######## call_stack_ctrl_flat ########
### PDN straps and rails, call_stack_ctrl_flat

Pins as bars on the die edge. Tap cells in gray.
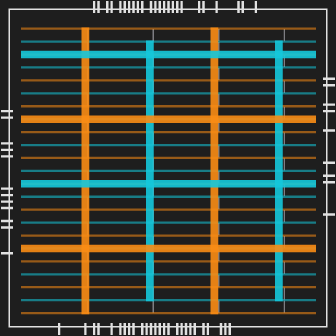
### Cells colored by class, call_stack_ctrl_flat

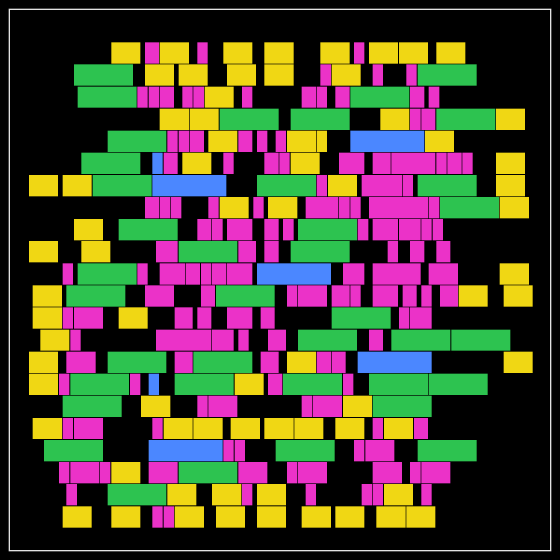
**config.mk**
```make
export PLATFORM = sky130hd
export DESIGN_NAME = call_stack_ctrl_flat
export DESIGN_NICKNAME = d
export VERILOG_FILES = /design/src/rtl/call_stack_ctrl_pkg.sv /design/src/rtl/call_stack_ctrl_if.sv /design/src/rtl/call_stack_ctrl.sv /design/src/flat_wrapper.sv
export SDC_FILE = /design/constraint.sdc
export NUM_CORES = 1
export LEC_CHECK = 0
export CORE_MARGIN = 2
export CORE_UTILIZATION = 42
export CTS_BUF_LIST = sky130_fd_sc_hd__clkbuf_16
export DETAILED_ROUTE_END_ITERATION = 10
export PLACE_DENSITY = 0.8
export RECOVER_POWER = 50
export SYNTH_ARGS = -nofsm -noshare
export SYNTH_HDL_FRONTEND = slang
export SYNTH_SLANG_ARGS = --single-unit
```
**constraint.sdc**
```tcl
create_clock -name clk -period 3.07 [get_ports clk]
set_input_delay 0.307 -clock clk [delete_from_list [all_inputs] [get_ports clk]]
set_output_delay 0.307 -clock clk [all_outputs]
set_load 0.02 [all_outputs]
```
**src/rtl/call_stack_ctrl_pkg.sv**
```systemverilog
// Shared definitions for the return-stack sequencer and the stack it drives.
//   CS_PC_W / CS_FLAGS_W / CS_DEPTH / CS_DEPTH_W : default widths and stack depth
//   state_e : sequencer states
//   op_e    : operation latched when a request is accepted
package call_stack_ctrl_pkg;

   localparam int CS_PC_W    = 9;
   localparam int CS_FLAGS_W = 4;
   localparam int CS_DEPTH   = 5;
   localparam int CS_DEPTH_W = 3;

   typedef enum logic [2:0] {
      ST_IDLE,
      ST_PUSH,
      ST_POP,
      ST_REJ,
      ST_DONE
   } state_e;

   typedef enum logic [1:0] {
      OP_CALL,
      OP_IRQ,
      OP_RET,
      OP_RETI
   } op_e;

endpackage

```
**src/rtl/call_stack_ctrl_if.sv**
```systemverilog
// Bundle of the request side (decoder / interrupt unit), the stack side and the
// status outputs of call_stack_ctrl.
//   slave  : the controller (requests and stack TOS in; strobes and status out)
//   master : the environment driving requests and hosting the stack
interface call_stack_ctrl_if
   import call_stack_ctrl_pkg::*;
#(
   parameter int PC_W    = CS_PC_W,
   parameter int FLAGS_W = CS_FLAGS_W,
   parameter int DEPTH_W = CS_DEPTH_W
);

   logic               call_req;
   logic               ret_req;
   logic               is_reti;
   logic               irq_req;
   logic [PC_W-1:0]    cur_pc;
   logic [FLAGS_W-1:0] cur_flags;
   logic               fault_clr;
   logic [PC_W-1:0]    stk_out_pc;
   logic [FLAGS_W-1:0] stk_out_fl;

   logic               push_en;
   logic               pop_en;
   logic [PC_W-1:0]    stk_in_pc;
   logic [FLAGS_W-1:0] stk_in_fl;
   logic               ready;
   logic               done;
   logic               ret_valid;
   logic [PC_W-1:0]    ret_pc;
   logic [FLAGS_W-1:0] ret_flags;
   logic               irq_ack;
   logic               isr_active;
   logic [DEPTH_W-1:0] depth;
   logic               ovf;
   logic               unf;

   modport slave (
      input  call_req, ret_req, is_reti, irq_req, cur_pc, cur_flags, fault_clr,
             stk_out_pc, stk_out_fl,
      output push_en, pop_en, stk_in_pc, stk_in_fl, ready, done, ret_valid,
             ret_pc, ret_flags, irq_ack, isr_active, depth, ovf, unf
   );

   modport master (
      output call_req, ret_req, is_reti, irq_req, cur_pc, cur_flags, fault_clr,
             stk_out_pc, stk_out_fl,
      input  push_en, pop_en, stk_in_pc, stk_in_fl, ready, done, ret_valid,
             ret_pc, ret_flags, irq_ack, isr_active, depth, ovf, unf
   );

endinterface

```
**src/rtl/call_stack_ctrl.sv**
```systemverilog
// Sequencer for the PC/flags return stack. Arbitrates IRQ entry, CALL and RET/RETI,
// issues single-cycle push/pop strobes, latches popped PC/flags, tracks depth and
// raises sticky overflow/underflow before the stack would be corrupted.
// Ports:
//   clk  : clock, all logic on posedge
//   rst  : synchronous, active-high reset
//   bus  : call_stack_ctrl_if.slave (requests, stack TOS, strobes, status)
//
//   state   | meaning
//   --------+-----------------------------------------------------------
//   IDLE    | ready; arbitrates irq (if no ISR active) > call > ret
//   PUSH    | push_en strobe, depth+1, ISR marked active for IRQ entry
//   POP     | pop_en strobe, TOS captured into ret_pc/ret_flags, depth-1
//   REJ     | overflow/underflow rejection, no strobes
//   DONE    | done pulse (ret_valid too when coming from POP)
module call_stack_ctrl
   import call_stack_ctrl_pkg::*;
#(
   parameter int PC_W    = CS_PC_W,
   parameter int FLAGS_W = CS_FLAGS_W,
   parameter int DEPTH   = CS_DEPTH,
   parameter int DEPTH_W = CS_DEPTH_W
) (
   input logic               clk,
   input logic               rst,
   call_stack_ctrl_if.slave  bus
);

   localparam logic [DEPTH_W-1:0] DEPTH_FULL = DEPTH_W'(DEPTH);
   localparam logic [DEPTH_W-1:0] DEPTH_ONE  = DEPTH_W'(1);

   state_e             state_q, state_d;
   op_e                op_q, op_d;
   logic [PC_W-1:0]    stk_in_pc_q, stk_in_pc_d;
   logic [FLAGS_W-1:0] stk_in_fl_q, stk_in_fl_d;
   logic [PC_W-1:0]    ret_pc_q, ret_pc_d;
   logic [FLAGS_W-1:0] ret_fl_q, ret_fl_d;
   logic [DEPTH_W-1:0] depth_q, depth_d;
   logic               isr_q, isr_d;
   logic               ovf_q, ovf_d;
   logic               unf_q, unf_d;
   logic               was_pop_q, was_pop_d;
   logic               ovf_set, unf_set;
   logic               irq_win;

   // IRQ entry is only eligible while no ISR is in progress (no nesting).
   assign irq_win = (state_q == ST_IDLE) && bus.irq_req && !isr_q;

   always_comb begin
      state_d     = state_q;
      op_d        = op_q;
      stk_in_pc_d = stk_in_pc_q;
      stk_in_fl_d = stk_in_fl_q;
      ret_pc_d    = ret_pc_q;
      ret_fl_d    = ret_fl_q;
      depth_d     = depth_q;
      isr_d       = isr_q;
      was_pop_d   = was_pop_q;
      ovf_set     = 1'b0;
      unf_set     = 1'b0;

      case (state_q)
         ST_IDLE: begin
            if (irq_win || bus.call_req) begin
               op_d        = irq_win ? OP_IRQ : OP_CALL;
               stk_in_pc_d = bus.cur_pc;
               stk_in_fl_d = bus.cur_flags;
               if (depth_q == DEPTH_FULL) begin
                  ovf_set = 1'b1;
                  state_d = ST_REJ;
               end else begin
                  state_d = ST_PUSH;
               end
            end else if (bus.ret_req) begin
               op_d = bus.is_reti ? OP_RETI : OP_RET;
               if (depth_q == '0) begin
                  unf_set = 1'b1;
                  state_d = ST_REJ;
               end else begin
                  state_d = ST_POP;
               end
            end
         end
         ST_PUSH: begin
            depth_d   = depth_q + DEPTH_ONE;
            was_pop_d = 1'b0;
            if (op_q == OP_IRQ) isr_d = 1'b1;
            state_d   = ST_DONE;
         end
         ST_POP: begin
            // TOS is sampled on the same edge the stack pops, so it is the pre-pop entry.
            ret_pc_d  = bus.stk_out_pc;
            ret_fl_d  = bus.stk_out_fl;
            depth_d   = depth_q - DEPTH_ONE;
            was_pop_d = 1'b1;
            if (op_q == OP_RETI) isr_d = 1'b0;
            state_d   = ST_DONE;
         end
         ST_REJ: begin
            was_pop_d = 1'b0;
            state_d   = ST_DONE;
         end
         ST_DONE: begin
            state_d = ST_IDLE;
         end
         default: begin
            state_d = ST_IDLE;
         end
      endcase

      // A fault raised on this edge takes precedence over a clear.
      ovf_d = ovf_set | (ovf_q & ~bus.fault_clr);
      unf_d = unf_set | (unf_q & ~bus.fault_clr);
   end

   always_ff @(posedge clk) begin
      if (rst) begin
         state_q     <= ST_IDLE;
         op_q        <= OP_CALL;
         stk_in_pc_q <= '0;
         stk_in_fl_q <= '0;
         ret_pc_q    <= '0;
         ret_fl_q    <= '0;
         depth_q     <= '0;
         isr_q       <= 1'b0;
         ovf_q       <= 1'b0;
         unf_q       <= 1'b0;
         was_pop_q   <= 1'b0;
      end else begin
         state_q     <= state_d;
         op_q        <= op_d;
         stk_in_pc_q <= stk_in_pc_d;
         stk_in_fl_q <= stk_in_fl_d;
         ret_pc_q    <= ret_pc_d;
         ret_fl_q    <= ret_fl_d;
         depth_q     <= depth_d;
         isr_q       <= isr_d;
         ovf_q       <= ovf_d;
         unf_q       <= unf_d;
         was_pop_q   <= was_pop_d;
      end
   end

   assign bus.push_en    = (state_q == ST_PUSH);
   assign bus.pop_en     = (state_q == ST_POP);
   assign bus.stk_in_pc  = stk_in_pc_q;
   assign bus.stk_in_fl  = stk_in_fl_q;
   assign bus.ready      = (state_q == ST_IDLE);
   assign bus.done       = (state_q == ST_DONE);
   assign bus.ret_valid  = (state_q == ST_DONE) && was_pop_q;
   assign bus.ret_pc     = ret_pc_q;
   assign bus.ret_flags  = ret_fl_q;
   assign bus.irq_ack    = irq_win;
   assign bus.isr_active = isr_q;
   assign bus.depth      = depth_q;
   assign bus.ovf        = ovf_q;
   assign bus.unf        = unf_q;

endmodule
```
**src/flat_wrapper.sv**
```systemverilog
// flat-port wrapper written by rule: the top's interface ports become plain ports
module call_stack_ctrl_flat import call_stack_ctrl_pkg::*;
#(
   parameter int PC_W    = CS_PC_W,
   parameter int FLAGS_W = CS_FLAGS_W,
   parameter int DEPTH   = CS_DEPTH,
   parameter int DEPTH_W = CS_DEPTH_W
)
  (clk, rst, bus_call_req, bus_ret_req, bus_is_reti, bus_irq_req, bus_cur_pc, bus_cur_flags, bus_fault_clr, bus_stk_out_pc, bus_stk_out_fl, bus_push_en, bus_pop_en, bus_stk_in_pc, bus_stk_in_fl, bus_ready, bus_done, bus_ret_valid, bus_ret_pc, bus_ret_flags, bus_irq_ack, bus_isr_active, bus_depth, bus_ovf, bus_unf);
  call_stack_ctrl_if #(.PC_W(PC_W), .FLAGS_W(FLAGS_W), .DEPTH_W(DEPTH_W)) bus_i ();
  input logic clk;
  input logic rst;
  input wire logic [$bits(bus_i.call_req)-1:0] bus_call_req;
  input wire logic [$bits(bus_i.ret_req)-1:0] bus_ret_req;
  input wire logic [$bits(bus_i.is_reti)-1:0] bus_is_reti;
  input wire logic [$bits(bus_i.irq_req)-1:0] bus_irq_req;
  input wire logic [$bits(bus_i.cur_pc)-1:0] bus_cur_pc;
  input wire logic [$bits(bus_i.cur_flags)-1:0] bus_cur_flags;
  input wire logic [$bits(bus_i.fault_clr)-1:0] bus_fault_clr;
  input wire logic [$bits(bus_i.stk_out_pc)-1:0] bus_stk_out_pc;
  input wire logic [$bits(bus_i.stk_out_fl)-1:0] bus_stk_out_fl;
  output wire logic [$bits(bus_i.push_en)-1:0] bus_push_en;
  output wire logic [$bits(bus_i.pop_en)-1:0] bus_pop_en;
  output wire logic [$bits(bus_i.stk_in_pc)-1:0] bus_stk_in_pc;
  output wire logic [$bits(bus_i.stk_in_fl)-1:0] bus_stk_in_fl;
  output wire logic [$bits(bus_i.ready)-1:0] bus_ready;
  output wire logic [$bits(bus_i.done)-1:0] bus_done;
  output wire logic [$bits(bus_i.ret_valid)-1:0] bus_ret_valid;
  output wire logic [$bits(bus_i.ret_pc)-1:0] bus_ret_pc;
  output wire logic [$bits(bus_i.ret_flags)-1:0] bus_ret_flags;
  output wire logic [$bits(bus_i.irq_ack)-1:0] bus_irq_ack;
  output wire logic [$bits(bus_i.isr_active)-1:0] bus_isr_active;
  output wire logic [$bits(bus_i.depth)-1:0] bus_depth;
  output wire logic [$bits(bus_i.ovf)-1:0] bus_ovf;
  output wire logic [$bits(bus_i.unf)-1:0] bus_unf;
  assign bus_i.call_req = bus_call_req;
  assign bus_i.ret_req = bus_ret_req;
  assign bus_i.is_reti = bus_is_reti;
  assign bus_i.irq_req = bus_irq_req;
  assign bus_i.cur_pc = bus_cur_pc;
  assign bus_i.cur_flags = bus_cur_flags;
  assign bus_i.fault_clr = bus_fault_clr;
  assign bus_i.stk_out_pc = bus_stk_out_pc;
  assign bus_i.stk_out_fl = bus_stk_out_fl;
  assign bus_push_en = bus_i.push_en;
  assign bus_pop_en = bus_i.pop_en;
  assign bus_stk_in_pc = bus_i.stk_in_pc;
  assign bus_stk_in_fl = bus_i.stk_in_fl;
  assign bus_ready = bus_i.ready;
  assign bus_done = bus_i.done;
  assign bus_ret_valid = bus_i.ret_valid;
  assign bus_ret_pc = bus_i.ret_pc;
  assign bus_ret_flags = bus_i.ret_flags;
  assign bus_irq_ack = bus_i.irq_ack;
  assign bus_isr_active = bus_i.isr_active;
  assign bus_depth = bus_i.depth;
  assign bus_ovf = bus_i.ovf;
  assign bus_unf = bus_i.unf;
  call_stack_ctrl #(.PC_W(PC_W), .FLAGS_W(FLAGS_W), .DEPTH(DEPTH), .DEPTH_W(DEPTH_W)) u_core (.clk(clk), .rst(rst), .bus(bus_i));
endmodule
```
==> run notes <==
Figures from the implementation reports.

- The run finished with clean final reports.
- The share of final layout cell area taken by non-clock buffers reads 0.287.
- The internal power is 1.02 mW.
- For this run, the leading register cell type out of synthesis is sky130_fd_sc_hd__dfxtp_1.
- The number of top-level pins is 71.
- The placed cell count is 295.
- Of the total power, combinational logic draws 0.261.
- The clock root buffer is sky130_fd_sc_hd__clkbuf_16.
- Leaving out the clock tree, the finished layout contains an inverter count of 8.
- Per the detail_route report, the via count comes to 1481.
- The clock H-tree reported by CTS has 2 levels.
- At the pin with the least slew margin, the transition time is 1.12 ns.
- The first-pass GRT wire length is 6290 um.
- The die width reads 66.5 um.
- The post-route standard cell area excluding fillers reads 2450 sq um.
- The slack of the worst reg-to-reg path reads 0.78 ns.
- The instance count along the most critical hold path reads 2.
- Among the non-sequential cells, simple AND/OR/NAND/NOR gates take the most area.
- The netlist uses 37 different library cells.
- The count of buffer and inverter cells on the critical path is 2.
- STA classifies the critical path endpoint as a primary output.
- Of the total power, the share spent switching nets is 0.287.
- For reference, the top cells by count after synthesis are sky130_fd_sc_hd__nand2_1, sky130_fd_sc_hd__dfxtp_1, sky130_fd_sc_hd__a21oi_1.
- The maximum number of pins on one net before global-route repair reads 32.
- The power dissipated by switching net loads is 0.409 mW.
- For this run, global-route usage on met1 was measured as 0.239.
- The flop share of the area is 0.310.
- The wire length on met3 is 176 um.
- The clock arrives with 0.00140 ns of skew.
- The post-route clock period utilization reads 0.854.
- The tool warning count for the run is 26.
- The top cell type's share of synthesized area reads 0.464.
- The number of setup violations in the final report is 0.
- The most common logic cell in the routed design is sky130_fd_sc_hd__nand2_1.
- The final global-route overflow total is 0.
- The reg-to-reg critical path startpoint is u_core.state_q[1]$_SDFFE_PP0P_.
- The total cells reported by yosys after synthesis is 189.
- The post-synthesis simple-gate area fraction is 0.222.
- The count of cells along the worst register-to-register path reads 4.
- Looking at the post-CTS report, the setup buffer insertion count equals 0.
- The sequential power share reads 0.409.
- The end-of-flow core utilization reads 0.660.
- The number of clock buffers inserted by TritonCTS reads 5.
- The clock period minus worst slack reads 2.62 ns.
- The overall fraction of global-route tracks in use reads 0.190.
- The final weighted congestion of routability-driven global placement is 0.784.
- The slowest library cell on the worst path reads sky130_fd_sc_hd__or3b_1.
- STA puts the critical path data arrival time at 2.32 ns.
- The initial antenna violation count is 0.
- The storage element area reads 761 sq um.
- The class of the most critical setup path reads register to primary output.
- The top routing layer in use reads met4.
- The clock latency on the worst-skew pair is 0.28 ns.
- Of all flip-flops after synthesis, the portion carrying an async set or reset was 0.
- The most area-hungry cell type in the Yosys netlist is sky130_fd_sc_hd__dfxtp_1.
- The detailed-routing iteration count for the pre-antenna-repair pass is 4.
- The highest ir drop seen on vdd reads 0.000380 V.
- Row generation in the floorplan step produced 22 rows.
- At the end of the flow, the number of nets in the layout was 288.
- The clock tree from TritonCTS reads built.
- In this run, the synthesized area fraction spent on xor and xnor cells is recorded as 0.00534.
- The core area is 3720 sq um.
- The summed instance area of the synthesized netlist reads 1640 sq um.
Notes on 'PDN straps and rails' of call_stack_ctrl_flat above:
legend:
  VSS:
    color: orange
  VDD:
    color: cyan
met5 straps: 4
met4 straps: 4

Notes on 'Cells colored by class' of call_stack_ctrl_flat above:
legend:
  clock drivers and dummy loads:
    color: blue
    cells: 7
  flip-flops:
    color: green
    cells: 38
  other buffers and delay cells:
    color: yellow
    cells: 71
  all other logic:
    color: magenta
    cells: 138


######## uart_rx_status ########
### PDN straps and rails, uart_rx_status

Pins as bars on the die edge. Tap cells in gray.
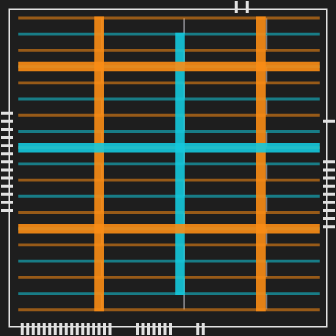
### Cells colored by class, uart_rx_status

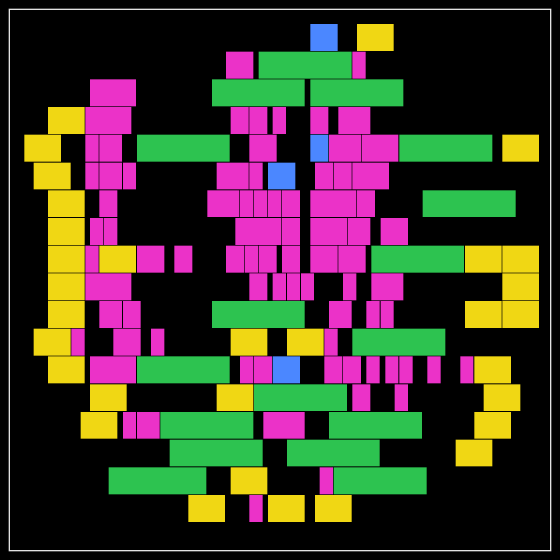
### Routed clock nets over the placement, uart_rx_status

Bar = 20 um.
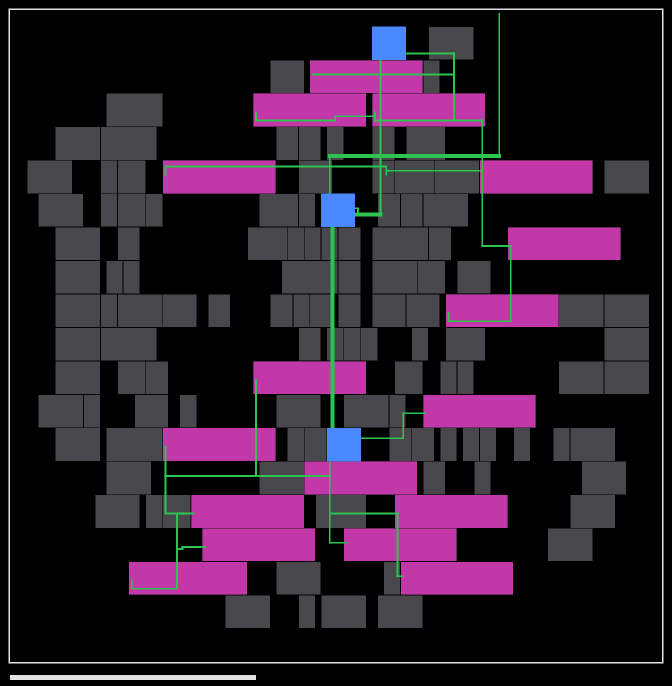
### src/rtl/uart_rx_status.sv
// Receive-side LSR bits, FIFO error accounting, trigger/timeout interrupts and IIR ID.
// The 16550 character timeout is built only when UART_RX_TIMEOUT_EN is defined.

module uart_rx_status #(
   parameter int FIFO_DEPTH = 16,
   parameter int TO_CHARS   = 4,
   parameter int TO_W       = 10,
   localparam int CNT_W     = $clog2(FIFO_DEPTH) + 1
) (
   input  logic             PCLK,
   input  logic             PRESETn,
   input  logic             enable,
   input  logic [7:0]       LCR,
   input  logic [1:0]       FCR_trig,
   input  logic             rx_fifo_clear,
   input  logic             IER_rda,
   input  logic             IER_rls,
   input  logic             push_rx_fifo,
   input  logic             rx_push_err,
   input  logic             rx_overrun,
   input  logic             pop_rx_fifo,
   input  logic             lsr_read,
   input  logic [10:0]      rx_fifo_out,
   input  logic [CNT_W-1:0] rx_fifo_count,
   input  logic             rx_fifo_empty,
   output logic             lsr_dr,
   output logic             lsr_oe,
   output logic             lsr_pe,
   output logic             lsr_fe,
   output logic             lsr_bi,
   output logic             lsr_fifo_err,
   output logic             irq_rls,
   output logic             irq_rda,
   output logic             irq_cti,
   output logic [3:0]       rx_iir_id
);

   logic             empty_dly_q, empty_dly_d;
   logic             pop_dly_q, pop_dly_d;
   logic             head_new;
   logic             lsr_dr_q, lsr_dr_d;
   logic             lsr_oe_q, lsr_oe_d;
   logic             lsr_pe_q, lsr_pe_d;
   logic             lsr_fe_q, lsr_fe_d;
   logic             lsr_bi_q, lsr_bi_d;
   logic [CNT_W-1:0] err_cnt_q, err_cnt_d;
   logic             err_inc, err_dec;
   logic             lsr_fifo_err_q, lsr_fifo_err_d;
   logic [CNT_W-1:0] trig_lvl;
   logic             irq_rls_q, irq_rls_d;
   logic             irq_rda_q, irq_rda_d;
   logic             irq_cti_q, irq_cti_d;
   logic [3:0]       rx_iir_id_q, rx_iir_id_d;
   logic             cti_d;
   logic             unused_inputs;

   // A new head word appears when the FIFO leaves empty or after a pop exposes the next entry.
   always_comb begin
      empty_dly_d = rx_fifo_empty;
      pop_dly_d   = pop_rx_fifo;
      head_new    = ~rx_fifo_empty & (empty_dly_q | pop_dly_q);

      lsr_dr_d = ~rx_fifo_empty;
      lsr_oe_d = (push_rx_fifo & rx_overrun)  | (lsr_oe_q & ~lsr_read);
      lsr_pe_d = (head_new & rx_fifo_out[9])  | (lsr_pe_q & ~lsr_read);
      lsr_fe_d = (head_new & rx_fifo_out[8])  | (lsr_fe_q & ~lsr_read);
      lsr_bi_d = (head_new & rx_fifo_out[10]) | (lsr_bi_q & ~lsr_read);
   end

   // Error words currently held in the FIFO; a push into a full FIFO is dropped upstream.
   always_comb begin
      err_inc   = push_rx_fifo & rx_push_err & (rx_fifo_count != CNT_W'(FIFO_DEPTH));
      err_dec   = pop_rx_fifo & (|rx_fifo_out[10:8]);
      err_cnt_d = err_cnt_q;
      if (rx_fifo_clear) begin
         err_cnt_d = '0;
      end else if (err_inc && !err_dec && (err_cnt_q != CNT_W'(FIFO_DEPTH))) begin
         err_cnt_d = err_cnt_q + CNT_W'(1);
      end else if (err_dec && !err_inc && (err_cnt_q != '0)) begin
         err_cnt_d = err_cnt_q - CNT_W'(1);
      end
      lsr_fifo_err_d = (err_cnt_d != '0);
   end

   always_comb begin
      trig_lvl = CNT_W'(1);
      case (FCR_trig)
         2'b00:   trig_lvl = CNT_W'(1);
         2'b01:   trig_lvl = CNT_W'(4);
         2'b10:   trig_lvl = CNT_W'(8);
         default: trig_lvl = CNT_W'(14);
      endcase

      irq_rls_d = IER_rls & (lsr_oe_d | lsr_pe_d | lsr_fe_d | lsr_bi_d);
      irq_rda_d = IER_rda & (rx_fifo_count >= trig_lvl);
      irq_cti_d = IER_rda & cti_d;

      rx_iir_id_d = 4'b0001;
      if (irq_rls_d) begin
         rx_iir_id_d = 4'b0110;
      end else if (irq_rda_d) begin
         rx_iir_id_d = 4'b0100;
      end else if (irq_cti_d) begin
         rx_iir_id_d = 4'b1100;
      end
   end

`ifdef UART_RX_TIMEOUT_EN
   logic [3:0]      char_bits;
   logic [TO_W-1:0] threshold;
   logic            to_clr;
   logic [TO_W-1:0] to_cnt_q, to_cnt_d;
   logic            cti_q;

   // Counter saturates at the threshold; using >= keeps it stuck rather than wrapping if LCR shrinks it.
   always_comb begin
      char_bits = 4'd1 + 4'd5 + {2'b00, LCR[1:0]} + {3'b000, LCR[3]} + (LCR[2] ? 4'd2 : 4'd1);
      threshold = TO_W'(TO_CHARS * 16 * int'(char_bits));
      to_clr    = push_rx_fifo | pop_rx_fifo | rx_fifo_empty | rx_fifo_clear;

      to_cnt_d = to_cnt_q;
      if (to_clr) begin
         to_cnt_d = '0;
      end else if (enable && (to_cnt_q < threshold)) begin
         to_cnt_d = to_cnt_q + TO_W'(1);
      end

      cti_d = cti_q;
      if (to_clr) begin
         cti_d = 1'b0;
      end else if (to_cnt_d >= threshold) begin
         cti_d = 1'b1;
      end
   end

   always_ff @(posedge PCLK or negedge PRESETn) begin
      if (!PRESETn) begin
         to_cnt_q <= '0;
         cti_q    <= 1'b0;
      end else begin
         to_cnt_q <= to_cnt_d;
         cti_q    <= cti_d;
      end
   end

   assign unused_inputs = ^{rx_fifo_out[7:0], LCR[7:4]};
`else
   localparam int unused_to_cfg = TO_CHARS + TO_W;

   assign cti_d         = 1'b0;
   assign unused_inputs = ^{rx_fifo_out[7:0], LCR, enable};
`endif

   always_ff @(posedge PCLK or negedge PRESETn) begin
      if (!PRESETn) begin
         empty_dly_q    <= 1'b0;
         pop_dly_q      <= 1'b0;
         lsr_dr_q       <= 1'b0;
         lsr_oe_q       <= 1'b0;
         lsr_pe_q       <= 1'b0;
         lsr_fe_q       <= 1'b0;
         lsr_bi_q       <= 1'b0;
         err_cnt_q      <= '0;
         lsr_fifo_err_q <= 1'b0;
         irq_rls_q      <= 1'b0;
         irq_rda_q      <= 1'b0;
         irq_cti_q      <= 1'b0;
         rx_iir_id_q    <= 4'b0001;
      end else begin
         empty_dly_q    <= empty_dly_d;
         pop_dly_q      <= pop_dly_d;
         lsr_dr_q       <= lsr_dr_d;
         lsr_oe_q       <= lsr_oe_d;
         lsr_pe_q       <= lsr_pe_d;
         lsr_fe_q       <= lsr_fe_d;
         lsr_bi_q       <= lsr_bi_d;
         err_cnt_q      <= err_cnt_d;
         lsr_fifo_err_q <= lsr_fifo_err_d;
         irq_rls_q      <= irq_rls_d;
         irq_rda_q      <= irq_rda_d;
         irq_cti_q      <= irq_cti_d;
         rx_iir_id_q    <= rx_iir_id_d;
      end
   end

   assign lsr_dr       = lsr_dr_q;
   assign lsr_oe       = lsr_oe_q;
   assign lsr_pe       = lsr_pe_q;
   assign lsr_fe       = lsr_fe_q;
   assign lsr_bi       = lsr_bi_q;
   assign lsr_fifo_err = lsr_fifo_err_q;
   assign irq_rls      = irq_rls_q;
   assign irq_rda      = irq_rda_q;
   assign irq_cti      = irq_cti_q;
   assign rx_iir_id    = rx_iir_id_q;

endmodule

### config.mk
export PLATFORM = sky130hd
export DESIGN_NAME = uart_rx_status
export DESIGN_NICKNAME = d
export VERILOG_FILES = /design/src/rtl/uart_rx_status.sv
export SDC_FILE = /design/constraint.sdc
export NUM_CORES = 1
export LEC_CHECK = 0
export CAP_MARGIN = 20
export CORE_UTILIZATION = 35
export CTS_BUF_LIST = sky130_fd_sc_hd__clkbuf_4
export DETAILED_ROUTE_END_ITERATION = 8
export PLACE_DENSITY = 0.74
export SLEW_MARGIN = 0
export SYNTH_ARGS = -nofsm -noshare
export SYNTH_HDL_FRONTEND = slang
export SYNTH_SLANG_ARGS = --single-unit
### constraint.sdc
create_clock -name PCLK -period 7.2 [get_ports PCLK]
set_clock_uncertainty 0.1 [all_clocks]
set_input_delay 0.72 -clock PCLK [delete_from_list [all_inputs] [get_ports PCLK]]
set_output_delay 0.72 -clock PCLK [all_outputs]
set_load 0.02 [all_outputs]
==> run notes <==
Figures from the implementation reports.

- The fraction of the core area occupied by cells at floorplan reads 0.368.
- The flip-flop count of the largest register, all copies and words added reads 5.
- The clock buffer count is 3.
- The row count reads 18.
- The synthesis run shows the most used standard cells to be sky130_fd_sc_hd__dfrtp_1, sky130_fd_sc_hd__inv_1, sky130_fd_sc_hd__nand2_1, sky130_fd_sc_hd__nor2_1, sky130_fd_sc_hd__a21oi_1.
- Across the run, the number of max-cap violations was 0.
- The combinational-cell power consumption reads 0.107 mW.
- The total cells reported by yosys after synthesis reads 98.
- The chip area line of the yosys report reads 911 sq um.
- The total of flip-flops plus latches after synthesis is 17.
- The initial DRC count reads 12.
- The number of clock sinks seen by CTS is 17.
- Looking at the max-slew report, the worst-margin pin has a slew of 0.743 ns.
- The initial antenna violation count reads 0.
- The required time at the worst endpoint is listed as 7.28 ns.
- Once layout is complete, the cells apart from fillers number 161.
- The run finished with clean final reports.
- The routing usage on met1 reads 0.172.
- The first element of the critical path reads rx_fifo_count[0].
- For the final routed database, the setup TNS stands at 0 ns.
- Counting instances, the worst hold path has a depth of 2.
- The worst VDD IR drop from the latest analysis is 0.000139 V.
- The number of clock buffers inserted by TritonCTS reads 3.
- The hold path endpoint is lsr_pe$_DFF_PN0_.
- The clock-pin slew of the registers on the worst-case setup and hold paths is 0.11 ns.
- The final antenna-violating net count reads 0.
- The final global-route overflow total reads 0.
- The share of total power in combinational logic is 0.376.
- For this run, the detailed router reports a per-instance via density of 5.09.
- The most common logic cell in the routed design is sky130_fd_sc_hd__clkdlybuf4s50_1.
- The total via count in the routed design is 819.
- The clock network consumes a total of 0.0537 mW.
- The total power after layout is 0.286 mW.
- The placed cell count reads 157.
- Leaving out fill and tap cells, the most frequent cells in the layout are sky130_fd_sc_hd__clkdlybuf4s50_1, sky130_fd_sc_hd__dfrtp_1, sky130_fd_sc_hd__inv_1.
- The most used flip-flop cell after synthesis is sky130_fd_sc_hd__dfrtp_1.
- Per the synthesis report, the simple-gate share of the synthesized area is 0.176.
- The mapped netlist covers 911 sq um.
- The clock latency on the worst-skew pair is 0.30 ns.
- The most repeated cell in the gate-level netlist after synthesis reads sky130_fd_sc_hd__dfrtp_1.
- The number of synthesized flops with an enable pin is 0.
- The proportion of power drawn by the clock network is 0.188.
- The overall fraction of global-route tracks in use reads 0.161.
- The combinational family with the most area after synthesis is simple AND/OR/NAND/NOR gates.
## Picture notes: 'PDN straps and rails' of uart_rx_status
legend:
  VSS:
    color: orange
  VDD:
    color: cyan
rows: 18
met4 straps: 3

## Picture notes: 'Cells colored by class' of uart_rx_status
legend:
  flip-flops:
    color: green
    cells: 17
  all other logic:
    color: magenta
    cells: 79
  clock drivers and dummy loads:
    color: blue
    cells: 4
  other buffers and delay cells:
    color: yellow
    cells: 31

## Picture notes: 'Routed clock nets over the placement' of uart_rx_status
legend:
  clock wires:
    color: green
    length: 231 um
  cells driving clock nets:
    color: blue
    count: 3
  flip-flops:
    color: magenta
    count: 17
routed clock nets: 4


######## stopwatch_ctrl ########
### PDN straps and rails, stopwatch_ctrl

Pins as bars on the die edge. Tap cells in gray.
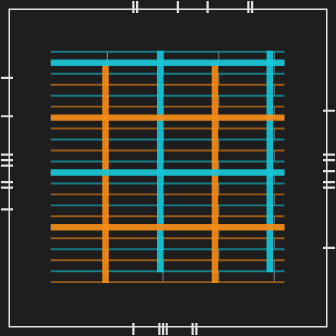
### Cells colored by class, stopwatch_ctrl

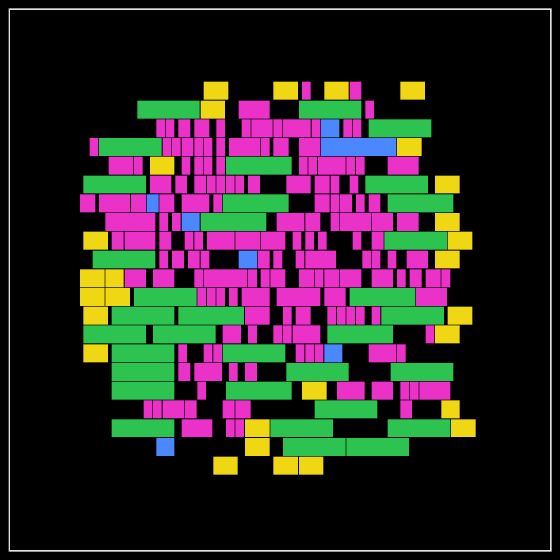
**src/rtl/stopwatch_ctrl.sv**
```systemverilog
// Stopwatch control: button conditioning, IDLE/RUN/PAUSE/ADJUST sequencing and
// an MM:SS BCD counter with a blink enable for the adjust display.
module stopwatch_ctrl #(
   parameter int DEB_CYCLES = 4,
   parameter int STATE_BITS = 1
) (
   input  logic                clk,
   input  logic                reset,
   input  logic                btnR,
   input  logic                btnL,
   input  logic [1:0]          sw,
   input  logic                oneHz,
   input  logic                twoHz,
   output logic [STATE_BITS:0] state,
   output logic [3:0]          num0,
   output logic [3:0]          num1,
   output logic [3:0]          num2,
   output logic [3:0]          num3,
   output logic                blink
);

   localparam int CW = (DEB_CYCLES > 1) ? $clog2(DEB_CYCLES) : 1;
   localparam logic [CW-1:0] CNT_LAST = CW'(DEB_CYCLES - 1);

   typedef enum logic [1:0] {
      S_IDLE   = 2'd0,
      S_RUN    = 2'd1,
      S_PAUSE  = 2'd2,
      S_ADJUST = 2'd3
   } state_t;

   state_t          r_state;
   state_t          w_state_nxt;

   // Index 0 is btnR (pause/resume), index 1 is btnL (clear).
   logic [1:0]      w_raw;
   logic [1:0]      r_sync1;
   logic [1:0]      r_sync2;
   logic [1:0]      r_deb;
   logic [1:0]      r_deb_d;
   logic [CW-1:0]   r_cnt [2];
   logic [1:0]      w_press;
   logic            w_press_r;
   logic            w_press_l;

   logic            r_one_d;
   logic            r_two_d;
   logic            w_tick1;
   logic            w_tick2;

   logic [8:0]      w_sec_inc;
   logic [8:0]      w_min_inc;

   // Returns {carry, tens, ones} for a 00..59 BCD field incremented by one.
   function automatic logic [8:0] bcd60_inc(input logic [3:0] tens, input logic [3:0] ones);
      logic [8:0] res;
      res = {1'b0, tens, ones + 4'd1};
      if (ones == 4'd9) begin
         if (tens == 4'd5) res = 9'h100;
         else              res = {1'b0, tens + 4'd1, 4'd0};
      end
      return res;
   endfunction

   assign w_raw = {btnL, btnR};

   always_ff @(posedge clk or negedge reset) begin
      if (!reset) begin
         r_sync1 <= '0;
         r_sync2 <= '0;
         r_deb   <= '0;
         r_deb_d <= '0;
         r_cnt[0] <= '0;
         r_cnt[1] <= '0;
      end else begin
         r_sync1 <= w_raw;
         r_sync2 <= r_sync1;
         r_deb_d <= r_deb;
         for (int i = 0; i < 2; i++) begin
            // Any cycle where the synced level agrees with the debounced one restarts the count.
            if (r_sync2[i] == r_deb[i]) begin
               r_cnt[i] <= '0;
            end else if (r_cnt[i] == CNT_LAST) begin
               r_deb[i] <= r_sync2[i];
               r_cnt[i] <= '0;
            end else begin
               r_cnt[i] <= r_cnt[i] + CW'(1);
            end
         end
      end
   end

   assign w_press   = r_deb & ~r_deb_d;
   assign w_press_r = w_press[0];
   assign w_press_l = w_press[1];

   always_ff @(posedge clk or negedge reset) begin
      if (!reset) begin
         r_one_d <= 1'b0;
         r_two_d <= 1'b0;
      end else begin
         r_one_d <= oneHz;
         r_two_d <= twoHz;
      end
   end

   assign w_tick1 = oneHz & ~r_one_d;
   assign w_tick2 = twoHz & ~r_two_d;

   always_ff @(posedge clk or negedge reset) begin
      if (!reset) r_state <= S_IDLE;
      else        r_state <= w_state_nxt;
   end

   always_comb begin
      w_state_nxt = r_state;
      if (w_press_l) begin
         w_state_nxt = sw[0] ? S_ADJUST : S_IDLE;
      end else if (sw[0] && (r_state != S_ADJUST)) begin
         w_state_nxt = S_ADJUST;
      end else if ((r_state == S_ADJUST) && !sw[0]) begin
         w_state_nxt = S_PAUSE;
      end else if (w_press_r) begin
         case (r_state)
            S_IDLE:  w_state_nxt = S_RUN;
            S_RUN:   w_state_nxt = S_PAUSE;
            S_PAUSE: w_state_nxt = S_RUN;
            default: w_state_nxt = r_state;
         endcase
      end
   end

   assign w_sec_inc = bcd60_inc(num1, num0);
   assign w_min_inc = bcd60_inc(num3, num2);

   // Counting and adjusting look at the current state, so a coinciding press still lets the tick land.
   always_ff @(posedge clk or negedge reset) begin
      if (!reset) begin
         num0 <= 4'd0;
         num1 <= 4'd0;
         num2 <= 4'd0;
         num3 <= 4'd0;
      end else if (w_press_l) begin
         num0 <= 4'd0;
         num1 <= 4'd0;
         num2 <= 4'd0;
         num3 <= 4'd0;
      end else if ((r_state == S_RUN) && w_tick1) begin
         {num1, num0} <= w_sec_inc[7:0];
         if (w_sec_inc[8]) {num3, num2} <= w_min_inc[7:0];
      end else if ((r_state == S_ADJUST) && w_tick2) begin
         if (sw[1]) {num3, num2} <= w_min_inc[7:0];
         else       {num1, num0} <= w_sec_inc[7:0];
      end
   end

   always_ff @(posedge clk or negedge reset) begin
      if (!reset) begin
         blink <= 1'b0;
      end else if (w_state_nxt != S_ADJUST) begin
         blink <= 1'b0;
      end else if ((r_state == S_ADJUST) && w_tick2) begin
         blink <= ~blink;
      end
   end

   assign state = (STATE_BITS + 1)'(r_state);

endmodule

```
**config.mk**
```make
export PLATFORM = sky130hd
export DESIGN_NAME = stopwatch_ctrl
export DESIGN_NICKNAME = d
export VERILOG_FILES = /design/src/rtl/stopwatch_ctrl.sv
export SDC_FILE = /design/constraint.sdc
export NUM_CORES = 1
export LEC_CHECK = 0
export ABC_AREA = 1
export CORE_MARGIN = 10
export CORE_UTILIZATION = 53
export CTS_CLUSTER_DIAMETER = 30
export DETAILED_ROUTE_END_ITERATION = 12
export PLACE_DENSITY = 0.85
export SKIP_CTS_REPAIR_TIMING = 1
export SYNTH_ARGS = -nofsm -noshare
export SYNTH_HDL_FRONTEND = slang
export SYNTH_SLANG_ARGS = --single-unit
```
**constraint.sdc**
```tcl
create_clock -name clk -period 1.9 [get_ports clk]
set_input_delay 0.475 -clock clk [delete_from_list [all_inputs] [get_ports clk]]
set_output_delay 0.475 -clock clk [all_outputs]
set_load 0.01 [all_outputs]
```
==> run notes <==
Figures from the implementation reports.

- The combinational-cell power consumption reads 1.29 mW.
- In the power breakdown, the internal column shows 1.72 mW.
- The sequential cell count is 33.
- The number of max-cap violations is 0.
- The highest attainable clock frequency is 0.546 GHz.
- The sum of negative setup slack reads 0 ns.
- After layout, the setup clock skew is reported as 0.00746 ns.
- The total of buffers placed on input and output ports reads 26.
- The slowest stage of the critical path belongs to the cell sky130_fd_sc_hd__clkdlybuf4s50_1.
- The clock root buffer reads sky130_fd_sc_hd__clkbuf_4.
- The area growth from synthesis to layout reads 22.7%.
- In this run the most critical hold path is launched from r_sync1[0]$_DFF_PN0_.
- Per the CTS log, the maximum H-tree level is 2.
- The largest incremental delay on the critical path is 0.58 ns.
- The fraction of power spent switching nets reads 0.402.
- The kind of cell adding the most delay to the critical path reads buffers and inverters.
- The met1 routed wirelength after detailed routing is 1530 um.
- The layout report lists the clock-cell share of area as 0.0327.
- The standby leakage power reads 1.05 nW.
- Max fanout on the critical path was recorded as 4.
- The flow ran to the end, and the final reports show no timing, DRC or antenna violations.
- In this run the critical path is formed by clkdlybuf4s50_1.
- The reg-to-reg critical path startpoint is num0[1]$_DFFE_PN0P_.
- The number of tap cells added at floorplan is 46.
- The critical path arrival is 1.36 ns.
- The clock latency on the worst-skew pair is 0.34 ns.
- 27 I/O pins were placed.
- The post-synthesis simple-gate area fraction reads 0.333.
- The post-synthesis sequential area ratio reads 0.457.
- The total placed instance area is 2130 sq um.
- The die boundary height is 78.4 um.
- The top routing layer in use is met4.
About 'PDN straps and rails' of stopwatch_ctrl:
legend:
  VSS:
    color: orange
  VDD:
    color: cyan
met1 rails: 22
tap cells: 46
met4 straps: 4

About 'Cells colored by class' of stopwatch_ctrl:
legend:
  other buffers and delay cells:
    color: yellow
    cells: 28
  clock drivers and dummy loads:
    color: blue
    cells: 7
  all other logic:
    color: magenta
    cells: 162
  flip-flops:
    color: green
    cells: 33


######## vh_frame_sequencer ########
`src/rtl/vh_seq_pkg.sv`:
```
// Shared types, timing defaults and width helper
// for the frame-timing sequencer.
package vh_seq_pkg;

  typedef enum logic {
    IDLE = 1'b0,
    RUN  = 1'b1
  } state_e;

  localparam int H_ACT_DEF = 2448;
  localparam int H_BLK_DEF = 52;
  localparam int V_ACT_DEF = 2048;
  localparam int V_BLK_DEF = 122;
  localparam int FRM_W_DEF = 8;

  // Never returns less than 1 so a 1-deep counter still has a bit.
  function automatic int clog2(input int n);
    int w;
    w = 1;
    for (int i = 1; i < 31; i++) begin
      if ((1 << w) < n) w = i + 1;
    end
    return w;
  endfunction

endpackage

```
`src/rtl/vh_wrap_cnt.sv`:
```
// Up-counter with enable, synchronous clear and a
// terminal-count strobe that fires only on an enabled wrap.
module vh_wrap_cnt
  import vh_seq_pkg::*;
#(
  parameter int MAX = 1,
  parameter int W   = 1
) (
  input  logic         clk,
  input  logic         rst_n,
  input  logic         en,
  input  logic         clr,
  output logic [W-1:0] cnt,
  output logic [W-1:0] nxt,
  output logic         tc
);

  localparam logic [W-1:0] MAX_C = W'(MAX);

  logic [W-1:0] cnt_d;
  logic [W-1:0] cnt_q;

  assign tc = en && (cnt_q == MAX_C);

  always_comb begin
    cnt_d = cnt_q;
    if (clr) begin
      cnt_d = '0;
    end else if (en) begin
      cnt_d = tc ? '0 : cnt_q + 1'b1;
    end
  end

  always_ff @(posedge clk or negedge rst_n) begin
    if (!rst_n) cnt_q <= '0;
    else        cnt_q <= cnt_d;
  end

  assign cnt = cnt_q;
  assign nxt = cnt_d;

endmodule

```
`src/rtl/vh_frame_sequencer.sv`:
```
// Frame-timing controller: sequences N frames of sync/de
// qualifiers with a start/busy/done handshake and stall hold.
module vh_frame_sequencer
  import vh_seq_pkg::*;
#(
  parameter int H_ACT = H_ACT_DEF,
  parameter int H_BLK = H_BLK_DEF,
  parameter int V_ACT = V_ACT_DEF,
  parameter int V_BLK = V_BLK_DEF,
  parameter int FRM_W = FRM_W_DEF,
  localparam int HW = clog2(H_ACT + H_BLK),
  localparam int VW = clog2(V_ACT + V_BLK)
) (
  input  logic             clk,
  input  logic             rst_n,
  input  logic             start,
  input  logic             abort,
  input  logic [FRM_W-1:0] frm_num,
  input  logic             stall,
  output logic             vsync,
  output logic             hsync,
  output logic             de,
  output logic             frm_start,
  output logic             frm_end,
  output logic [FRM_W-1:0] frm_idx,
  output logic [HW-1:0]    hcnt,
  output logic [VW-1:0]    vcnt,
  output logic             busy,
  output logic             done
);

  localparam int H_TOT = H_ACT + H_BLK;
  localparam int V_TOT = V_ACT + V_BLK;

  localparam logic [HW:0]   H_ACT_C = (HW+1)'(H_ACT);
  localparam logic [VW:0]   V_ACT_C = (VW+1)'(V_ACT);
  localparam logic [HW-1:0] H_LAST  = HW'(H_TOT - 1);
  localparam logic [VW-1:0] V_LAST  = VW'(V_TOT - 1);

  if (H_ACT == 0 || V_ACT == 0 || (H_BLK + V_BLK) == 0) begin : g_bad_timing
    $error("vh_frame_sequencer: degenerate timing parameters");
  end

  state_e state_q, state_d;

  logic [FRM_W-1:0] frm_num_q, frm_num_d;
  logic [FRM_W-1:0] frm_idx_q, frm_idx_d;
  logic             stall_q, stall_d;
  logic             vsync_q, vsync_d;
  logic             hsync_q, hsync_d;
  logic             de_q, de_d;
  logic             fs_q, fs_d;
  logic             fe_q, fe_d;
  logic             done_q, done_d;

  logic          run, run_d, accept, last_pos;
  logic          complete, quit;
  logic          h_en, h_clr, h_tc, v_tc;
  logic [HW-1:0] h_nxt;
  logic [VW-1:0] v_nxt;

  vh_wrap_cnt #(.MAX(H_TOT - 1), .W(HW)) u_hcnt (
    .clk  (clk),
    .rst_n(rst_n),
    .en   (h_en),
    .clr  (h_clr),
    .cnt  (hcnt),
    .nxt  (h_nxt),
    .tc   (h_tc)
  );

  vh_wrap_cnt #(.MAX(V_TOT - 1), .W(VW)) u_vcnt (
    .clk  (clk),
    .rst_n(rst_n),
    .en   (h_tc),
    .clr  (h_clr),
    .cnt  (vcnt),
    .nxt  (v_nxt),
    .tc   (v_tc)
  );

  always_ff @(posedge clk or negedge rst_n) begin
    if (!rst_n) state_q <= IDLE;
    else        state_q <= state_d;
  end

  always_comb begin
    run      = (state_q == RUN);
    accept   = !run && start && !abort;
    last_pos = (hcnt == H_LAST) && (vcnt == V_LAST);
    // A frm_num of zero never matches, giving continuous mode.
    complete = run && !abort && !stall && last_pos
               && (frm_num_q != '0)
               && (frm_idx_q == frm_num_q - 1'b1);
    quit     = run && (abort || complete);
    h_en     = run && !stall && !abort;
    h_clr    = accept || quit;
    state_d  = state_q;
    unique case (state_q)
      IDLE: if (accept) state_d = RUN;
      RUN:  if (quit)   state_d = IDLE;
      default: state_d = IDLE;
    endcase
  end

  always_comb begin
    run_d     = (state_d == RUN);
    frm_num_d = accept ? frm_num : frm_num_q;
    frm_idx_d = frm_idx_q;
    if (h_clr)     frm_idx_d = '0;
    else if (v_tc) frm_idx_d = frm_idx_q + 1'b1;
    stall_d = run && run_d && stall;
    vsync_d = run_d && ({1'b0, v_nxt} < V_ACT_C);
    hsync_d = run_d && ({1'b0, h_nxt} < H_ACT_C);
    de_d    = vsync_d && hsync_d && !stall_d;
    fs_d    = run_d && !stall_d
              && (h_nxt == '0) && (v_nxt == '0);
    fe_d    = run_d && !stall_d
              && (h_nxt == H_LAST) && (v_nxt == V_LAST);
    done_d  = quit;
  end

  always_ff @(posedge clk or negedge rst_n) begin
    if (!rst_n) begin
      frm_num_q <= '0;
      frm_idx_q <= '0;
      stall_q   <= 1'b0;
      vsync_q   <= 1'b0;
      hsync_q   <= 1'b0;
      de_q      <= 1'b0;
      fs_q      <= 1'b0;
      fe_q      <= 1'b0;
      done_q    <= 1'b0;
    end else begin
      frm_num_q <= frm_num_d;
      frm_idx_q <= frm_idx_d;
      stall_q   <= stall_d;
      vsync_q   <= vsync_d;
      hsync_q   <= hsync_d;
      de_q      <= de_d;
      fs_q      <= fs_d;
      fe_q      <= fe_d;
      done_q    <= done_d;
    end
  end

  assign vsync     = vsync_q;
  assign hsync     = hsync_q;
  assign de        = de_q;
  assign frm_start = fs_q;
  assign frm_end   = fe_q;
  assign frm_idx   = frm_idx_q;
  assign busy      = run;
  assign done      = done_q;

endmodule

```
`config.mk`:
```
export PLATFORM = sky130hd
export DESIGN_NAME = vh_frame_sequencer
export DESIGN_NICKNAME = d
export VERILOG_FILES = /design/src/rtl/vh_seq_pkg.sv /design/src/rtl/vh_wrap_cnt.sv /design/src/rtl/vh_frame_sequencer.sv
export SDC_FILE = /design/constraint.sdc
export NUM_CORES = 1
export LEC_CHECK = 0
export CORE_ASPECT_RATIO = 0.5
export CORE_UTILIZATION = 41
export DETAILED_ROUTE_END_ITERATION = 8
export PLACE_DENSITY_LB_ADDON = 0.08
export SYNTH_ARGS = -nofsm -noshare
export SYNTH_HDL_FRONTEND = slang
export SYNTH_SLANG_ARGS = --single-unit
```
`constraint.sdc`:
```
create_clock -name clk -period 3.3 [get_ports clk]
set_input_delay 0.495 -clock clk [delete_from_list [all_inputs] [get_ports clk]]
set_output_delay 0.495 -clock clk [all_outputs]
set_load 0.01 [all_outputs]
```
### PDN straps and rails, vh_frame_sequencer

Pins as bars on the die edge. Tap cells in gray.
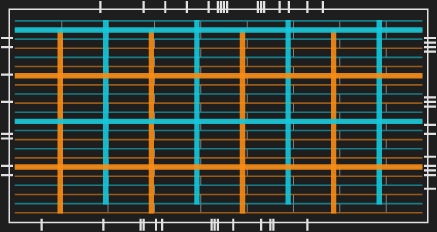
legend:
  VDD:
    color: cyan
  VSS:
    color: orange
rows: 21
met1 rails: 22
met5 straps: 4
tap cells: 92

==> run notes <==
Figures from the implementation reports.

- The clock period minus worst slack is 2.76 ns.
- The detail route stage leaves a number of antenna-violating nets equal to 0.
- The reg-to-reg endpoint reads frm_end$_DFF_PN0_.
- Yosys shows that the main logic family after synthesis is simple AND/OR/NAND/NOR gates.
- The total cells reported by yosys after synthesis reads 329.
- The count of multi-input gates is 253.
- The total DRC errors in the routed layout reads 0.
- The die boundary height reads 63.1 um.
- Data on the critical path is required at its endpoint by 3.47 ns.
- The dominant register cell is sky130_fd_sc_hd__dfrtp_1.
- The count of buffer and inverter cells on the critical path reads 3.
- The overall fraction of global-route tracks in use is 0.214.
- The clock latency on the worst-skew pair is 0.29 ns.
- The total of fill cells in the finished design reads 668.
- In the post-synthesis netlist, the biggest area contributors are sky130_fd_sc_hd__dfrtp_1, sky130_fd_sc_hd__xnor2_1, sky130_fd_sc_hd__xor2_1.
- The highest ir drop seen on vdd is 0.000179 V.
- The area growth from synthesis to layout is 24.0%.
- Across all setup checks in the final design, the least slack found is 0.540 ns.
- Buffers inserted during clock tree synthesis total 5.
- The chip area line of the yosys report reads 3060 sq um.
- The power density relative to cell area reads 360 nW/um^2.
- By instance count after routing, the leading logic cell types are sky130_fd_sc_hd__clkdlybuf4s50_1, sky130_fd_sc_hd__dfrtp_1, sky130_fd_sc_hd__nor2_1.
- Entering global routing, the biggest net connects 48 pins.
- The run finished with clean final reports.
- The share of total power in combinational logic reads 0.146.
- The total number of warnings across the stage logs reads 28.
- The top cell type's share of synthesized area reads 0.384.
- The number of top-level pins is 52.
- The maximum buffer depth of the clock tree is 2.
- At the pin with the least slew margin, the transition time is 1.07 ns.
- Measured along the x axis, the die boundary spans 124 um.
### Cells colored by class, vh_frame_sequencer

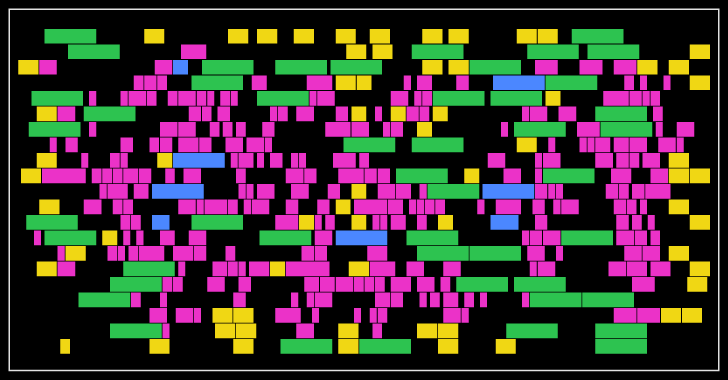
legend:
  flip-flops:
    color: green
    cells: 47
  all other logic:
    color: magenta
    cells: 261
  other buffers and delay cells:
    color: yellow
    cells: 66
  clock drivers and dummy loads:
    color: blue
    cells: 8


######## gray_code_counter ########
==> src/rtl/gray_code_counter.sv <==
// Up/down binary counter with a registered Gray-coded copy of its value and a
// one-cycle roll-over pulse. Every output comes straight from a flop.
module gray_code_counter #(
  parameter int               WIDTH   = 3,
  parameter logic [WIDTH-1:0] RST_VAL = '0
) (
  input  logic             clk,
  input  logic             rst_n,
  input  logic             en,
  input  logic             up_dn,
  input  logic             load,
  input  logic [WIDTH-1:0] load_val,
  output logic [WIDTH-1:0] bin_o,
  output logic [WIDTH-1:0] gray_o,
  output logic             wrap
);

  localparam logic [WIDTH:0] ONE = (WIDTH+1)'(1);

  logic [WIDTH-1:0] r_bin;
  logic [WIDTH-1:0] r_gray;
  logic             r_wrap;

  logic [WIDTH:0]   w_inc;
  logic [WIDTH:0]   w_dec;
  logic [WIDTH-1:0] w_nextBin;
  logic             w_nextWrap;

  function automatic logic [WIDTH-1:0] toGray(input logic [WIDTH-1:0] b);
    return b ^ (b >> 1);
  endfunction

  // The extra top bit of each sum is the carry/borrow; it only feeds wrap.
  always_comb begin
    w_inc      = {1'b0, r_bin} + ONE;
    w_dec      = {1'b0, r_bin} - ONE;
    w_nextBin  = r_bin;
    w_nextWrap = 1'b0;
    if (load) begin
      w_nextBin = load_val;
    end else if (en) begin
      if (up_dn) begin
        w_nextBin  = w_inc[WIDTH-1:0];
        w_nextWrap = w_inc[WIDTH];
      end else begin
        w_nextBin  = w_dec[WIDTH-1:0];
        w_nextWrap = w_dec[WIDTH];
      end
    end
  end

  always_ff @(posedge clk) begin
    if (!rst_n) begin
      r_bin  <= RST_VAL;
      r_gray <= toGray(RST_VAL);
      r_wrap <= 1'b0;
    end else begin
      r_bin  <= w_nextBin;
      r_gray <= toGray(w_nextBin);
      r_wrap <= w_nextWrap;
    end
  end

  assign bin_o  = r_bin;
  assign gray_o = r_gray;
  assign wrap   = r_wrap;

endmodule

==> config.mk <==
export PLATFORM = sky130hd
export DESIGN_NAME = gray_code_counter
export DESIGN_NICKNAME = d
export VERILOG_FILES = /design/src/rtl/gray_code_counter.sv
export SDC_FILE = /design/constraint.sdc
export NUM_CORES = 1
export LEC_CHECK = 0
export CAP_MARGIN = 20
export CORE_AREA = 2 2 39 41
export DETAILED_ROUTE_END_ITERATION = 12
export DIE_AREA = 0 0 41 43
export PLACE_DENSITY_LB_ADDON = 0.2
export RECOVER_POWER = 100
export SYNTH_ARGS = -nofsm -noshare
export SYNTH_HDL_FRONTEND = slang
export SYNTH_SLANG_ARGS = --single-unit
==> constraint.sdc <==
create_clock -name clk -period 2.2 [get_ports clk]
set_clock_uncertainty 0.2 [all_clocks]
set_input_delay 0.22 -clock clk [delete_from_list [all_inputs] [get_ports clk]]
set_output_delay 0.22 -clock clk [all_outputs]
set_load 0.02 [all_outputs]
### PDN straps and rails, gray_code_counter

Pins as bars on the die edge. Tap cells in gray.
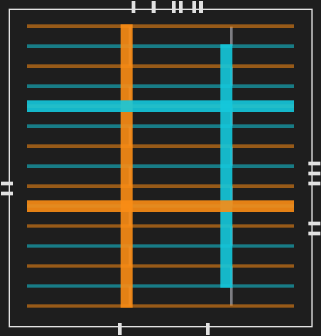
legend:
  VDD:
    color: cyan
  VSS:
    color: orange
met5 straps: 2
tap cells: 16
rows: 14
signal pins: 15
met4 straps: 2

### Cells colored by class, gray_code_counter

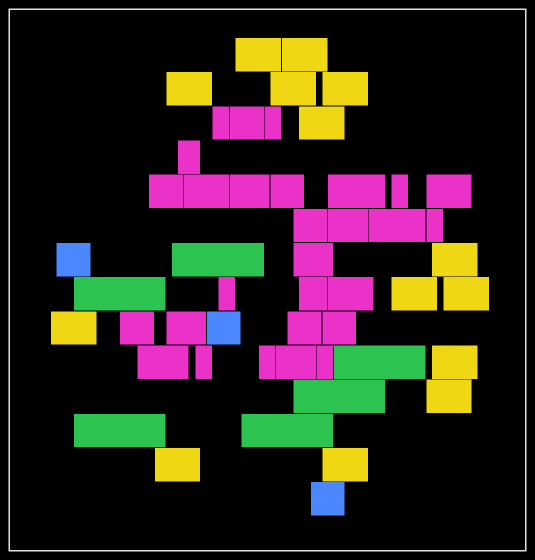
legend:
  flip-flops:
    color: green
    cells: 6
  all other logic:
    color: magenta
    cells: 28
  cells driving clock nets:
    color: blue
    cells: 3
  other buffers and delay cells:
    color: yellow
    cells: 14

==> run notes <==
Figures from the implementation reports.

- The detailed-route vias per instance is 4.37.
- The post-synthesis simple-gate area fraction reads 0.216.
- The number of distinct standard cells referenced by the synthesized netlist is 20.
- For the worst-skew pair, the clock arrives at the later sink with an insertion delay of 0.24 ns.
- The internal power reads 0.227 mW.
- In the synthesized netlist, the cells that appear most often are sky130_fd_sc_hd__dfxtp_1, sky130_fd_sc_hd__nor2_1, sky130_fd_sc_hd__inv_1, sky130_fd_sc_hd__mux2i_1, sky130_fd_sc_hd__xor2_1.
- The met1 routed wirelength after detailed routing reads 297 um.
- In this run, the synthesized area fraction spent on adder and majority cells is recorded as 0.0743.
- The final non-filler cell total reads 67.
- The number of tap cells added at floorplan is 16.
- Wire segments on met2 add up to 296 um in the final route.
- The final weighted congestion of routability-driven global placement reads 0.661.
- The total via count in the routed design reads 293.
- The highest attainable clock frequency reads 0.521 GHz.
- The count of cells along the worst register-to-register path reads 6.
- Among all stages on the critical path, the maximum delay recorded is 0.41 ns.
- The run finished with clean final reports.
- The mean instance size in the synthesized netlist is 9.62 sq um.
- The count of buffer and inverter cells on the critical path is 1.
- The final worst slack reads 0.280 ns.
- The dominant register cell is sky130_fd_sc_hd__dfxtp_1.
- The inverter tally of the final layout excluding the clock network is 3.
- The post-synthesis share of cell area spent on xor and xnor gates is 0.0781.
- Overall power consumption after layout is estimated at 0.314 mW.
- The final count of pins violating max slew is 0.
- The initial DRC count is 3.
- The number of multi-input combinational cells in the layout is 25.
- The number of buffers outside the clock class in the layout reads 14.
- Per the synthesis report, the AND-OR/OR-AND share of the synthesized area is 0.0967.
- Of the post-synthesis cell area, the dominant cell type holds 0.357.
- The met3 usage in global routing reads 0.0785.

######## bch_serial_decoder ########
### PDN straps and rails, bch_serial_decoder

Pins as bars on the die edge. Tap cells in gray.
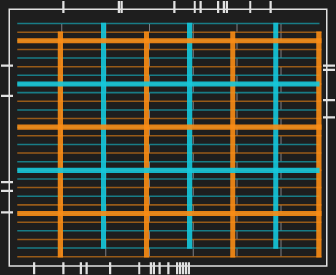
### Cells colored by class, bch_serial_decoder

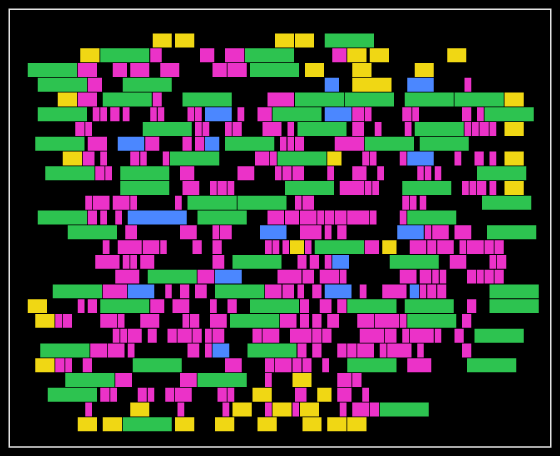
[src/rtl/bch_pkg.sv]
// Shared constants and types for the (14,8) BCH encoder/decoder pair.
// Generator g(x) = x^5 + x^2 + 1, single-error-correcting.
package bch_pkg;

    localparam int BCH_N = 14;
    localparam int BCH_K = 8;
    localparam int BCH_SYN_W = 5;
    localparam logic [BCH_SYN_W:0] BCH_G_POLY = 6'b100101;

    typedef logic [BCH_N-1:0] codeword_t;
    typedef logic [BCH_K-1:0] message_t;
    typedef logic [BCH_SYN_W-1:0] syndrome_t;

    typedef enum logic [2:0] {
        IDLE,
        DIV1,
        SEARCH,
        DIV2,
        DONE
    } dec_state_t;

endpackage

[src/rtl/bch_poly_div_serial.sv]
// Serial GF(2) polynomial divider, MSB first, one bit per enabled cycle.
// Quotient is truncated to its low K bits; done pulses after the last bit.
module bch_poly_div_serial
    import bch_pkg::*;
#(
    parameter int N = BCH_N,
    parameter int K = BCH_K,
    parameter int SYN_W = BCH_SYN_W,
    parameter logic [SYN_W:0] G_POLY = BCH_G_POLY
) (
    input  logic             clk,
    input  logic             rst,
    input  logic             clr,
    input  logic             en,
    input  logic [N-1:0]     word,
    output logic [SYN_W-1:0] rem,
    output logic [K-1:0]     quot,
    output logic [K-1:0]     quot_nxt,
    output logic             last,
    output logic             done
);

    localparam int CW = $clog2(N + 1);

    logic [CW-1:0]    cnt;
    logic             din;
    logic             top_bit;
    logic             run;
    logic [SYN_W-1:0] rem_nxt;

    // Pick the word bit for the current step, highest power first
    always_comb begin
        din = 1'b0;
        for (int i = 0; i < N; i++) begin
            if (cnt == CW'(N - 1 - i)) begin
                din = word[i];
            end
        end
    end

    // One long-division step: shift in next bit, subtract g when the leading term overflows
    always_comb begin
        top_bit  = rem[SYN_W-1];
        rem_nxt  = {rem[SYN_W-2:0], din} ^ (top_bit ? G_POLY[SYN_W-1:0] : '0);
        quot_nxt = {quot[K-2:0], top_bit};
        run      = en && (cnt != CW'(N));
        last     = en && (cnt == CW'(N - 1));
    end

    // Shift registers and bit counter; clr restarts a division
    always_ff @(posedge clk or posedge rst) begin
        if (rst) begin
            rem  <= '0;
            quot <= '0;
            cnt  <= '0;
            done <= 1'b0;
        end else if (clr) begin
            rem  <= '0;
            quot <= '0;
            cnt  <= '0;
            done <= 1'b0;
        end else begin
            done <= last;
            if (run) begin
                rem  <= rem_nxt;
                quot <= quot_nxt;
                cnt  <= cnt + 1'b1;
            end
        end
    end

endmodule

[src/rtl/bch_serial_decoder.sv]
// Single-error-correcting BCH decoder: divide, LFSR error search, re-divide.
// Results are held in DONE until the consumer accepts them.
module bch_serial_decoder
    import bch_pkg::*;
#(
    parameter int N = BCH_N,
    parameter int K = BCH_K,
    parameter int SYN_W = BCH_SYN_W,
    parameter logic [SYN_W:0] G_POLY = BCH_G_POLY
) (
    input  logic             clk,
    input  logic             rst,
    input  logic             in_valid,
    output logic             in_ready,
    input  logic [N-1:0]     in_word,
    output logic             out_valid,
    input  logic             out_ready,
    output logic [K-1:0]     out_data,
    output logic [SYN_W-1:0] out_syndrome,
    output logic             out_corrected,
    output logic             out_uncorrectable
);

    localparam int PW = $clog2(N);

    dec_state_t state_q;
    dec_state_t state_d;

    logic [N-1:0]     word_q;
    logic [SYN_W-1:0] syn_q;
    logic [SYN_W-1:0] s_q;
    logic [PW-1:0]    p_q;
    logic [K-1:0]     data_q;
    logic [SYN_W-1:0] syn_out_q;
    logic             corr_q;
    logic             unc_q;

    logic [SYN_W-1:0] div_rem;
    logic [K-1:0]     div_quot;
    logic [K-1:0]     div_quot_nxt;
    logic             div_last;
    logic             div_done;
    logic             div_en;
    logic             div_clr;

    logic             match;
    logic             p_last;
    logic             accept;
    logic             hit;
    logic             syn_load;
    logic             ld_clean;
    logic             ld_unc;
    logic             ld_fix;
    logic [N-1:0]     flip_mask;
    logic [SYN_W-1:0] s_nxt;

    bch_poly_div_serial #(
        .N      (N),
        .K      (K),
        .SYN_W  (SYN_W),
        .G_POLY (G_POLY)
    ) u_div (
        .clk      (clk),
        .rst      (rst),
        .clr      (div_clr),
        .en       (div_en),
        .word     (word_q),
        .rem      (div_rem),
        .quot     (div_quot),
        .quot_nxt (div_quot_nxt),
        .last     (div_last),
        .done     (div_done)
    );

    // Search helpers: s_q tracks x^p mod g alongside position p
    always_comb begin
        match     = (s_q == syn_q);
        p_last    = (p_q == PW'(N - 1));
        s_nxt     = {s_q[SYN_W-2:0], 1'b0} ^ (s_q[SYN_W-1] ? G_POLY[SYN_W-1:0] : '0);
        flip_mask = {{(N-1){1'b0}}, 1'b1} << p_q;
    end

    // State register
    always_ff @(posedge clk or posedge rst) begin
        if (rst) begin
            state_q <= IDLE;
        end else begin
            state_q <= state_d;
        end
    end

    // Next-state logic
    always_comb begin
        state_d = state_q;
        unique case (state_q)
            IDLE: begin
                if (in_valid) state_d = DIV1;
            end
            DIV1: begin
                if (div_done) state_d = (div_rem == '0) ? DONE : SEARCH;
            end
            SEARCH: begin
                if (match) state_d = DIV2;
                else if (p_last) state_d = DONE;
            end
            DIV2: begin
                if (div_last) state_d = DONE;
            end
            DONE: begin
                if (out_ready) state_d = IDLE;
            end
            default: state_d = IDLE;
        endcase
    end

    // Control outputs decoded from the current state
    always_comb begin
        in_ready  = (state_q == IDLE);
        out_valid = (state_q == DONE);
        accept    = in_ready && in_valid;
        div_en    = (state_q == DIV1) || (state_q == DIV2);
        hit       = (state_q == SEARCH) && match;
        div_clr   = accept || hit;
        syn_load  = (state_q == DIV1) && div_done;
        ld_clean  = syn_load && (div_rem == '0);
        ld_unc    = (state_q == SEARCH) && !match && p_last;
        ld_fix    = (state_q == DIV2) && div_last;
    end

    // Working word, syndrome and LFSR search registers
    always_ff @(posedge clk or posedge rst) begin
        if (rst) begin
            word_q <= '0;
            syn_q  <= '0;
            s_q    <= '0;
            p_q    <= '0;
        end else begin
            if (accept) begin
                word_q <= in_word;
            end else if (hit) begin
                word_q <= word_q ^ flip_mask;
            end
            if (syn_load) begin
                syn_q <= div_rem;
                s_q   <= {{(SYN_W-1){1'b0}}, 1'b1};
                p_q   <= '0;
            end else if ((state_q == SEARCH) && !match) begin
                s_q <= s_nxt;
                p_q <= p_q + 1'b1;
            end
        end
    end

    // Result registers, written only on entry to DONE
    always_ff @(posedge clk or posedge rst) begin
        if (rst) begin
            data_q    <= '0;
            syn_out_q <= '0;
            corr_q    <= 1'b0;
            unc_q     <= 1'b0;
        end else if (ld_clean) begin
            data_q    <= div_quot;
            syn_out_q <= div_rem;
            corr_q    <= 1'b0;
            unc_q     <= 1'b0;
        end else if (ld_unc) begin
            data_q    <= div_quot;
            syn_out_q <= syn_q;
            corr_q    <= 1'b0;
            unc_q     <= 1'b1;
        end else if (ld_fix) begin
            data_q    <= div_quot_nxt;
            syn_out_q <= syn_q;
            corr_q    <= 1'b1;
            unc_q     <= 1'b0;
        end
    end

    assign out_data          = data_q;
    assign out_syndrome      = syn_out_q;
    assign out_corrected     = corr_q;
    assign out_uncorrectable = unc_q;

endmodule

[config.mk]
export PLATFORM = sky130hd
export DESIGN_NAME = bch_serial_decoder
export DESIGN_NICKNAME = d
export VERILOG_FILES = /design/src/rtl/bch_pkg.sv /design/src/rtl/bch_poly_div_serial.sv /design/src/rtl/bch_serial_decoder.sv
export SDC_FILE = /design/constraint.sdc
export NUM_CORES = 1
export LEC_CHECK = 0
export CAP_MARGIN = 20
export CORE_ASPECT_RATIO = 0.8
export CORE_MARGIN = 2
export CORE_UTILIZATION = 45
export CTS_CLUSTER_DIAMETER = 100
export CTS_CLUSTER_SIZE = 25
export DETAILED_ROUTE_END_ITERATION = 6
export GPL_ROUTABILITY_DRIVEN = 0
export HOLD_SLACK_MARGIN = 0.08
export PLACE_DENSITY_LB_ADDON = 0.15
export SLEW_MARGIN = 20
export SYNTH_ARGS = -nofsm -noshare
export SYNTH_HDL_FRONTEND = slang
export SYNTH_SLANG_ARGS = --single-unit
export TNS_END_PERCENT = 20
[constraint.sdc]
create_clock -name clk -period 3.13 [get_ports clk]
set_input_delay 0.939 -clock clk [delete_from_list [all_inputs] [get_ports clk]]
set_output_delay 0.939 -clock clk [all_outputs]
set_load 0.03 [all_outputs]
==> run notes <==
Figures from the implementation reports.

- The class of the most critical setup path is register to primary output.
- The reg-to-reg critical path startpoint is state_q[1]$_DFFE_PP0P_.
- During I/O placement, the number of pins put on the boundary was 35.
- The post-route standard cell area excluding fillers is 3900 sq um.
- The standby leakage power reads 1.69 nW.
- The total of flip-flops plus latches after synthesis reads 64.
- Along the critical path, the tally of buffer and inverter instances is 1.
- The flow ran to the end, and the final reports show no timing, DRC or antenna violations.
- The first element of the critical path reads state_q[1]$_DFFE_PP0P_.
- The fraction of power spent switching nets reads 0.408.
- The required time of the worst setup path reads 2.19 ns.
- The area growth from synthesis to layout reads 18.8%.
- The final global-route overflow total reads 0.
- The routing usage on met1 reads 0.275.
- The share of final layout cell area taken by non-clock buffers reads 0.100.
- The total count of hold-check failures in the final report reads 0.
- The met3 usage in global routing is 0.0601.
- The cell-mix breakdown from Yosys lists the adder-cell area share as 0.0381.
- Sorting the synthesized cells by how often they occur yields sky130_fd_sc_hd__nand2_1, sky130_fd_sc_hd__dfrtp_1, sky130_fd_sc_hd__o21ai_0.
- Per the post-synthesis report, the number of cells in the design is 355.
- The power dissipated by switching net loads reads 1.48 mW.
- Warnings raised by the tools during the run amount to 33.
- The total DRC errors in the routed layout reads 0.
- The number of cells upsized or downsized after cts reads 0.
- The sequential power share reads 0.408.
## Picture notes: 'PDN straps and rails' of bch_serial_decoder
legend:
  VSS:
    color: orange
  VDD:
    color: cyan
met1 rails: 28
tap cells: 87
met4 straps: 7
met5 straps: 5

## Picture notes: 'Cells colored by class' of bch_serial_decoder
legend:
  flip-flops:
    color: green
    cells: 64
  clock drivers and dummy loads:
    color: blue
    cells: 16
  other buffers and delay cells:
    color: yellow
    cells: 39
  all other logic:
    color: magenta
    cells: 273


######## dac_arbiter ########
### PDN straps and rails, dac_arbiter

Pins as bars on the die edge. Tap cells in gray.
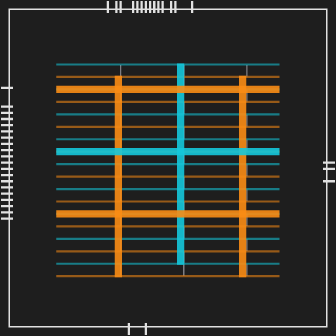
### Cells colored by class, dac_arbiter

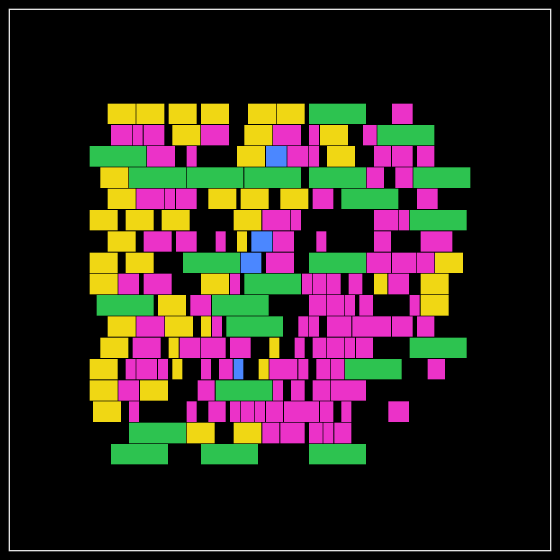
`config.mk`:
```
export PLATFORM = sky130hd
export DESIGN_NAME = dac_arbiter
export DESIGN_NICKNAME = d
export VERILOG_FILES = /design/src/rtl/dac_pkg.sv /design/src/rtl/frame_timer.sv /design/src/rtl/dac_arbiter.sv
export SDC_FILE = /design/constraint.sdc
export NUM_CORES = 1
export LEC_CHECK = 0
export CAP_MARGIN = 20
export CORE_MARGIN = 10
export CORE_UTILIZATION = 47
export CTS_CLUSTER_DIAMETER = 120
export DETAILED_ROUTE_END_ITERATION = 16
export GPL_TIMING_DRIVEN = 0
export PLACE_DENSITY_LB_ADDON = 0.25
export SLEW_MARGIN = 25
export SYNTH_ARGS = -nofsm -noshare
export SYNTH_HDL_FRONTEND = slang
export SYNTH_SLANG_ARGS = --single-unit
```
`constraint.sdc`:
```
create_clock -name sysclk -period 4.75 [get_ports sysclk]
set_clock_uncertainty 0.15 [all_clocks]
set_input_delay 0.7125 -clock sysclk [delete_from_list [all_inputs] [get_ports sysclk]]
set_output_delay 0.7125 -clock sysclk [all_outputs]
set_load 0.1 [all_outputs]
```
`src/rtl/dac_pkg.sv`:
```
// dac_pkg: shared state encoding, widths and timing defaults for the DAC arbiter
package dac_pkg;
  typedef enum logic [1:0] {IDLE, LOAD, BUSY} state_t;
  localparam int DAC_DATA_W = 10;
  // One 16-bit SPI frame at the spi2dac SCK rate plus margin, in 50 MHz cycles.
  localparam int XFER_CYCLES_50M = 1000;
  function automatic int cnt_w(int n);
    return (n > 2) ? $clog2(n) : 1;
  endfunction
endpackage

```
`src/rtl/frame_timer.sv`:
```
// frame_timer: loadable down-counter that saturates at zero and flags it
module frame_timer #(
  parameter int W = 1
) (
  input  logic         sysclk,
  input  logic         rst_n,
  input  logic         load,
  input  logic         en,
  input  logic [W-1:0] load_val,
  output logic         zero
);
  logic [W-1:0] count;
  always_ff @(posedge sysclk)
    if (!rst_n) count <= '0;
    else if (load) count <= load_val;
    else if (en && count != '0) count <= count - 1'b1;
  assign zero = count == '0;
endmodule

```
`src/rtl/dac_arbiter.sv`:
```
// dac_arbiter: two-producer arbiter for the shared spi2dac load path.
// Define DAC_ARB_FIXED_PRIO_EN for strict producer-0 priority instead of round-robin.
module dac_arbiter
  import dac_pkg::*;
#(
  parameter int XFER_CYCLES = XFER_CYCLES_50M,
  parameter int DATA_W      = DAC_DATA_W
) (
  input  logic              sysclk,
  input  logic              rst_n,
  input  logic              req0,
  input  logic              req1,
  input  logic [DATA_W-1:0] data0,
  input  logic [DATA_W-1:0] data1,
  output logic              ack0,
  output logic              ack1,
  output logic [DATA_W-1:0] dac_data,
  output logic              dac_load,
  output logic              busy,
  output logic              grant_id
);
  localparam int CW = cnt_w(XFER_CYCLES);
  state_t state, state_nx;
  logic   req_any, win, zero;
  assign req_any = req0 | req1;
`ifdef DAC_ARB_FIXED_PRIO_EN
  assign win = ~req0;
`else
  assign win = (req0 & req1) ? ~grant_id : req1;
`endif
  always_comb begin
    dac_load = state == LOAD;
    ack0     = dac_load & ~grant_id;
    ack1     = dac_load & grant_id;
    busy     = state != IDLE;
    state_nx = state == IDLE ? (req_any ? LOAD : IDLE) :
               state == LOAD ? BUSY : (zero ? IDLE : BUSY);
  end
  always_ff @(posedge sysclk)
    if (!rst_n) begin
      state    <= IDLE;
      dac_data <= '0;
      grant_id <= 1'b1;
    end else begin
      state <= state_nx;
      if (state == IDLE && req_any) begin
        dac_data <= win ? data1 : data0;
        grant_id <= win;
      end
    end
  // LOAD accounts for the first window cycle, so the timer covers the rest.
  frame_timer #(.W(CW)) u_timer (
    .sysclk   (sysclk),
    .rst_n    (rst_n),
    .load     (dac_load),
    .en       (state == BUSY),
    .load_val (CW'(XFER_CYCLES - 2)),
    .zero     (zero)
  );
endmodule

```
==> run notes <==
Figures from the implementation reports.

- The run finished with clean final reports.
- The post-route clock period utilization is 0.745.
- The final weighted congestion of routability-driven global placement reads 0.804.
- The share of final layout cell area taken by non-clock buffers is 0.260.
- Detailed routing placed a total of 260 um of wire on met3.
- The proportion of power drawn by the clock network reads 0.137.
- The die is 69.0 um wide.
- The setup path with the least slack is of type register to primary output.
- The clock root buffer reads sky130_fd_sc_hd__clkbuf_4.
- The routed layout reports a DRC error count of 0.
- Per the detail_route log, the uppermost layer with routed signals is met4.
- Per Yosys stat, the portion of area used by sequential elements is 0.408.
- The area growth from synthesis to layout reads 39.1%.
- The storage element area is 460 sq um.
- The normalized max-slew margin is 0.336.
- The share of post-route cells with drive strength above 1 is 0.0581.
- The met1 routed wirelength after detailed routing is 1270 um.
- The number of nets in the finished design is 199.
- Ranked by power, first place goes to combinational logic.
- The clock-pin slew of the registers on the worst-case setup and hold paths reads 0.13 ns.
- Across all hold checks on the routed design, the worst slack comes to 0.339 ns.
- The highest ir drop seen on vdd is 0.000252 V.
- The number of max-cap violations reads 0.
- The initial antenna violation count reads 0.
- The library cells used most frequently in the layout, excluding fill and tap cells, are sky130_fd_sc_hd__clkdlybuf4s50_1, sky130_fd_sc_hd__dfxtp_1, sky130_fd_sc_hd__nor2_1.
- The combinational family with the most area after synthesis is simple AND/OR/NAND/NOR gates.
- The total count of hold-check failures in the final report reads 0.
- The data required time reported for the critical path is 3.89 ns.
- The post-route standard cell area excluding fillers is 1570 sq um.
- The final max-slew violation count recorded for this run is 0.
- The portion of the layout cell area used by clock cells reads 0.0167.
- The power density relative to cell area is 422 nW/um^2.
- The synth_stat.txt file lists the number of cells as 130.
- The met3 usage in global routing is 0.0499.
- The detailed-routing iteration count for the pre-antenna-repair pass reads 6.
- The transition time recorded at the tightest slew-check pin is 0.993 ns.
- Of the total standard cell area in the layout, the sequential portion is 0.293.
- The most repeated cell in the gate-level netlist after synthesis is sky130_fd_sc_hd__dfxtp_1.
- The post-synthesis share of cell area spent on and-or and or-and gates reads 0.202.
- The logic gate fraction of the total cell area is 0.394.
- The count of multi-input gates is 94.
- The area fraction in full adders, half adders and majority gates reads 0.0221.
- The combinational-cell power consumption reads 0.330 mW.
- The mapped netlist covers 1130 sq um.
- The number of buffers outside the clock class in the layout reads 45.
- The initial DRC count is 45.
- Clock tree synthesis inserted a total of 3 buffers.
- The fraction of synthesis flops using an asynchronous set or reset pin reads 0.
- The power report lists cell-internal power as 0.361 mW.
- Hold repair after CTS inserted 0 buffers.
## Picture notes: 'PDN straps and rails' of dac_arbiter
legend:
  VDD:
    color: cyan
  VSS:
    color: orange
tap cells: 28
rows: 17
met1 rails: 18
met5 straps: 3
met4 straps: 3

## Picture notes: 'Cells colored by class' of dac_arbiter
legend:
  clock drivers and dummy loads:
    color: blue
    cells: 4
  all other logic:
    color: magenta
    cells: 100
  other buffers and delay cells:
    color: yellow
    cells: 45
  flip-flops:
    color: green
    cells: 23


######## mem_arbiter ########
[src/rtl/mem_arbiter.sv]
// Word-access arbiter sharing one byte-wide memory between fetch and data ports (4 big-endian beats).
// Optional: define ARB_RR_EN for round-robin tie-breaking; otherwise the data port wins ties.
module mem_arbiter #(
  parameter int MEM_BYTES = 20,
  parameter int ADDR_W    = 5
) (
  input  logic              clk,
  input  logic              reset,
  input  logic              if_req,
  input  logic [31:0]       if_addr,
  output logic              if_done,
  output logic [31:0]       if_rdata,
  input  logic              d_req,
  input  logic              d_we,
  input  logic [31:0]       d_addr,
  input  logic [31:0]       d_wdata,
  output logic              d_done,
  output logic [31:0]       d_rdata,
  output logic              err,
  output logic              busy,
  output logic [ADDR_W-1:0] mem_addr,
  output logic              mem_we,
  output logic [7:0]        mem_wdata,
  input  logic [7:0]        mem_rdata
);

  typedef enum logic [1:0] {IDLE, XFER, TAIL, RESP} state_t;

  localparam logic [31:0] MEM_LIMIT = MEM_BYTES;

  state_t            state_q, state_d;
  logic              owner_q, owner_d;
  logic              we_q, we_d;
  logic [ADDR_W-1:0] base_q, base_d;
  logic [1:0]        beat_q, beat_d;
  logic [31:0]       wdata_q, wdata_d;
  logic [23:0]       rbuf_q, rbuf_d;
  logic              if_done_q, if_done_d;
  logic              d_done_q, d_done_d;
  logic [31:0]       if_rdata_q, if_rdata_d;
  logic [31:0]       d_rdata_q, d_rdata_d;
  logic              err_q, err_d;
  logic              busy_q, busy_d;
  logic [ADDR_W-1:0] mem_addr_q, mem_addr_d;
  logic              mem_we_q, mem_we_d;
  logic [7:0]        mem_wdata_q, mem_wdata_d;
`ifdef ARB_RR_EN
  logic              rr_last_q, rr_last_d;
`endif

  logic        grant_data;
  logic [31:0] req_addr;
  logic [31:0] req_last;
  logic        req_bad;
  logic [1:0]  next_beat;
  logic        unused_addr_lsb;

  function automatic logic [7:0] word_byte(input logic [31:0] word, input logic [1:0] idx);
    case (idx)
      2'd0:    word_byte = word[31:24];
      2'd1:    word_byte = word[23:16];
      2'd2:    word_byte = word[15:8];
      default: word_byte = word[7:0];
    endcase
  endfunction

  // rr_last_q high means the data port took the previous grant
`ifdef ARB_RR_EN
  assign grant_data = d_req && !(if_req && rr_last_q);
`else
  assign grant_data = d_req;
`endif
  assign req_addr        = grant_data ? d_addr : if_addr;
  assign req_last        = {req_addr[31:2], 2'b11};
  assign req_bad         = req_last >= MEM_LIMIT;
  assign next_beat       = beat_q + 2'd1;
  assign unused_addr_lsb = ^req_addr[1:0];

  always_comb begin
    state_d     = state_q;
    owner_d     = owner_q;
    we_d        = we_q;
    base_d      = base_q;
    beat_d      = beat_q;
    wdata_d     = wdata_q;
    rbuf_d      = rbuf_q;
    if_done_d   = 1'b0;
    d_done_d    = 1'b0;
    if_rdata_d  = if_rdata_q;
    d_rdata_d   = d_rdata_q;
    err_d       = 1'b0;
    mem_addr_d  = '0;
    mem_we_d    = 1'b0;
    mem_wdata_d = '0;
`ifdef ARB_RR_EN
    rr_last_d   = rr_last_q;
`endif
    case (state_q)
      IDLE: begin
        if (if_req || d_req) begin
          owner_d = grant_data;
          we_d    = grant_data && d_we;
          base_d  = {req_last[ADDR_W-1:2], 2'b00};
          wdata_d = d_wdata;
          beat_d  = 2'd0;
`ifdef ARB_RR_EN
          rr_last_d = grant_data;
`endif
          if (req_bad) begin
            state_d = RESP;
            err_d   = 1'b1;
            if (grant_data) begin
              d_done_d  = 1'b1;
              d_rdata_d = '0;
            end else begin
              if_done_d  = 1'b1;
              if_rdata_d = '0;
            end
          end else begin
            state_d     = XFER;
            mem_addr_d  = base_d;
            mem_we_d    = we_d;
            mem_wdata_d = we_d ? d_wdata[31:24] : 8'h00;
          end
        end
      end
      XFER: begin
        // memory read data lags the address by one cycle, so beat N lands in byte N-1
        case (beat_q)
          2'd1:    rbuf_d[23:16] = mem_rdata;
          2'd2:    rbuf_d[15:8]  = mem_rdata;
          2'd3:    rbuf_d[7:0]   = mem_rdata;
          default: ;
        endcase
        if (beat_q == 2'd3) begin
          state_d = TAIL;
        end else begin
          beat_d      = next_beat;
          mem_addr_d  = base_q + ADDR_W'(next_beat);
          mem_we_d    = we_q;
          mem_wdata_d = we_q ? word_byte(wdata_q, next_beat) : 8'h00;
        end
      end
      TAIL: begin
        state_d = RESP;
        if (owner_q) begin
          d_done_d  = 1'b1;
          d_rdata_d = we_q ? 32'h0 : {rbuf_q, mem_rdata};
        end else begin
          if_done_d  = 1'b1;
          if_rdata_d = {rbuf_q, mem_rdata};
        end
      end
      RESP:    state_d = IDLE;
      default: state_d = IDLE;
    endcase
    busy_d = (state_d != IDLE);
  end

  always_ff @(posedge clk) begin
    if (reset) begin
      state_q     <= IDLE;
      owner_q     <= 1'b0;
      we_q        <= 1'b0;
      base_q      <= '0;
      beat_q      <= 2'd0;
      wdata_q     <= '0;
      rbuf_q      <= '0;
      if_done_q   <= 1'b0;
      d_done_q    <= 1'b0;
      if_rdata_q  <= '0;
      d_rdata_q   <= '0;
      err_q       <= 1'b0;
      busy_q      <= 1'b0;
      mem_addr_q  <= '0;
      mem_we_q    <= 1'b0;
      mem_wdata_q <= '0;
`ifdef ARB_RR_EN
      rr_last_q   <= 1'b1;
`endif
    end else begin
      state_q     <= state_d;
      owner_q     <= owner_d;
      we_q        <= we_d;
      base_q      <= base_d;
      beat_q      <= beat_d;
      wdata_q     <= wdata_d;
      rbuf_q      <= rbuf_d;
      if_done_q   <= if_done_d;
      d_done_q    <= d_done_d;
      if_rdata_q  <= if_rdata_d;
      d_rdata_q   <= d_rdata_d;
      err_q       <= err_d;
      busy_q      <= busy_d;
      mem_addr_q  <= mem_addr_d;
      mem_we_q    <= mem_we_d;
      mem_wdata_q <= mem_wdata_d;
`ifdef ARB_RR_EN
      rr_last_q   <= rr_last_d;
`endif
    end
  end

  assign if_done   = if_done_q;
  assign d_done    = d_done_q;
  assign if_rdata  = if_rdata_q;
  assign d_rdata   = d_rdata_q;
  assign err       = err_q;
  assign busy      = busy_q;
  assign mem_addr  = mem_addr_q;
  // a write beat coinciding with reset is dropped so an aborted word never lands a further byte
  assign mem_we    = mem_we_q & ~reset;
  assign mem_wdata = mem_wdata_q;

endmodule
[config.mk]
export PLATFORM = sky130hd
export DESIGN_NAME = mem_arbiter
export DESIGN_NICKNAME = d
export VERILOG_FILES = /design/src/rtl/mem_arbiter.sv
export SDC_FILE = /design/constraint.sdc
export NUM_CORES = 1
export LEC_CHECK = 0
export CORE_UTILIZATION = 36
export CTS_CLUSTER_DIAMETER = 40
export DETAILED_ROUTE_END_ITERATION = 6
export PLACE_DENSITY = 0.65
export SYNTH_ARGS = -nofsm -noshare
export SYNTH_HDL_FRONTEND = slang
export SYNTH_SLANG_ARGS = --single-unit
[constraint.sdc]
create_clock -name clk -period 2.6 [get_ports clk]
set_input_delay 0.52 -clock clk [delete_from_list [all_inputs] [get_ports clk]]
set_output_delay 0.52 -clock clk [all_outputs]
set_load 0.01 [all_outputs]
==> run notes <==
Figures from the implementation reports.

- The row count is 48.
- The layer carrying the most global-route usage reads met2.
- The largest cell class by area is logic gates.
- The routing usage on met1 reads 0.282.
- The startpoint of the worst hold path is wdata_q[8]$_SDFFE_PP0P_.
- The sum of negative setup slack reads 0 ns.
- In the synthesized netlist, the number of instances is 734.
- The end-of-flow timing check tallies setup violations at 0.
- The wire length on met3 reads 1230 um.
- The maximum buffer depth of the clock tree is 2.
- The depth of the critical timing path with buffers and inverters included reads 6.
- Yosys reports that the most numerous cell types are sky130_fd_sc_hd__nand2_1, sky130_fd_sc_hd__dfxtp_1, sky130_fd_sc_hd__a21oi_1.
- The combinational-cell power consumption is 0.758 mW.
- The total of flip-flops plus latches after synthesis reads 147.
- The run finished, with violations left.
- In the post-route report, total wirelength is listed as 20200 um.
- At the floorplan stage, the core utilization is reported as 0.371.
- The overall fraction of global-route tracks in use reads 0.224.
- The final reports fail on design-rule violations.
- The most repeated cell in the gate-level netlist after synthesis is sky130_fd_sc_hd__nand2_1.
- The total via count in the routed design reads 6257.
- Setup repair after global routing left no endpoint under its margin.
- The total DRC errors in the routed layout reads 3.
- The standby leakage power is 3.09 nW.
- The timing endpoint of the critical path is if_rdata[23]$_SDFFE_PP0P_.
- The clock drives 147 sinks.
- The initial antenna violation count is 0.
- The post-synthesis simple-gate area fraction reads 0.178.
- The reg-to-reg endpoint is mem_wdata[5]$_SDFF_PP0_.
- The number of tap cells added at floorplan reads 225.
- The via count of the first global-routing pass is 6103.
- Clock buffers in the final layout number 18.
- The largest incremental delay on the critical path is 0.61 ns.
- The clock-pin slew of the registers on the worst-case setup and hold paths reads 0.06 ns.
- The count of buffer and inverter cells on the critical path is 2.
- The worst hold path class is register to register.
- Entering global routing, the biggest net connects 35 pins.
- Per the post-route antenna check, the number of violating nets is 0.
- The met2 global-route usage is 0.375.
- The highest attainable clock frequency is 0.453 GHz.
- The proportion of power drawn by the clock network reads 0.448.
- The area recorded from the Yosys report for this design is 6470 sq um.
- The number of nets in the finished design is 1019.
- The element type at the critical path end reads a register.
### PDN straps and rails, mem_arbiter

Pins as bars on the die edge. Tap cells in gray.
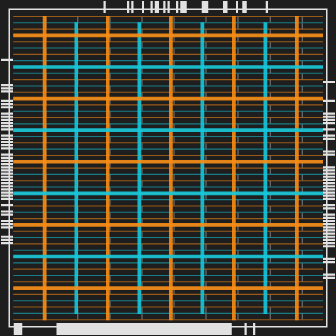
legend:
  VSS:
    color: orange
  VDD:
    color: cyan
rows: 48
met4 straps: 9
met5 straps: 9
met1 rails: 49
signal pins: 191

### Cells colored by class, mem_arbiter

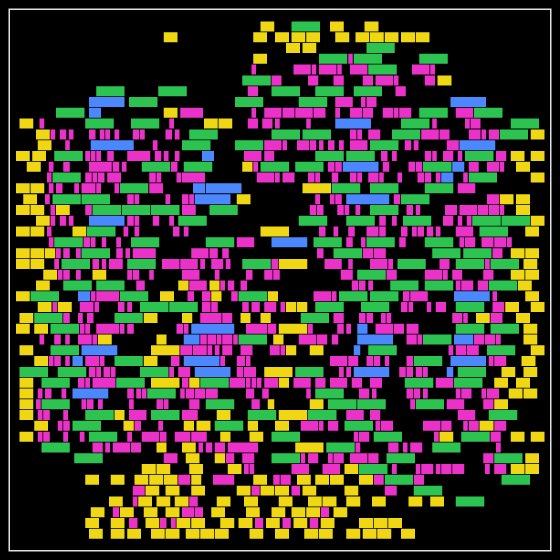
legend:
  other buffers and delay cells:
    color: yellow
    cells: 219
  flip-flops:
    color: green
    cells: 147
  all other logic:
    color: magenta
    cells: 519
  clock drivers and dummy loads:
    color: blue
    cells: 32


######## rr_burst_arbiter ########
$ cat src/rtl/rr_burst_arb_pkg.sv
// Shared types and helpers for the round-robin burst arbiter.
package rr_burst_arb_pkg;

  typedef enum logic {
    IDLE = 1'b0,
    BUSY = 1'b1
  } state_e;

  // Pointer increment modulo n, wrapping n-1 back to 0.
  function automatic int ptrInc(input int idx, input int n);
    return (idx + 1 >= n) ? 0 : idx + 1;
  endfunction

endpackage

$ cat src/rtl/rr_prio_pick.sv
// Combinational N-way rotating-priority picker: the first set request at or
// after ptr_i (ascending, modulo N) wins.
module rr_prio_pick #(
  parameter int N   = 3,
  parameter int IDW = $clog2(N)
) (
  input  logic [N-1:0]   req_i,
  input  logic [IDW-1:0] ptr_i,
  output logic [N-1:0]   win_o,
  output logic [IDW-1:0] idx_o,
  output logic           any_o
);

  always_comb begin
    int idx;
    idx   = 0;
    win_o = '0;
    idx_o = '0;
    any_o = 1'b0;
    for (int off = 0; off < N; off++) begin
      idx = int'(ptr_i) + off;
      if (idx >= N) idx = idx - N;
      if (!any_o && req_i[idx]) begin
        any_o      = 1'b1;
        win_o[idx] = 1'b1;
        idx_o      = IDW'(idx);
      end
    end
  end

endmodule

$ cat src/rtl/rr_burst_arbiter.sv
// N-requester round-robin arbiter that locks the grant for a whole burst.
// Define RR_BURST_ARB_TIMEOUT_EN to add the stall-timeout release and o_timeout.
module rr_burst_arbiter
  import rr_burst_arb_pkg::*;
#(
  parameter int N = 3,
`ifdef RR_BURST_ARB_TIMEOUT_EN
  parameter int MAX_HOLD = 16,
`endif
  localparam int IDW = $clog2(N)
) (
  input  logic           clk,
  input  logic           asrst_n,
  input  logic           en,
  input  logic [N-1:0]   req,
  input  logic [N-1:0]   req_last,
  input  logic           gnt_ready,
  output logic [N-1:0]   o_grant,
  output logic [IDW-1:0] o_grant_id,
  output logic           o_grant_vld,
  output logic           o_busy
`ifdef RR_BURST_ARB_TIMEOUT_EN
  ,
  output logic           o_timeout
`endif
);

  state_e         state_q, state_d;
  logic [N-1:0]   grant_q, grant_d;
  logic [IDW-1:0] id_q, id_d;
  logic [IDW-1:0] ptr_q, ptr_d;

  logic [N-1:0]   pickWin;
  logic [IDW-1:0] pickIdx;
  logic           pickAny;
  logic [IDW-1:0] pickPtr;
  logic [IDW-1:0] ptrNext;
  logic           beatAcc;
  logic           releaseNow;

`ifdef RR_BURST_ARB_TIMEOUT_EN
  localparam int HW = $clog2(MAX_HOLD + 1);
  logic [HW-1:0] hold_q, hold_d;
  logic          timeout_q, timeout_d;
`endif

  // At release the picker already sees the rotated pointer, so a new winner
  // can be registered in the same cycle without an idle bubble.
  assign ptrNext = IDW'(ptrInc(int'(id_q), N));
  assign pickPtr = (state_q == BUSY) ? ptrNext : ptr_q;

  rr_prio_pick #(
    .N   (N),
    .IDW (IDW)
  ) u_pick (
    .req_i (req),
    .ptr_i (pickPtr),
    .win_o (pickWin),
    .idx_o (pickIdx),
    .any_o (pickAny)
  );

  always_ff @(posedge clk or negedge asrst_n) begin
    if (!asrst_n) begin
      state_q   <= IDLE;
      grant_q   <= '0;
      id_q      <= '0;
      ptr_q     <= '0;
`ifdef RR_BURST_ARB_TIMEOUT_EN
      hold_q    <= '0;
      timeout_q <= 1'b0;
`endif
    end else begin
      state_q   <= state_d;
      grant_q   <= grant_d;
      id_q      <= id_d;
      ptr_q     <= ptr_d;
`ifdef RR_BURST_ARB_TIMEOUT_EN
      hold_q    <= hold_d;
      timeout_q <= timeout_d;
`endif
    end
  end

  always_comb begin
    state_d    = state_q;
    grant_d    = grant_q;
    id_d       = id_q;
    ptr_d      = ptr_q;
    beatAcc    = (state_q == BUSY) && gnt_ready && req[id_q];
    releaseNow = beatAcc && req_last[id_q];
`ifdef RR_BURST_ARB_TIMEOUT_EN
    hold_d     = hold_q;
    timeout_d  = 1'b0;
    // A stalled burst is forced out as if its last beat had been accepted.
    if ((state_q == BUSY) && !beatAcc) begin
      if (hold_q == HW'(MAX_HOLD - 1)) begin
        releaseNow = 1'b1;
        timeout_d  = 1'b1;
      end else begin
        hold_d = hold_q + HW'(1);
      end
    end
`endif
    case (state_q)
      IDLE: begin
        if (en && pickAny) begin
          state_d = BUSY;
          grant_d = pickWin;
          id_d    = pickIdx;
`ifdef RR_BURST_ARB_TIMEOUT_EN
          hold_d  = '0;
`endif
        end
      end
      BUSY: begin
        if (releaseNow) begin
          ptr_d = ptrNext;
`ifdef RR_BURST_ARB_TIMEOUT_EN
          hold_d = '0;
`endif
          if (en && pickAny) begin
            grant_d = pickWin;
            id_d    = pickIdx;
          end else begin
            state_d = IDLE;
            grant_d = '0;
            id_d    = '0;
          end
        end
      end
      default: begin
        state_d = IDLE;
        grant_d = '0;
        id_d    = '0;
      end
    endcase
  end

  always_comb begin
    o_grant     = grant_q;
    o_grant_id  = id_q;
    o_grant_vld = |grant_q;
    o_busy      = (state_q == BUSY);
`ifdef RR_BURST_ARB_TIMEOUT_EN
    o_timeout   = timeout_q;
`endif
  end

endmodule
$ cat config.mk
export PLATFORM = sky130hd
export DESIGN_NAME = rr_burst_arbiter
export DESIGN_NICKNAME = d
export VERILOG_FILES = /design/src/rtl/rr_burst_arb_pkg.sv /design/src/rtl/rr_prio_pick.sv /design/src/rtl/rr_burst_arbiter.sv
export SDC_FILE = /design/constraint.sdc
export NUM_CORES = 1
export LEC_CHECK = 0
export ABC_AREA = 1
export CAP_MARGIN = 10
export CORE_MARGIN = 2
export CORE_UTILIZATION = 30
export DETAILED_ROUTE_END_ITERATION = 16
export PLACE_DENSITY = 0.58
export SLEW_MARGIN = 20
export SYNTH_ARGS = -nofsm -noshare
export SYNTH_HDL_FRONTEND = slang
export SYNTH_SLANG_ARGS = --single-unit
$ cat constraint.sdc
create_clock -name clk -period 2 [get_ports clk]
set_input_delay 0.3 -clock clk [delete_from_list [all_inputs] [get_ports clk]]
set_output_delay 0.3 -clock clk [all_outputs]
set_load 0.05 [all_outputs]
### PDN straps and rails, rr_burst_arbiter

Pins as bars on the die edge. Tap cells in gray.
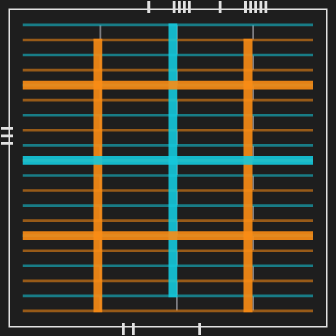
legend:
  VSS:
    color: orange
  VDD:
    color: cyan
met5 straps: 3
rows: 19
met4 straps: 3

==> run notes <==
Figures from the implementation reports.

- After synthesis the netlist holds a flip-flop and latch count of 8.
- The number of buffers outside the clock class in the layout is 30.
- On met1, the global router reports a usage of 0.169.
- The maximum buffer depth of the clock tree reads 2.
- The share of post-route cells with drive strength above 1 is 0.381.
- According to the cell report, the number of logic gates is 96.
- The via count of the first global-routing pass reads 842.
- The dominant register cell reads sky130_fd_sc_hd__dfrtp_1.
- The met3 usage in global routing is 0.0408.
- Each instance of the synthesized netlist takes up on average 6.82 sq um.
- The clock tree skew after final layout is 0.00141 ns.
- In this run the number of H-tree levels came out at 1.
- The finished layout holds 186 standard cells, fillers aside.
- The first global-routing pass estimated 3550 um of wire.
- The cell-mix breakdown from Yosys lists the compound-gate area share as 0.111.
- The flow ran to the end, and the final reports show no timing, DRC or antenna violations.
- The number of distinct standard cells referenced by the synthesized netlist is 24.
- The count of hold-fix buffers inserted at cts reads 0.
- The timing endpoint of the critical path is o_grant_id[1]$_DFFE_PN0P_.
- The count of cells along the worst register-to-register path is 14.
- The area recorded from the Yosys report for this design is 846 sq um.
- The total DRC errors in the routed layout is 0.
- The floorplan step records an initial core utilization of 0.312.
- Of the combinational cells, the family taking the most area is simple AND/OR/NAND/NOR gates.
- Per the layout report, the design carries 293 filler cells.
- The sequential cell count reads 8.
- Of the total synthesized cell area, the portion taken by full adders, half adders and majority gates is 0.0592.
- The slack of the worst reg-to-reg path is 0.04 ns.
- The element type at the critical path end reads a register.
- The flop share of the area reads 0.160.
- The clock-pin slew of the registers on the worst-case setup and hold paths reads 0.07 ns.
- Entering global routing, the biggest net connects 12 pins.
- The transition at the pin with the smallest max-transition slack reads 0.505 ns.
- The number of inserted diodes reads 0.
- The Yosys step of the flow raised 0 warnings.
- The core area reads 2710 sq um.
- The report shows a maximum critical-path fanout of 6.
- The number of max-cap violations is 0.
- The number of clock buffers added by TritonCTS is 3.
- The post-synthesis sequential area ratio is 0.237.
- The total placed instance area reads 1110 sq um.
- By area the synthesized netlist is led by sky130_fd_sc_hd__dfrtp_1, sky130_fd_sc_hd__nand2_1, sky130_fd_sc_hd__nand3_1.
- The number of clock sinks seen by CTS is 8.
- Counting pins that exceed their max-slew limit in the final report gives 0.
- The area growth from synthesis to layout reads 51.0%.
- After routing the design area is 1280 sq um.
- The total count of hold-check failures in the final report reads 0.
- The detailed-route vias per instance reads 4.83.

######## fft_out_serializer ########
<file path="src/rtl/fft_out_serializer.sv">
// Captures one parallel FFT output frame and replays it as an N-beat
// valid/ready stream of (re, im, idx, last) beats.
module fft_out_serializer #(
    parameter int unsigned N           = 8,
    parameter int unsigned DATA_OUT_W  = 21,
    parameter int unsigned FFT_LATENCY = 3
) (
    input  logic                         clk_i,
    input  logic                         rst_ni,
    input  logic                         frame_valid_i,
    input  logic signed [DATA_OUT_W-1:0] y_re_i [0:N-1],
    input  logic signed [DATA_OUT_W-1:0] y_im_i [0:N-1],
    output logic                         m_valid_o,
    input  logic                         m_ready_i,
    output logic signed [DATA_OUT_W-1:0] m_re_o,
    output logic signed [DATA_OUT_W-1:0] m_im_o,
    output logic [$clog2(N)-1:0]         m_idx_o,
    output logic                         m_last_o,
    output logic                         busy_o,
    output logic                         drop_o
);

    localparam int unsigned IDX_W = $clog2(N);
    localparam int unsigned CNT_W = 4;
    localparam logic [CNT_W-1:0] CNT_LOAD = CNT_W'(FFT_LATENCY - 1);
    localparam logic [IDX_W-1:0] IDX_LAST = IDX_W'(N - 1);

    typedef enum logic [1:0] {
        S_IDLE,
        S_WAIT,
        S_STREAM
    } state_t;

    state_t                        state;
    logic [CNT_W-1:0]              cnt;
    logic signed [DATA_OUT_W-1:0]  buf_re [0:N-1];
    logic signed [DATA_OUT_W-1:0]  buf_im [0:N-1];
    logic                          capture;
    logic                          last_xfer;
    logic [IDX_W-1:0]              idx_nxt;

    // Capture edge is the last WAIT cycle; final transfer ends the frame.
    assign capture   = (state == S_WAIT) && (cnt == '0);
    assign last_xfer = (state == S_STREAM) && m_ready_i && (m_idx_o == IDX_LAST);
    assign idx_nxt   = m_idx_o + IDX_W'(1);

    // Frame buffer: loaded only at the capture edge, data-path only so no reset.
    always_ff @(posedge clk_i) begin
        if (capture) begin
            buf_re <= y_re_i;
            buf_im <= y_im_i;
        end
    end

    // Control FSM with registered stream outputs.
    always_ff @(posedge clk_i or negedge rst_ni) begin
        if (!rst_ni) begin
            state     <= S_IDLE;
            cnt       <= '0;
            m_valid_o <= 1'b0;
            m_re_o    <= '0;
            m_im_o    <= '0;
            m_idx_o   <= '0;
            m_last_o  <= 1'b0;
            busy_o    <= 1'b0;
            drop_o    <= 1'b0;
        end else begin
            drop_o <= 1'b0;
            case (state)
                S_IDLE: begin
                    if (frame_valid_i) begin
                        state  <= S_WAIT;
                        cnt    <= CNT_LOAD;
                        busy_o <= 1'b1;
                    end
                end
                S_WAIT: begin
                    if (frame_valid_i) begin
                        drop_o <= 1'b1;
                    end
                    if (cnt == '0) begin
                        state     <= S_STREAM;
                        m_valid_o <= 1'b1;
                        m_re_o    <= y_re_i[0];
                        m_im_o    <= y_im_i[0];
                        m_idx_o   <= '0;
                        m_last_o  <= (IDX_LAST == '0);
                    end else begin
                        cnt <= cnt - CNT_W'(1);
                    end
                end
                S_STREAM: begin
                    if (last_xfer) begin
                        m_valid_o <= 1'b0;
                        m_last_o  <= 1'b0;
                        if (frame_valid_i) begin
                            state <= S_WAIT;
                            cnt   <= CNT_LOAD;
                        end else begin
                            state  <= S_IDLE;
                            busy_o <= 1'b0;
                        end
                    end else begin
                        if (frame_valid_i) begin
                            drop_o <= 1'b1;
                        end
                        if (m_ready_i) begin
                            m_idx_o  <= idx_nxt;
                            m_re_o   <= buf_re[idx_nxt];
                            m_im_o   <= buf_im[idx_nxt];
                            m_last_o <= (idx_nxt == IDX_LAST);
                        end
                    end
                end
                default: begin
                    state     <= S_IDLE;
                    m_valid_o <= 1'b0;
                    busy_o    <= 1'b0;
                end
            endcase
        end
    end

endmodule

</file>
<file path="config.mk">
export PLATFORM = sky130hd
export DESIGN_NAME = fft_out_serializer
export DESIGN_NICKNAME = d
export VERILOG_FILES = /design/src/rtl/fft_out_serializer.sv
export SDC_FILE = /design/constraint.sdc
export NUM_CORES = 1
export LEC_CHECK = 0
export CAP_MARGIN = 20
export CORE_ASPECT_RATIO = 0.75
export CORE_UTILIZATION = 46
export CTS_BUF_LIST = sky130_fd_sc_hd__clkbuf_8
export DETAILED_ROUTE_END_ITERATION = 6
export PLACE_DENSITY_LB_ADDON = 0.08
export SYNTH_ARGS = -nofsm -noshare
export SYNTH_HDL_FRONTEND = slang
export SYNTH_SLANG_ARGS = --single-unit
</file>
<file path="constraint.sdc">
create_clock -name clk_i -period 17.3 [get_ports clk_i]
set_clock_uncertainty 0.2 [all_clocks]
set_input_delay 2.595 -clock clk_i [delete_from_list [all_inputs] [get_ports clk_i]]
set_output_delay 2.595 -clock clk_i [all_outputs]
set_load 0.1 [all_outputs]
</file>
### PDN straps and rails, fft_out_serializer

Pins as bars on the die edge. Tap cells in gray.
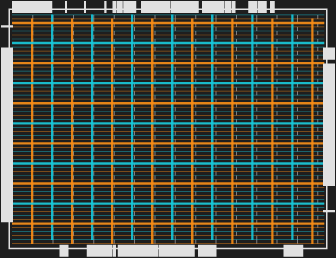
legend:
  VDD:
    color: cyan
  VSS:
    color: orange
met5 straps: 11
rows: 57

==> run notes <==
Figures from the implementation reports.

- The gate-level netlist out of Yosys references 41 unique cell types.
- The number of warning messages in the yosys log reads 0.
- The post-synthesis sequential area ratio reads 0.739.
- The number of top-level pins is 389.
- Summing every instance area after synthesis gives 15500 sq um.
- The post-detailed-placement half-perimeter wirelength reads 25800 um.
- For reference, the final report shows the hold violation count at 0.
- The total of flip-flops plus latches after synthesis reads 391.
- The die boundary height is 161 um.
- The worst-path maximum fanout reads 81.
- The number of nets in the finished design is 1649.
- The count of multi-input gates is 436.
- The average wire per standard cell is 21.6 um.
- The hold path endpoint reads m_re_o[13]$_DFFE_PN0P_.
- The dominant power group in this design is registers.
- The depth of the critical timing path with buffers and inverters included reads 7.
- The run finished with clean final reports.
- The layout has 12 inverters outside the clock class.
- The commonest register cell is sky130_fd_sc_hd__edfxtp_1.
- In the post-synthesis netlist, the biggest area contributors are sky130_fd_sc_hd__edfxtp_1, sky130_fd_sc_hd__mux2i_1, sky130_fd_sc_hd__dfrtp_1.
- The number of max-cap violations reads 0.
- The kind of cell adding the most delay to the critical path reads buffers and inverters.
### Cells colored by class, fft_out_serializer

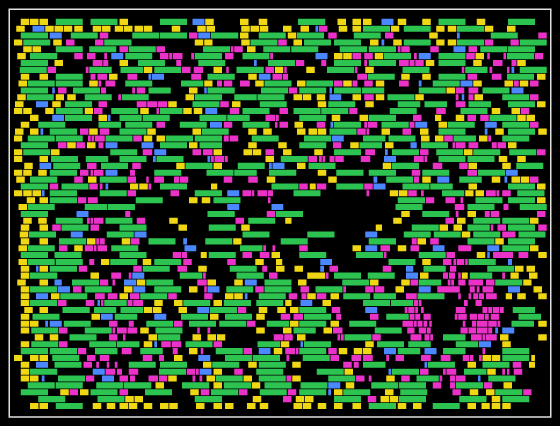
legend:
  flip-flops:
    color: green
    cells: 391
  other buffers and delay cells:
    color: yellow
    cells: 400
  all other logic:
    color: magenta
    cells: 448
  clock drivers and dummy loads:
    color: blue
    cells: 112


######## dsp_add_v3 ########
### src/rtl/dsp_add_simd_pkg.sv
`default_nettype none
// ============================================================================
//  Module      : dsp_add_simd_pkg
//  Description : Shared constants, SIMD mode table and lane-packing helpers
//                for the DSP-slice SIMD adder family.
//  Revision    : 1.0 - initial release
// ============================================================================
package dsp_add_simd_pkg;

   localparam int c_alu_width = 48;

   typedef enum logic [1:0] {
      SIMD_ONE48  = 2'd0,
      SIMD_TWO24  = 2'd1,
      SIMD_FOUR12 = 2'd2
   } simd_mode_e;

   // Largest legal lane width per LANES setting; 0 marks an illegal LANES.
   function automatic int max_width(input int lanes);
      int result;
      case (lanes)
         1:       result = 48;
         2:       result = 24;
         3:       result = 12;
         default: result = 0;
      endcase
      return result;
   endfunction

   function automatic simd_mode_e simd_mode(input int lanes);
      simd_mode_e result;
      case (lanes)
         1:       result = SIMD_ONE48;
         2:       result = SIMD_TWO24;
         default: result = SIMD_FOUR12;
      endcase
      return result;
   endfunction

   function automatic int slot_width(input simd_mode_e mode);
      int result;
      case (mode)
         SIMD_ONE48: result = 48;
         SIMD_TWO24: result = 24;
         default:    result = 12;
      endcase
      return result;
   endfunction

   // Spread densely packed lanes (stride width) onto ALU slots (stride slot),
   // leaving every slot bit above the lane width at zero.
   function automatic logic [c_alu_width-1:0] pack_lanes(
      input logic [c_alu_width-1:0] data,
      input int                     lanes,
      input int                     width
   );
      logic [c_alu_width-1:0] mask;
      logic [c_alu_width-1:0] result;
      int                     slot;
      slot   = slot_width(simd_mode(lanes));
      mask   = (48'd1 << width) - 48'd1;
      result = '0;
      for (int i = 0; i < 3; i++) begin
         if (i < lanes) begin
            result = result | (((data >> (i * width)) & mask) << (i * slot));
         end
      end
      return result;
   endfunction

   // Inverse of pack_lanes: gather the low width bits of each slot.
   function automatic logic [c_alu_width-1:0] unpack_lanes(
      input logic [c_alu_width-1:0] alu,
      input int                     lanes,
      input int                     width
   );
      logic [c_alu_width-1:0] mask;
      logic [c_alu_width-1:0] result;
      int                     slot;
      slot   = slot_width(simd_mode(lanes));
      mask   = (48'd1 << width) - 48'd1;
      result = '0;
      for (int i = 0; i < 3; i++) begin
         if (i < lanes) begin
            result = result | (((alu >> (i * slot)) & mask) << (i * width));
         end
      end
      return result;
   endfunction

endpackage
`default_nettype wire

### src/rtl/dsp_add_v3.sv
`default_nettype none
// ============================================================================
//  Module      : dsp_add_v3
//  Description : Three-lane combinational adder wrapper around dsp_add_simd.
//  Revision    : 1.0 - initial release
// ============================================================================
module dsp_add_v3 #(
   parameter int width = 12
) (
   input  logic             clock,
   input  logic             reset,
   input  logic [width-1:0] a0,
   input  logic [width-1:0] b0,
   input  logic [width-1:0] a1,
   input  logic [width-1:0] b1,
   input  logic [width-1:0] a2,
   input  logic [width-1:0] b2,
   output logic [width-1:0] y0,
   output logic [width-1:0] y1,
   output logic [width-1:0] y2
);

   logic [3*width-1:0] w_y;

   dsp_add_simd #(
      .LANES (3),
      .WIDTH (width),
      .OREG  (0)
   ) u_core (
      .clock (clock),
      .reset (reset),
      .a     ({a2, a1, a0}),
      .b     ({b2, b1, b0}),
      .y     (w_y)
   );

   assign y0 = w_y[0       +: width];
   assign y1 = w_y[width   +: width];
   assign y2 = w_y[2*width +: width];

endmodule
`default_nettype wire

### src/rtl/dsp_add_simd.sv
`default_nettype none
// ============================================================================
//  Module      : dsp_add_simd
//  Description : Carry-isolated multi-lane adder mapped onto one 48-bit
//                DSP ALU in SIMD mode, with optional output register.
//  Revision    : 1.0 - initial release
// ============================================================================
module dsp_add_simd
   import dsp_add_simd_pkg::*;
#(
   parameter int LANES = 1,
   parameter int WIDTH = 8,
   parameter int OREG  = 0
) (
   input  logic                   clock,
   input  logic                   reset,
   input  logic [LANES*WIDTH-1:0] a,
   input  logic [LANES*WIDTH-1:0] b,
   output logic [LANES*WIDTH-1:0] y
);

   localparam int         c_bus   = LANES * WIDTH;
   localparam simd_mode_e c_mode  = simd_mode(LANES);
   localparam int         c_slot  = slot_width(c_mode);
   localparam int         c_slots = c_alu_width / c_slot;

   if ((LANES < 1) || (LANES > 3) || (WIDTH < 1) || (WIDTH > max_width(LANES))) begin : g_illegal
      $error("dsp_add_simd: illegal LANES=%0d / WIDTH=%0d combination", LANES, WIDTH);
   end

   logic [c_alu_width-1:0] w_alu_a;
   logic [c_alu_width-1:0] w_alu_b;
   logic [c_alu_width-1:0] w_alu_sum;
   logic [c_bus-1:0]       w_sum;

   assign w_alu_a = pack_lanes(c_alu_width'(a), LANES, WIDTH);
   assign w_alu_b = pack_lanes(c_alu_width'(b), LANES, WIDTH);

   // One adder per SIMD slot; the slot boundary is where the carry chain breaks.
   for (genvar s = 0; s < c_slots; s++) begin : g_slot
      assign w_alu_sum[s*c_slot +: c_slot] = w_alu_a[s*c_slot +: c_slot]
                                           + w_alu_b[s*c_slot +: c_slot];
   end

   assign w_sum = c_bus'(unpack_lanes(w_alu_sum, LANES, WIDTH));

   if (OREG != 0) begin : g_oreg
      logic [c_bus-1:0] r_y;
      always_ff @(posedge clock) begin
         if (reset) begin
            r_y <= '0;
         end else begin
            r_y <= w_sum;
         end
      end
      assign y = r_y;
   end else begin : g_comb
      logic w_unused_ctrl;
      assign w_unused_ctrl = clock ^ reset;
      assign y             = w_sum;
   end

endmodule
`default_nettype wire

### config.mk
export PLATFORM = sky130hd
export DESIGN_NAME = dsp_add_v3
export DESIGN_NICKNAME = d
export VERILOG_FILES = /design/src/rtl/dsp_add_simd_pkg.sv /design/src/rtl/dsp_add_v3.sv /design/src/rtl/dsp_add_simd.sv
export SDC_FILE = /design/constraint.sdc
export NUM_CORES = 1
export LEC_CHECK = 0
export CAP_MARGIN = 5
export CORE_MARGIN = 5
export CORE_UTILIZATION = 38
export DETAILED_ROUTE_END_ITERATION = 7
export GPL_TIMING_DRIVEN = 0
export PLACE_DENSITY_LB_ADDON = 0.3
export SETUP_SLACK_MARGIN = 0.02
export SLEW_MARGIN = 20
export SYNTH_ARGS = -nofsm -noshare
export SYNTH_HDL_FRONTEND = slang
export SYNTH_SLANG_ARGS = --single-unit
export TNS_END_PERCENT = 1
### constraint.sdc
create_clock -name vclk -period 4.1
set_clock_uncertainty 0.05 [all_clocks]
set_input_delay 0.615 -clock vclk [all_inputs]
set_output_delay 0.615 -clock vclk [all_outputs]
set_load 0.01 [all_outputs]
==> run notes <==
Figures from the implementation reports.

- The count of multi-input gates reads 166.
- Warnings raised by the tools during the run amount to 36.
- The average wire per standard cell is 13.3 um.
- The sequential power share reads 0.
- The highest clock rate this design can be run at is 0.254 GHz.
- For this run the aggregate overflow at the end of global routing stands at 0.
- In the detailed route, the total length drawn on met3 is 414 um.
- The most common logic cell in the routed design reads sky130_fd_sc_hd__clkdlybuf4s50_1.
- The routed wire length reads 4300 um.
- For the final routed database, the setup TNS stands at 0 ns.
- The standby leakage power reads 1.03 nW.
- The via count of the first global-routing pass reads 1724.
- The combinational-cell power consumption reads 0.479 mW.
- The cell-mix breakdown from Yosys lists the compound-gate area share as 0.298.
- The area growth from synthesis to layout is 83.8%.
- The number of nets in the finished design reads 390.
- The flow ran to the end, and the final reports show no timing, DRC or antenna violations.
- Dividing the final minimum period by the clock period gives 0.961.
- In the final layout, the share of cells above drive strength 1 is 0.0288.
- The met3 usage in global routing reads 0.0430.
- In this run the critical path is formed by clkdlybuf4s50_1 > ha_1 > fa_1 > a211oi_2 > o21bai_1 > a2111oi_2 > nor3_1 > xor2_1 > clkdlybuf4s50_1.
- Per the log, the first TritonRoute iteration ended with a DRC count of 49.
- The post-detailed-placement half-perimeter wirelength reads 3890 um.
- Of the total standard cell area in the layout, the sequential portion is 0.
- The total count of hold-check failures in the final report is 0.
- The number of warning messages in the yosys log is 0.
- Per the area breakdown, the dominant cell category is logic gates.
- The first-pass GRT wire length is 7030 um.
- The flow reports power dissipated in sequential cells as 0 mW.
- The number of top-level pins reads 110.
- The critical path launch point type is an input pin.
- Of the total power, combinational logic draws 1.000.
- The number of distinct standard cells referenced by the synthesized netlist is 33.
- The multi-input combinational cell area is 1380 sq um.
### Routing congestion, dsp_add_v3

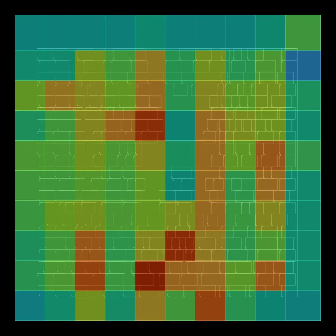
overall fraction of global-route tracks in use: 0.163
share of the core filled with cells: 0.742

### M3 wires, dsp_add_v3

Cells faint in the background.
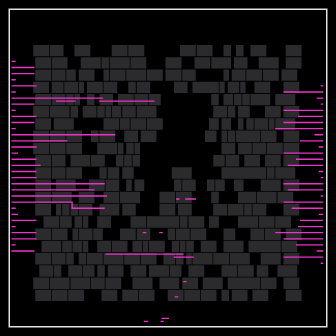
wire length on this layer: 414 um
nets with wire on the layer: 71
share of all routed wire: 9.7%
longest straight run: 22.8 um
main direction: horizontal



==> gallery <==
Signal wires by layer.
panel A
Bar = 20 um.
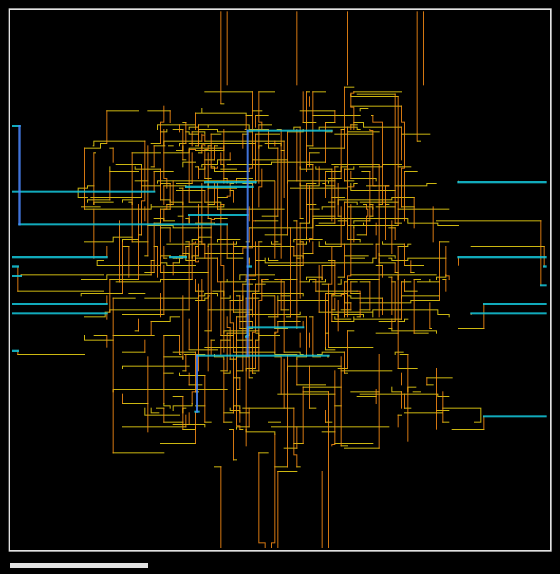
panel B
Bar = 20 um.
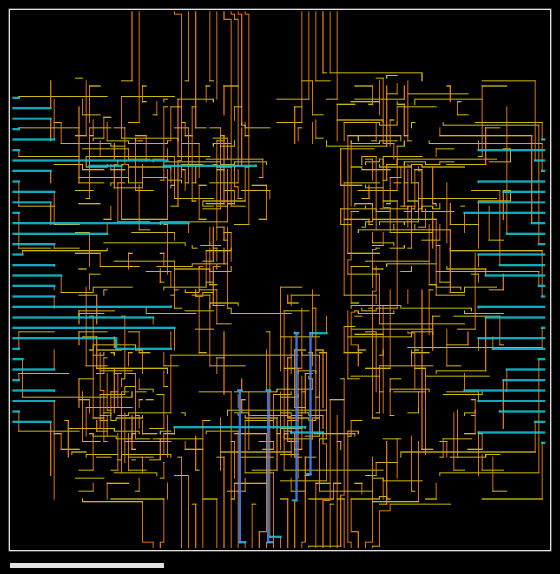
panel C
Bar = 20 um.
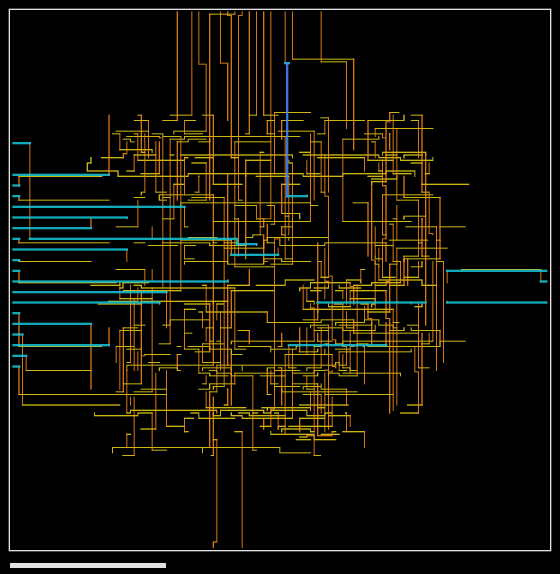
panel D
Bar = 20 um.
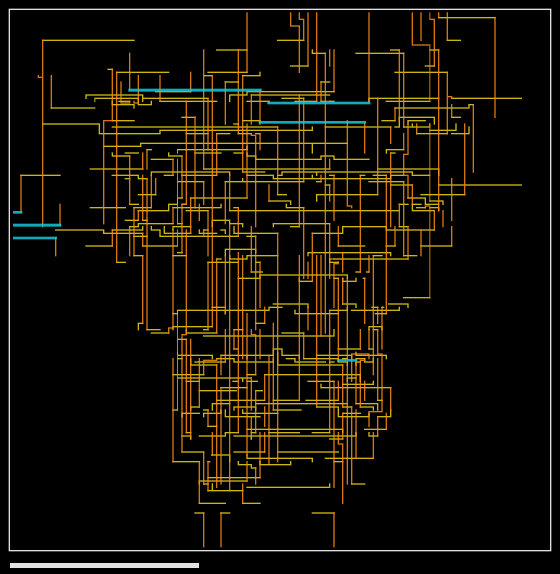
panel E
Bar = 20 um.
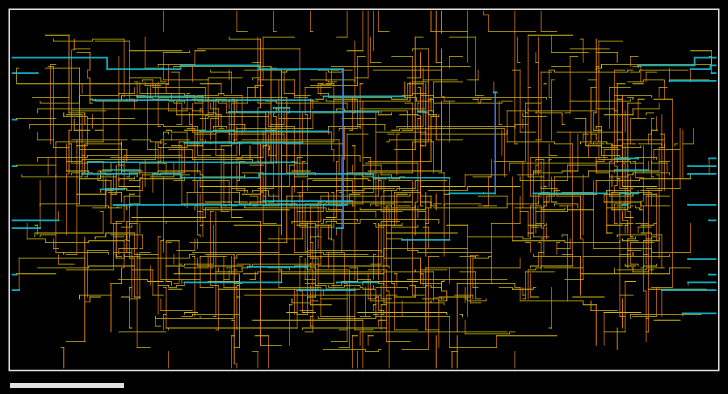
panel F
Bar = 50 um.
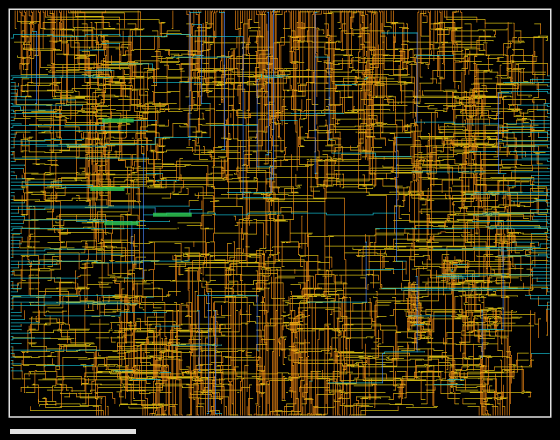
For dac_arbiter, see panel C.
For dsp_add_v3, see panel B.
For fft_out_serializer, see panel F.
For rr_burst_arbiter, see panel D.
For vh_frame_sequencer, see panel E.
For stopwatch_ctrl, see panel A.

Key to panel E:
legend:
  met1:
    color: yellow
    wire_length: 3870 um
  met2:
    color: orange
    wire_length: 3410 um
  met4:
    color: blue
    wire_length: 45.6 um
  met3:
    color: cyan
    wire_length: 549 um


==> layout pictures side by side <==
Signal wires by layer.
Plate I
Bar = 50 um.
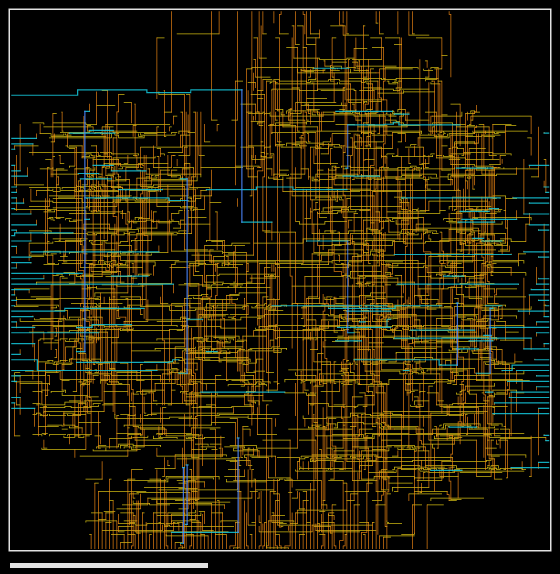
Plate II
Bar = 20 um.
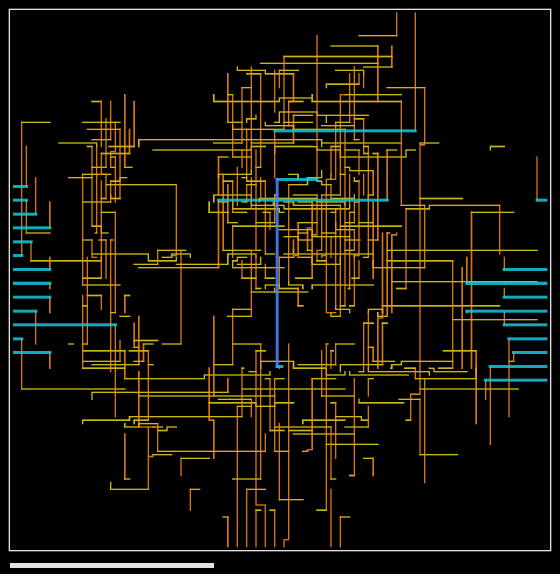
Plate III
Bar = 20 um.
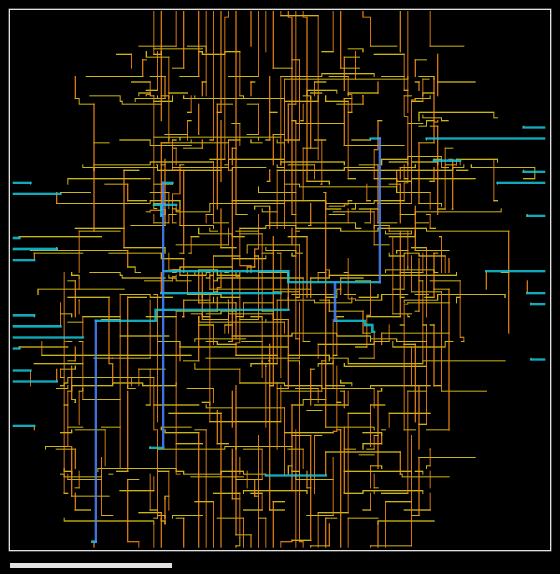
Plate IV
Bar = 20 um.
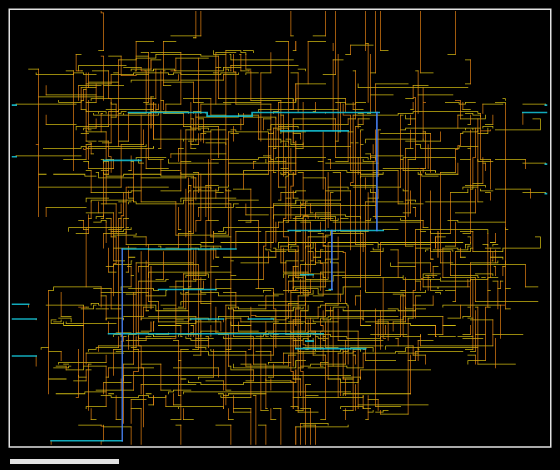
Plate V
Bar = 10 um.
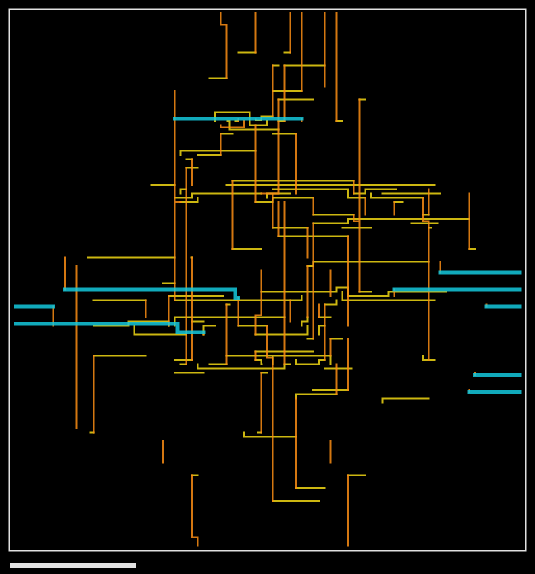
| picture | from |
|---|---|
| Plate I | mem_arbiter |
| Plate V | gray_code_counter |
| Plate II | uart_rx_status |
| Plate III | call_stack_ctrl_flat |
| Plate IV | bch_serial_decoder |
The one with the most wire is Plate I.

Power is estimated from default activity; no workload was simulated.
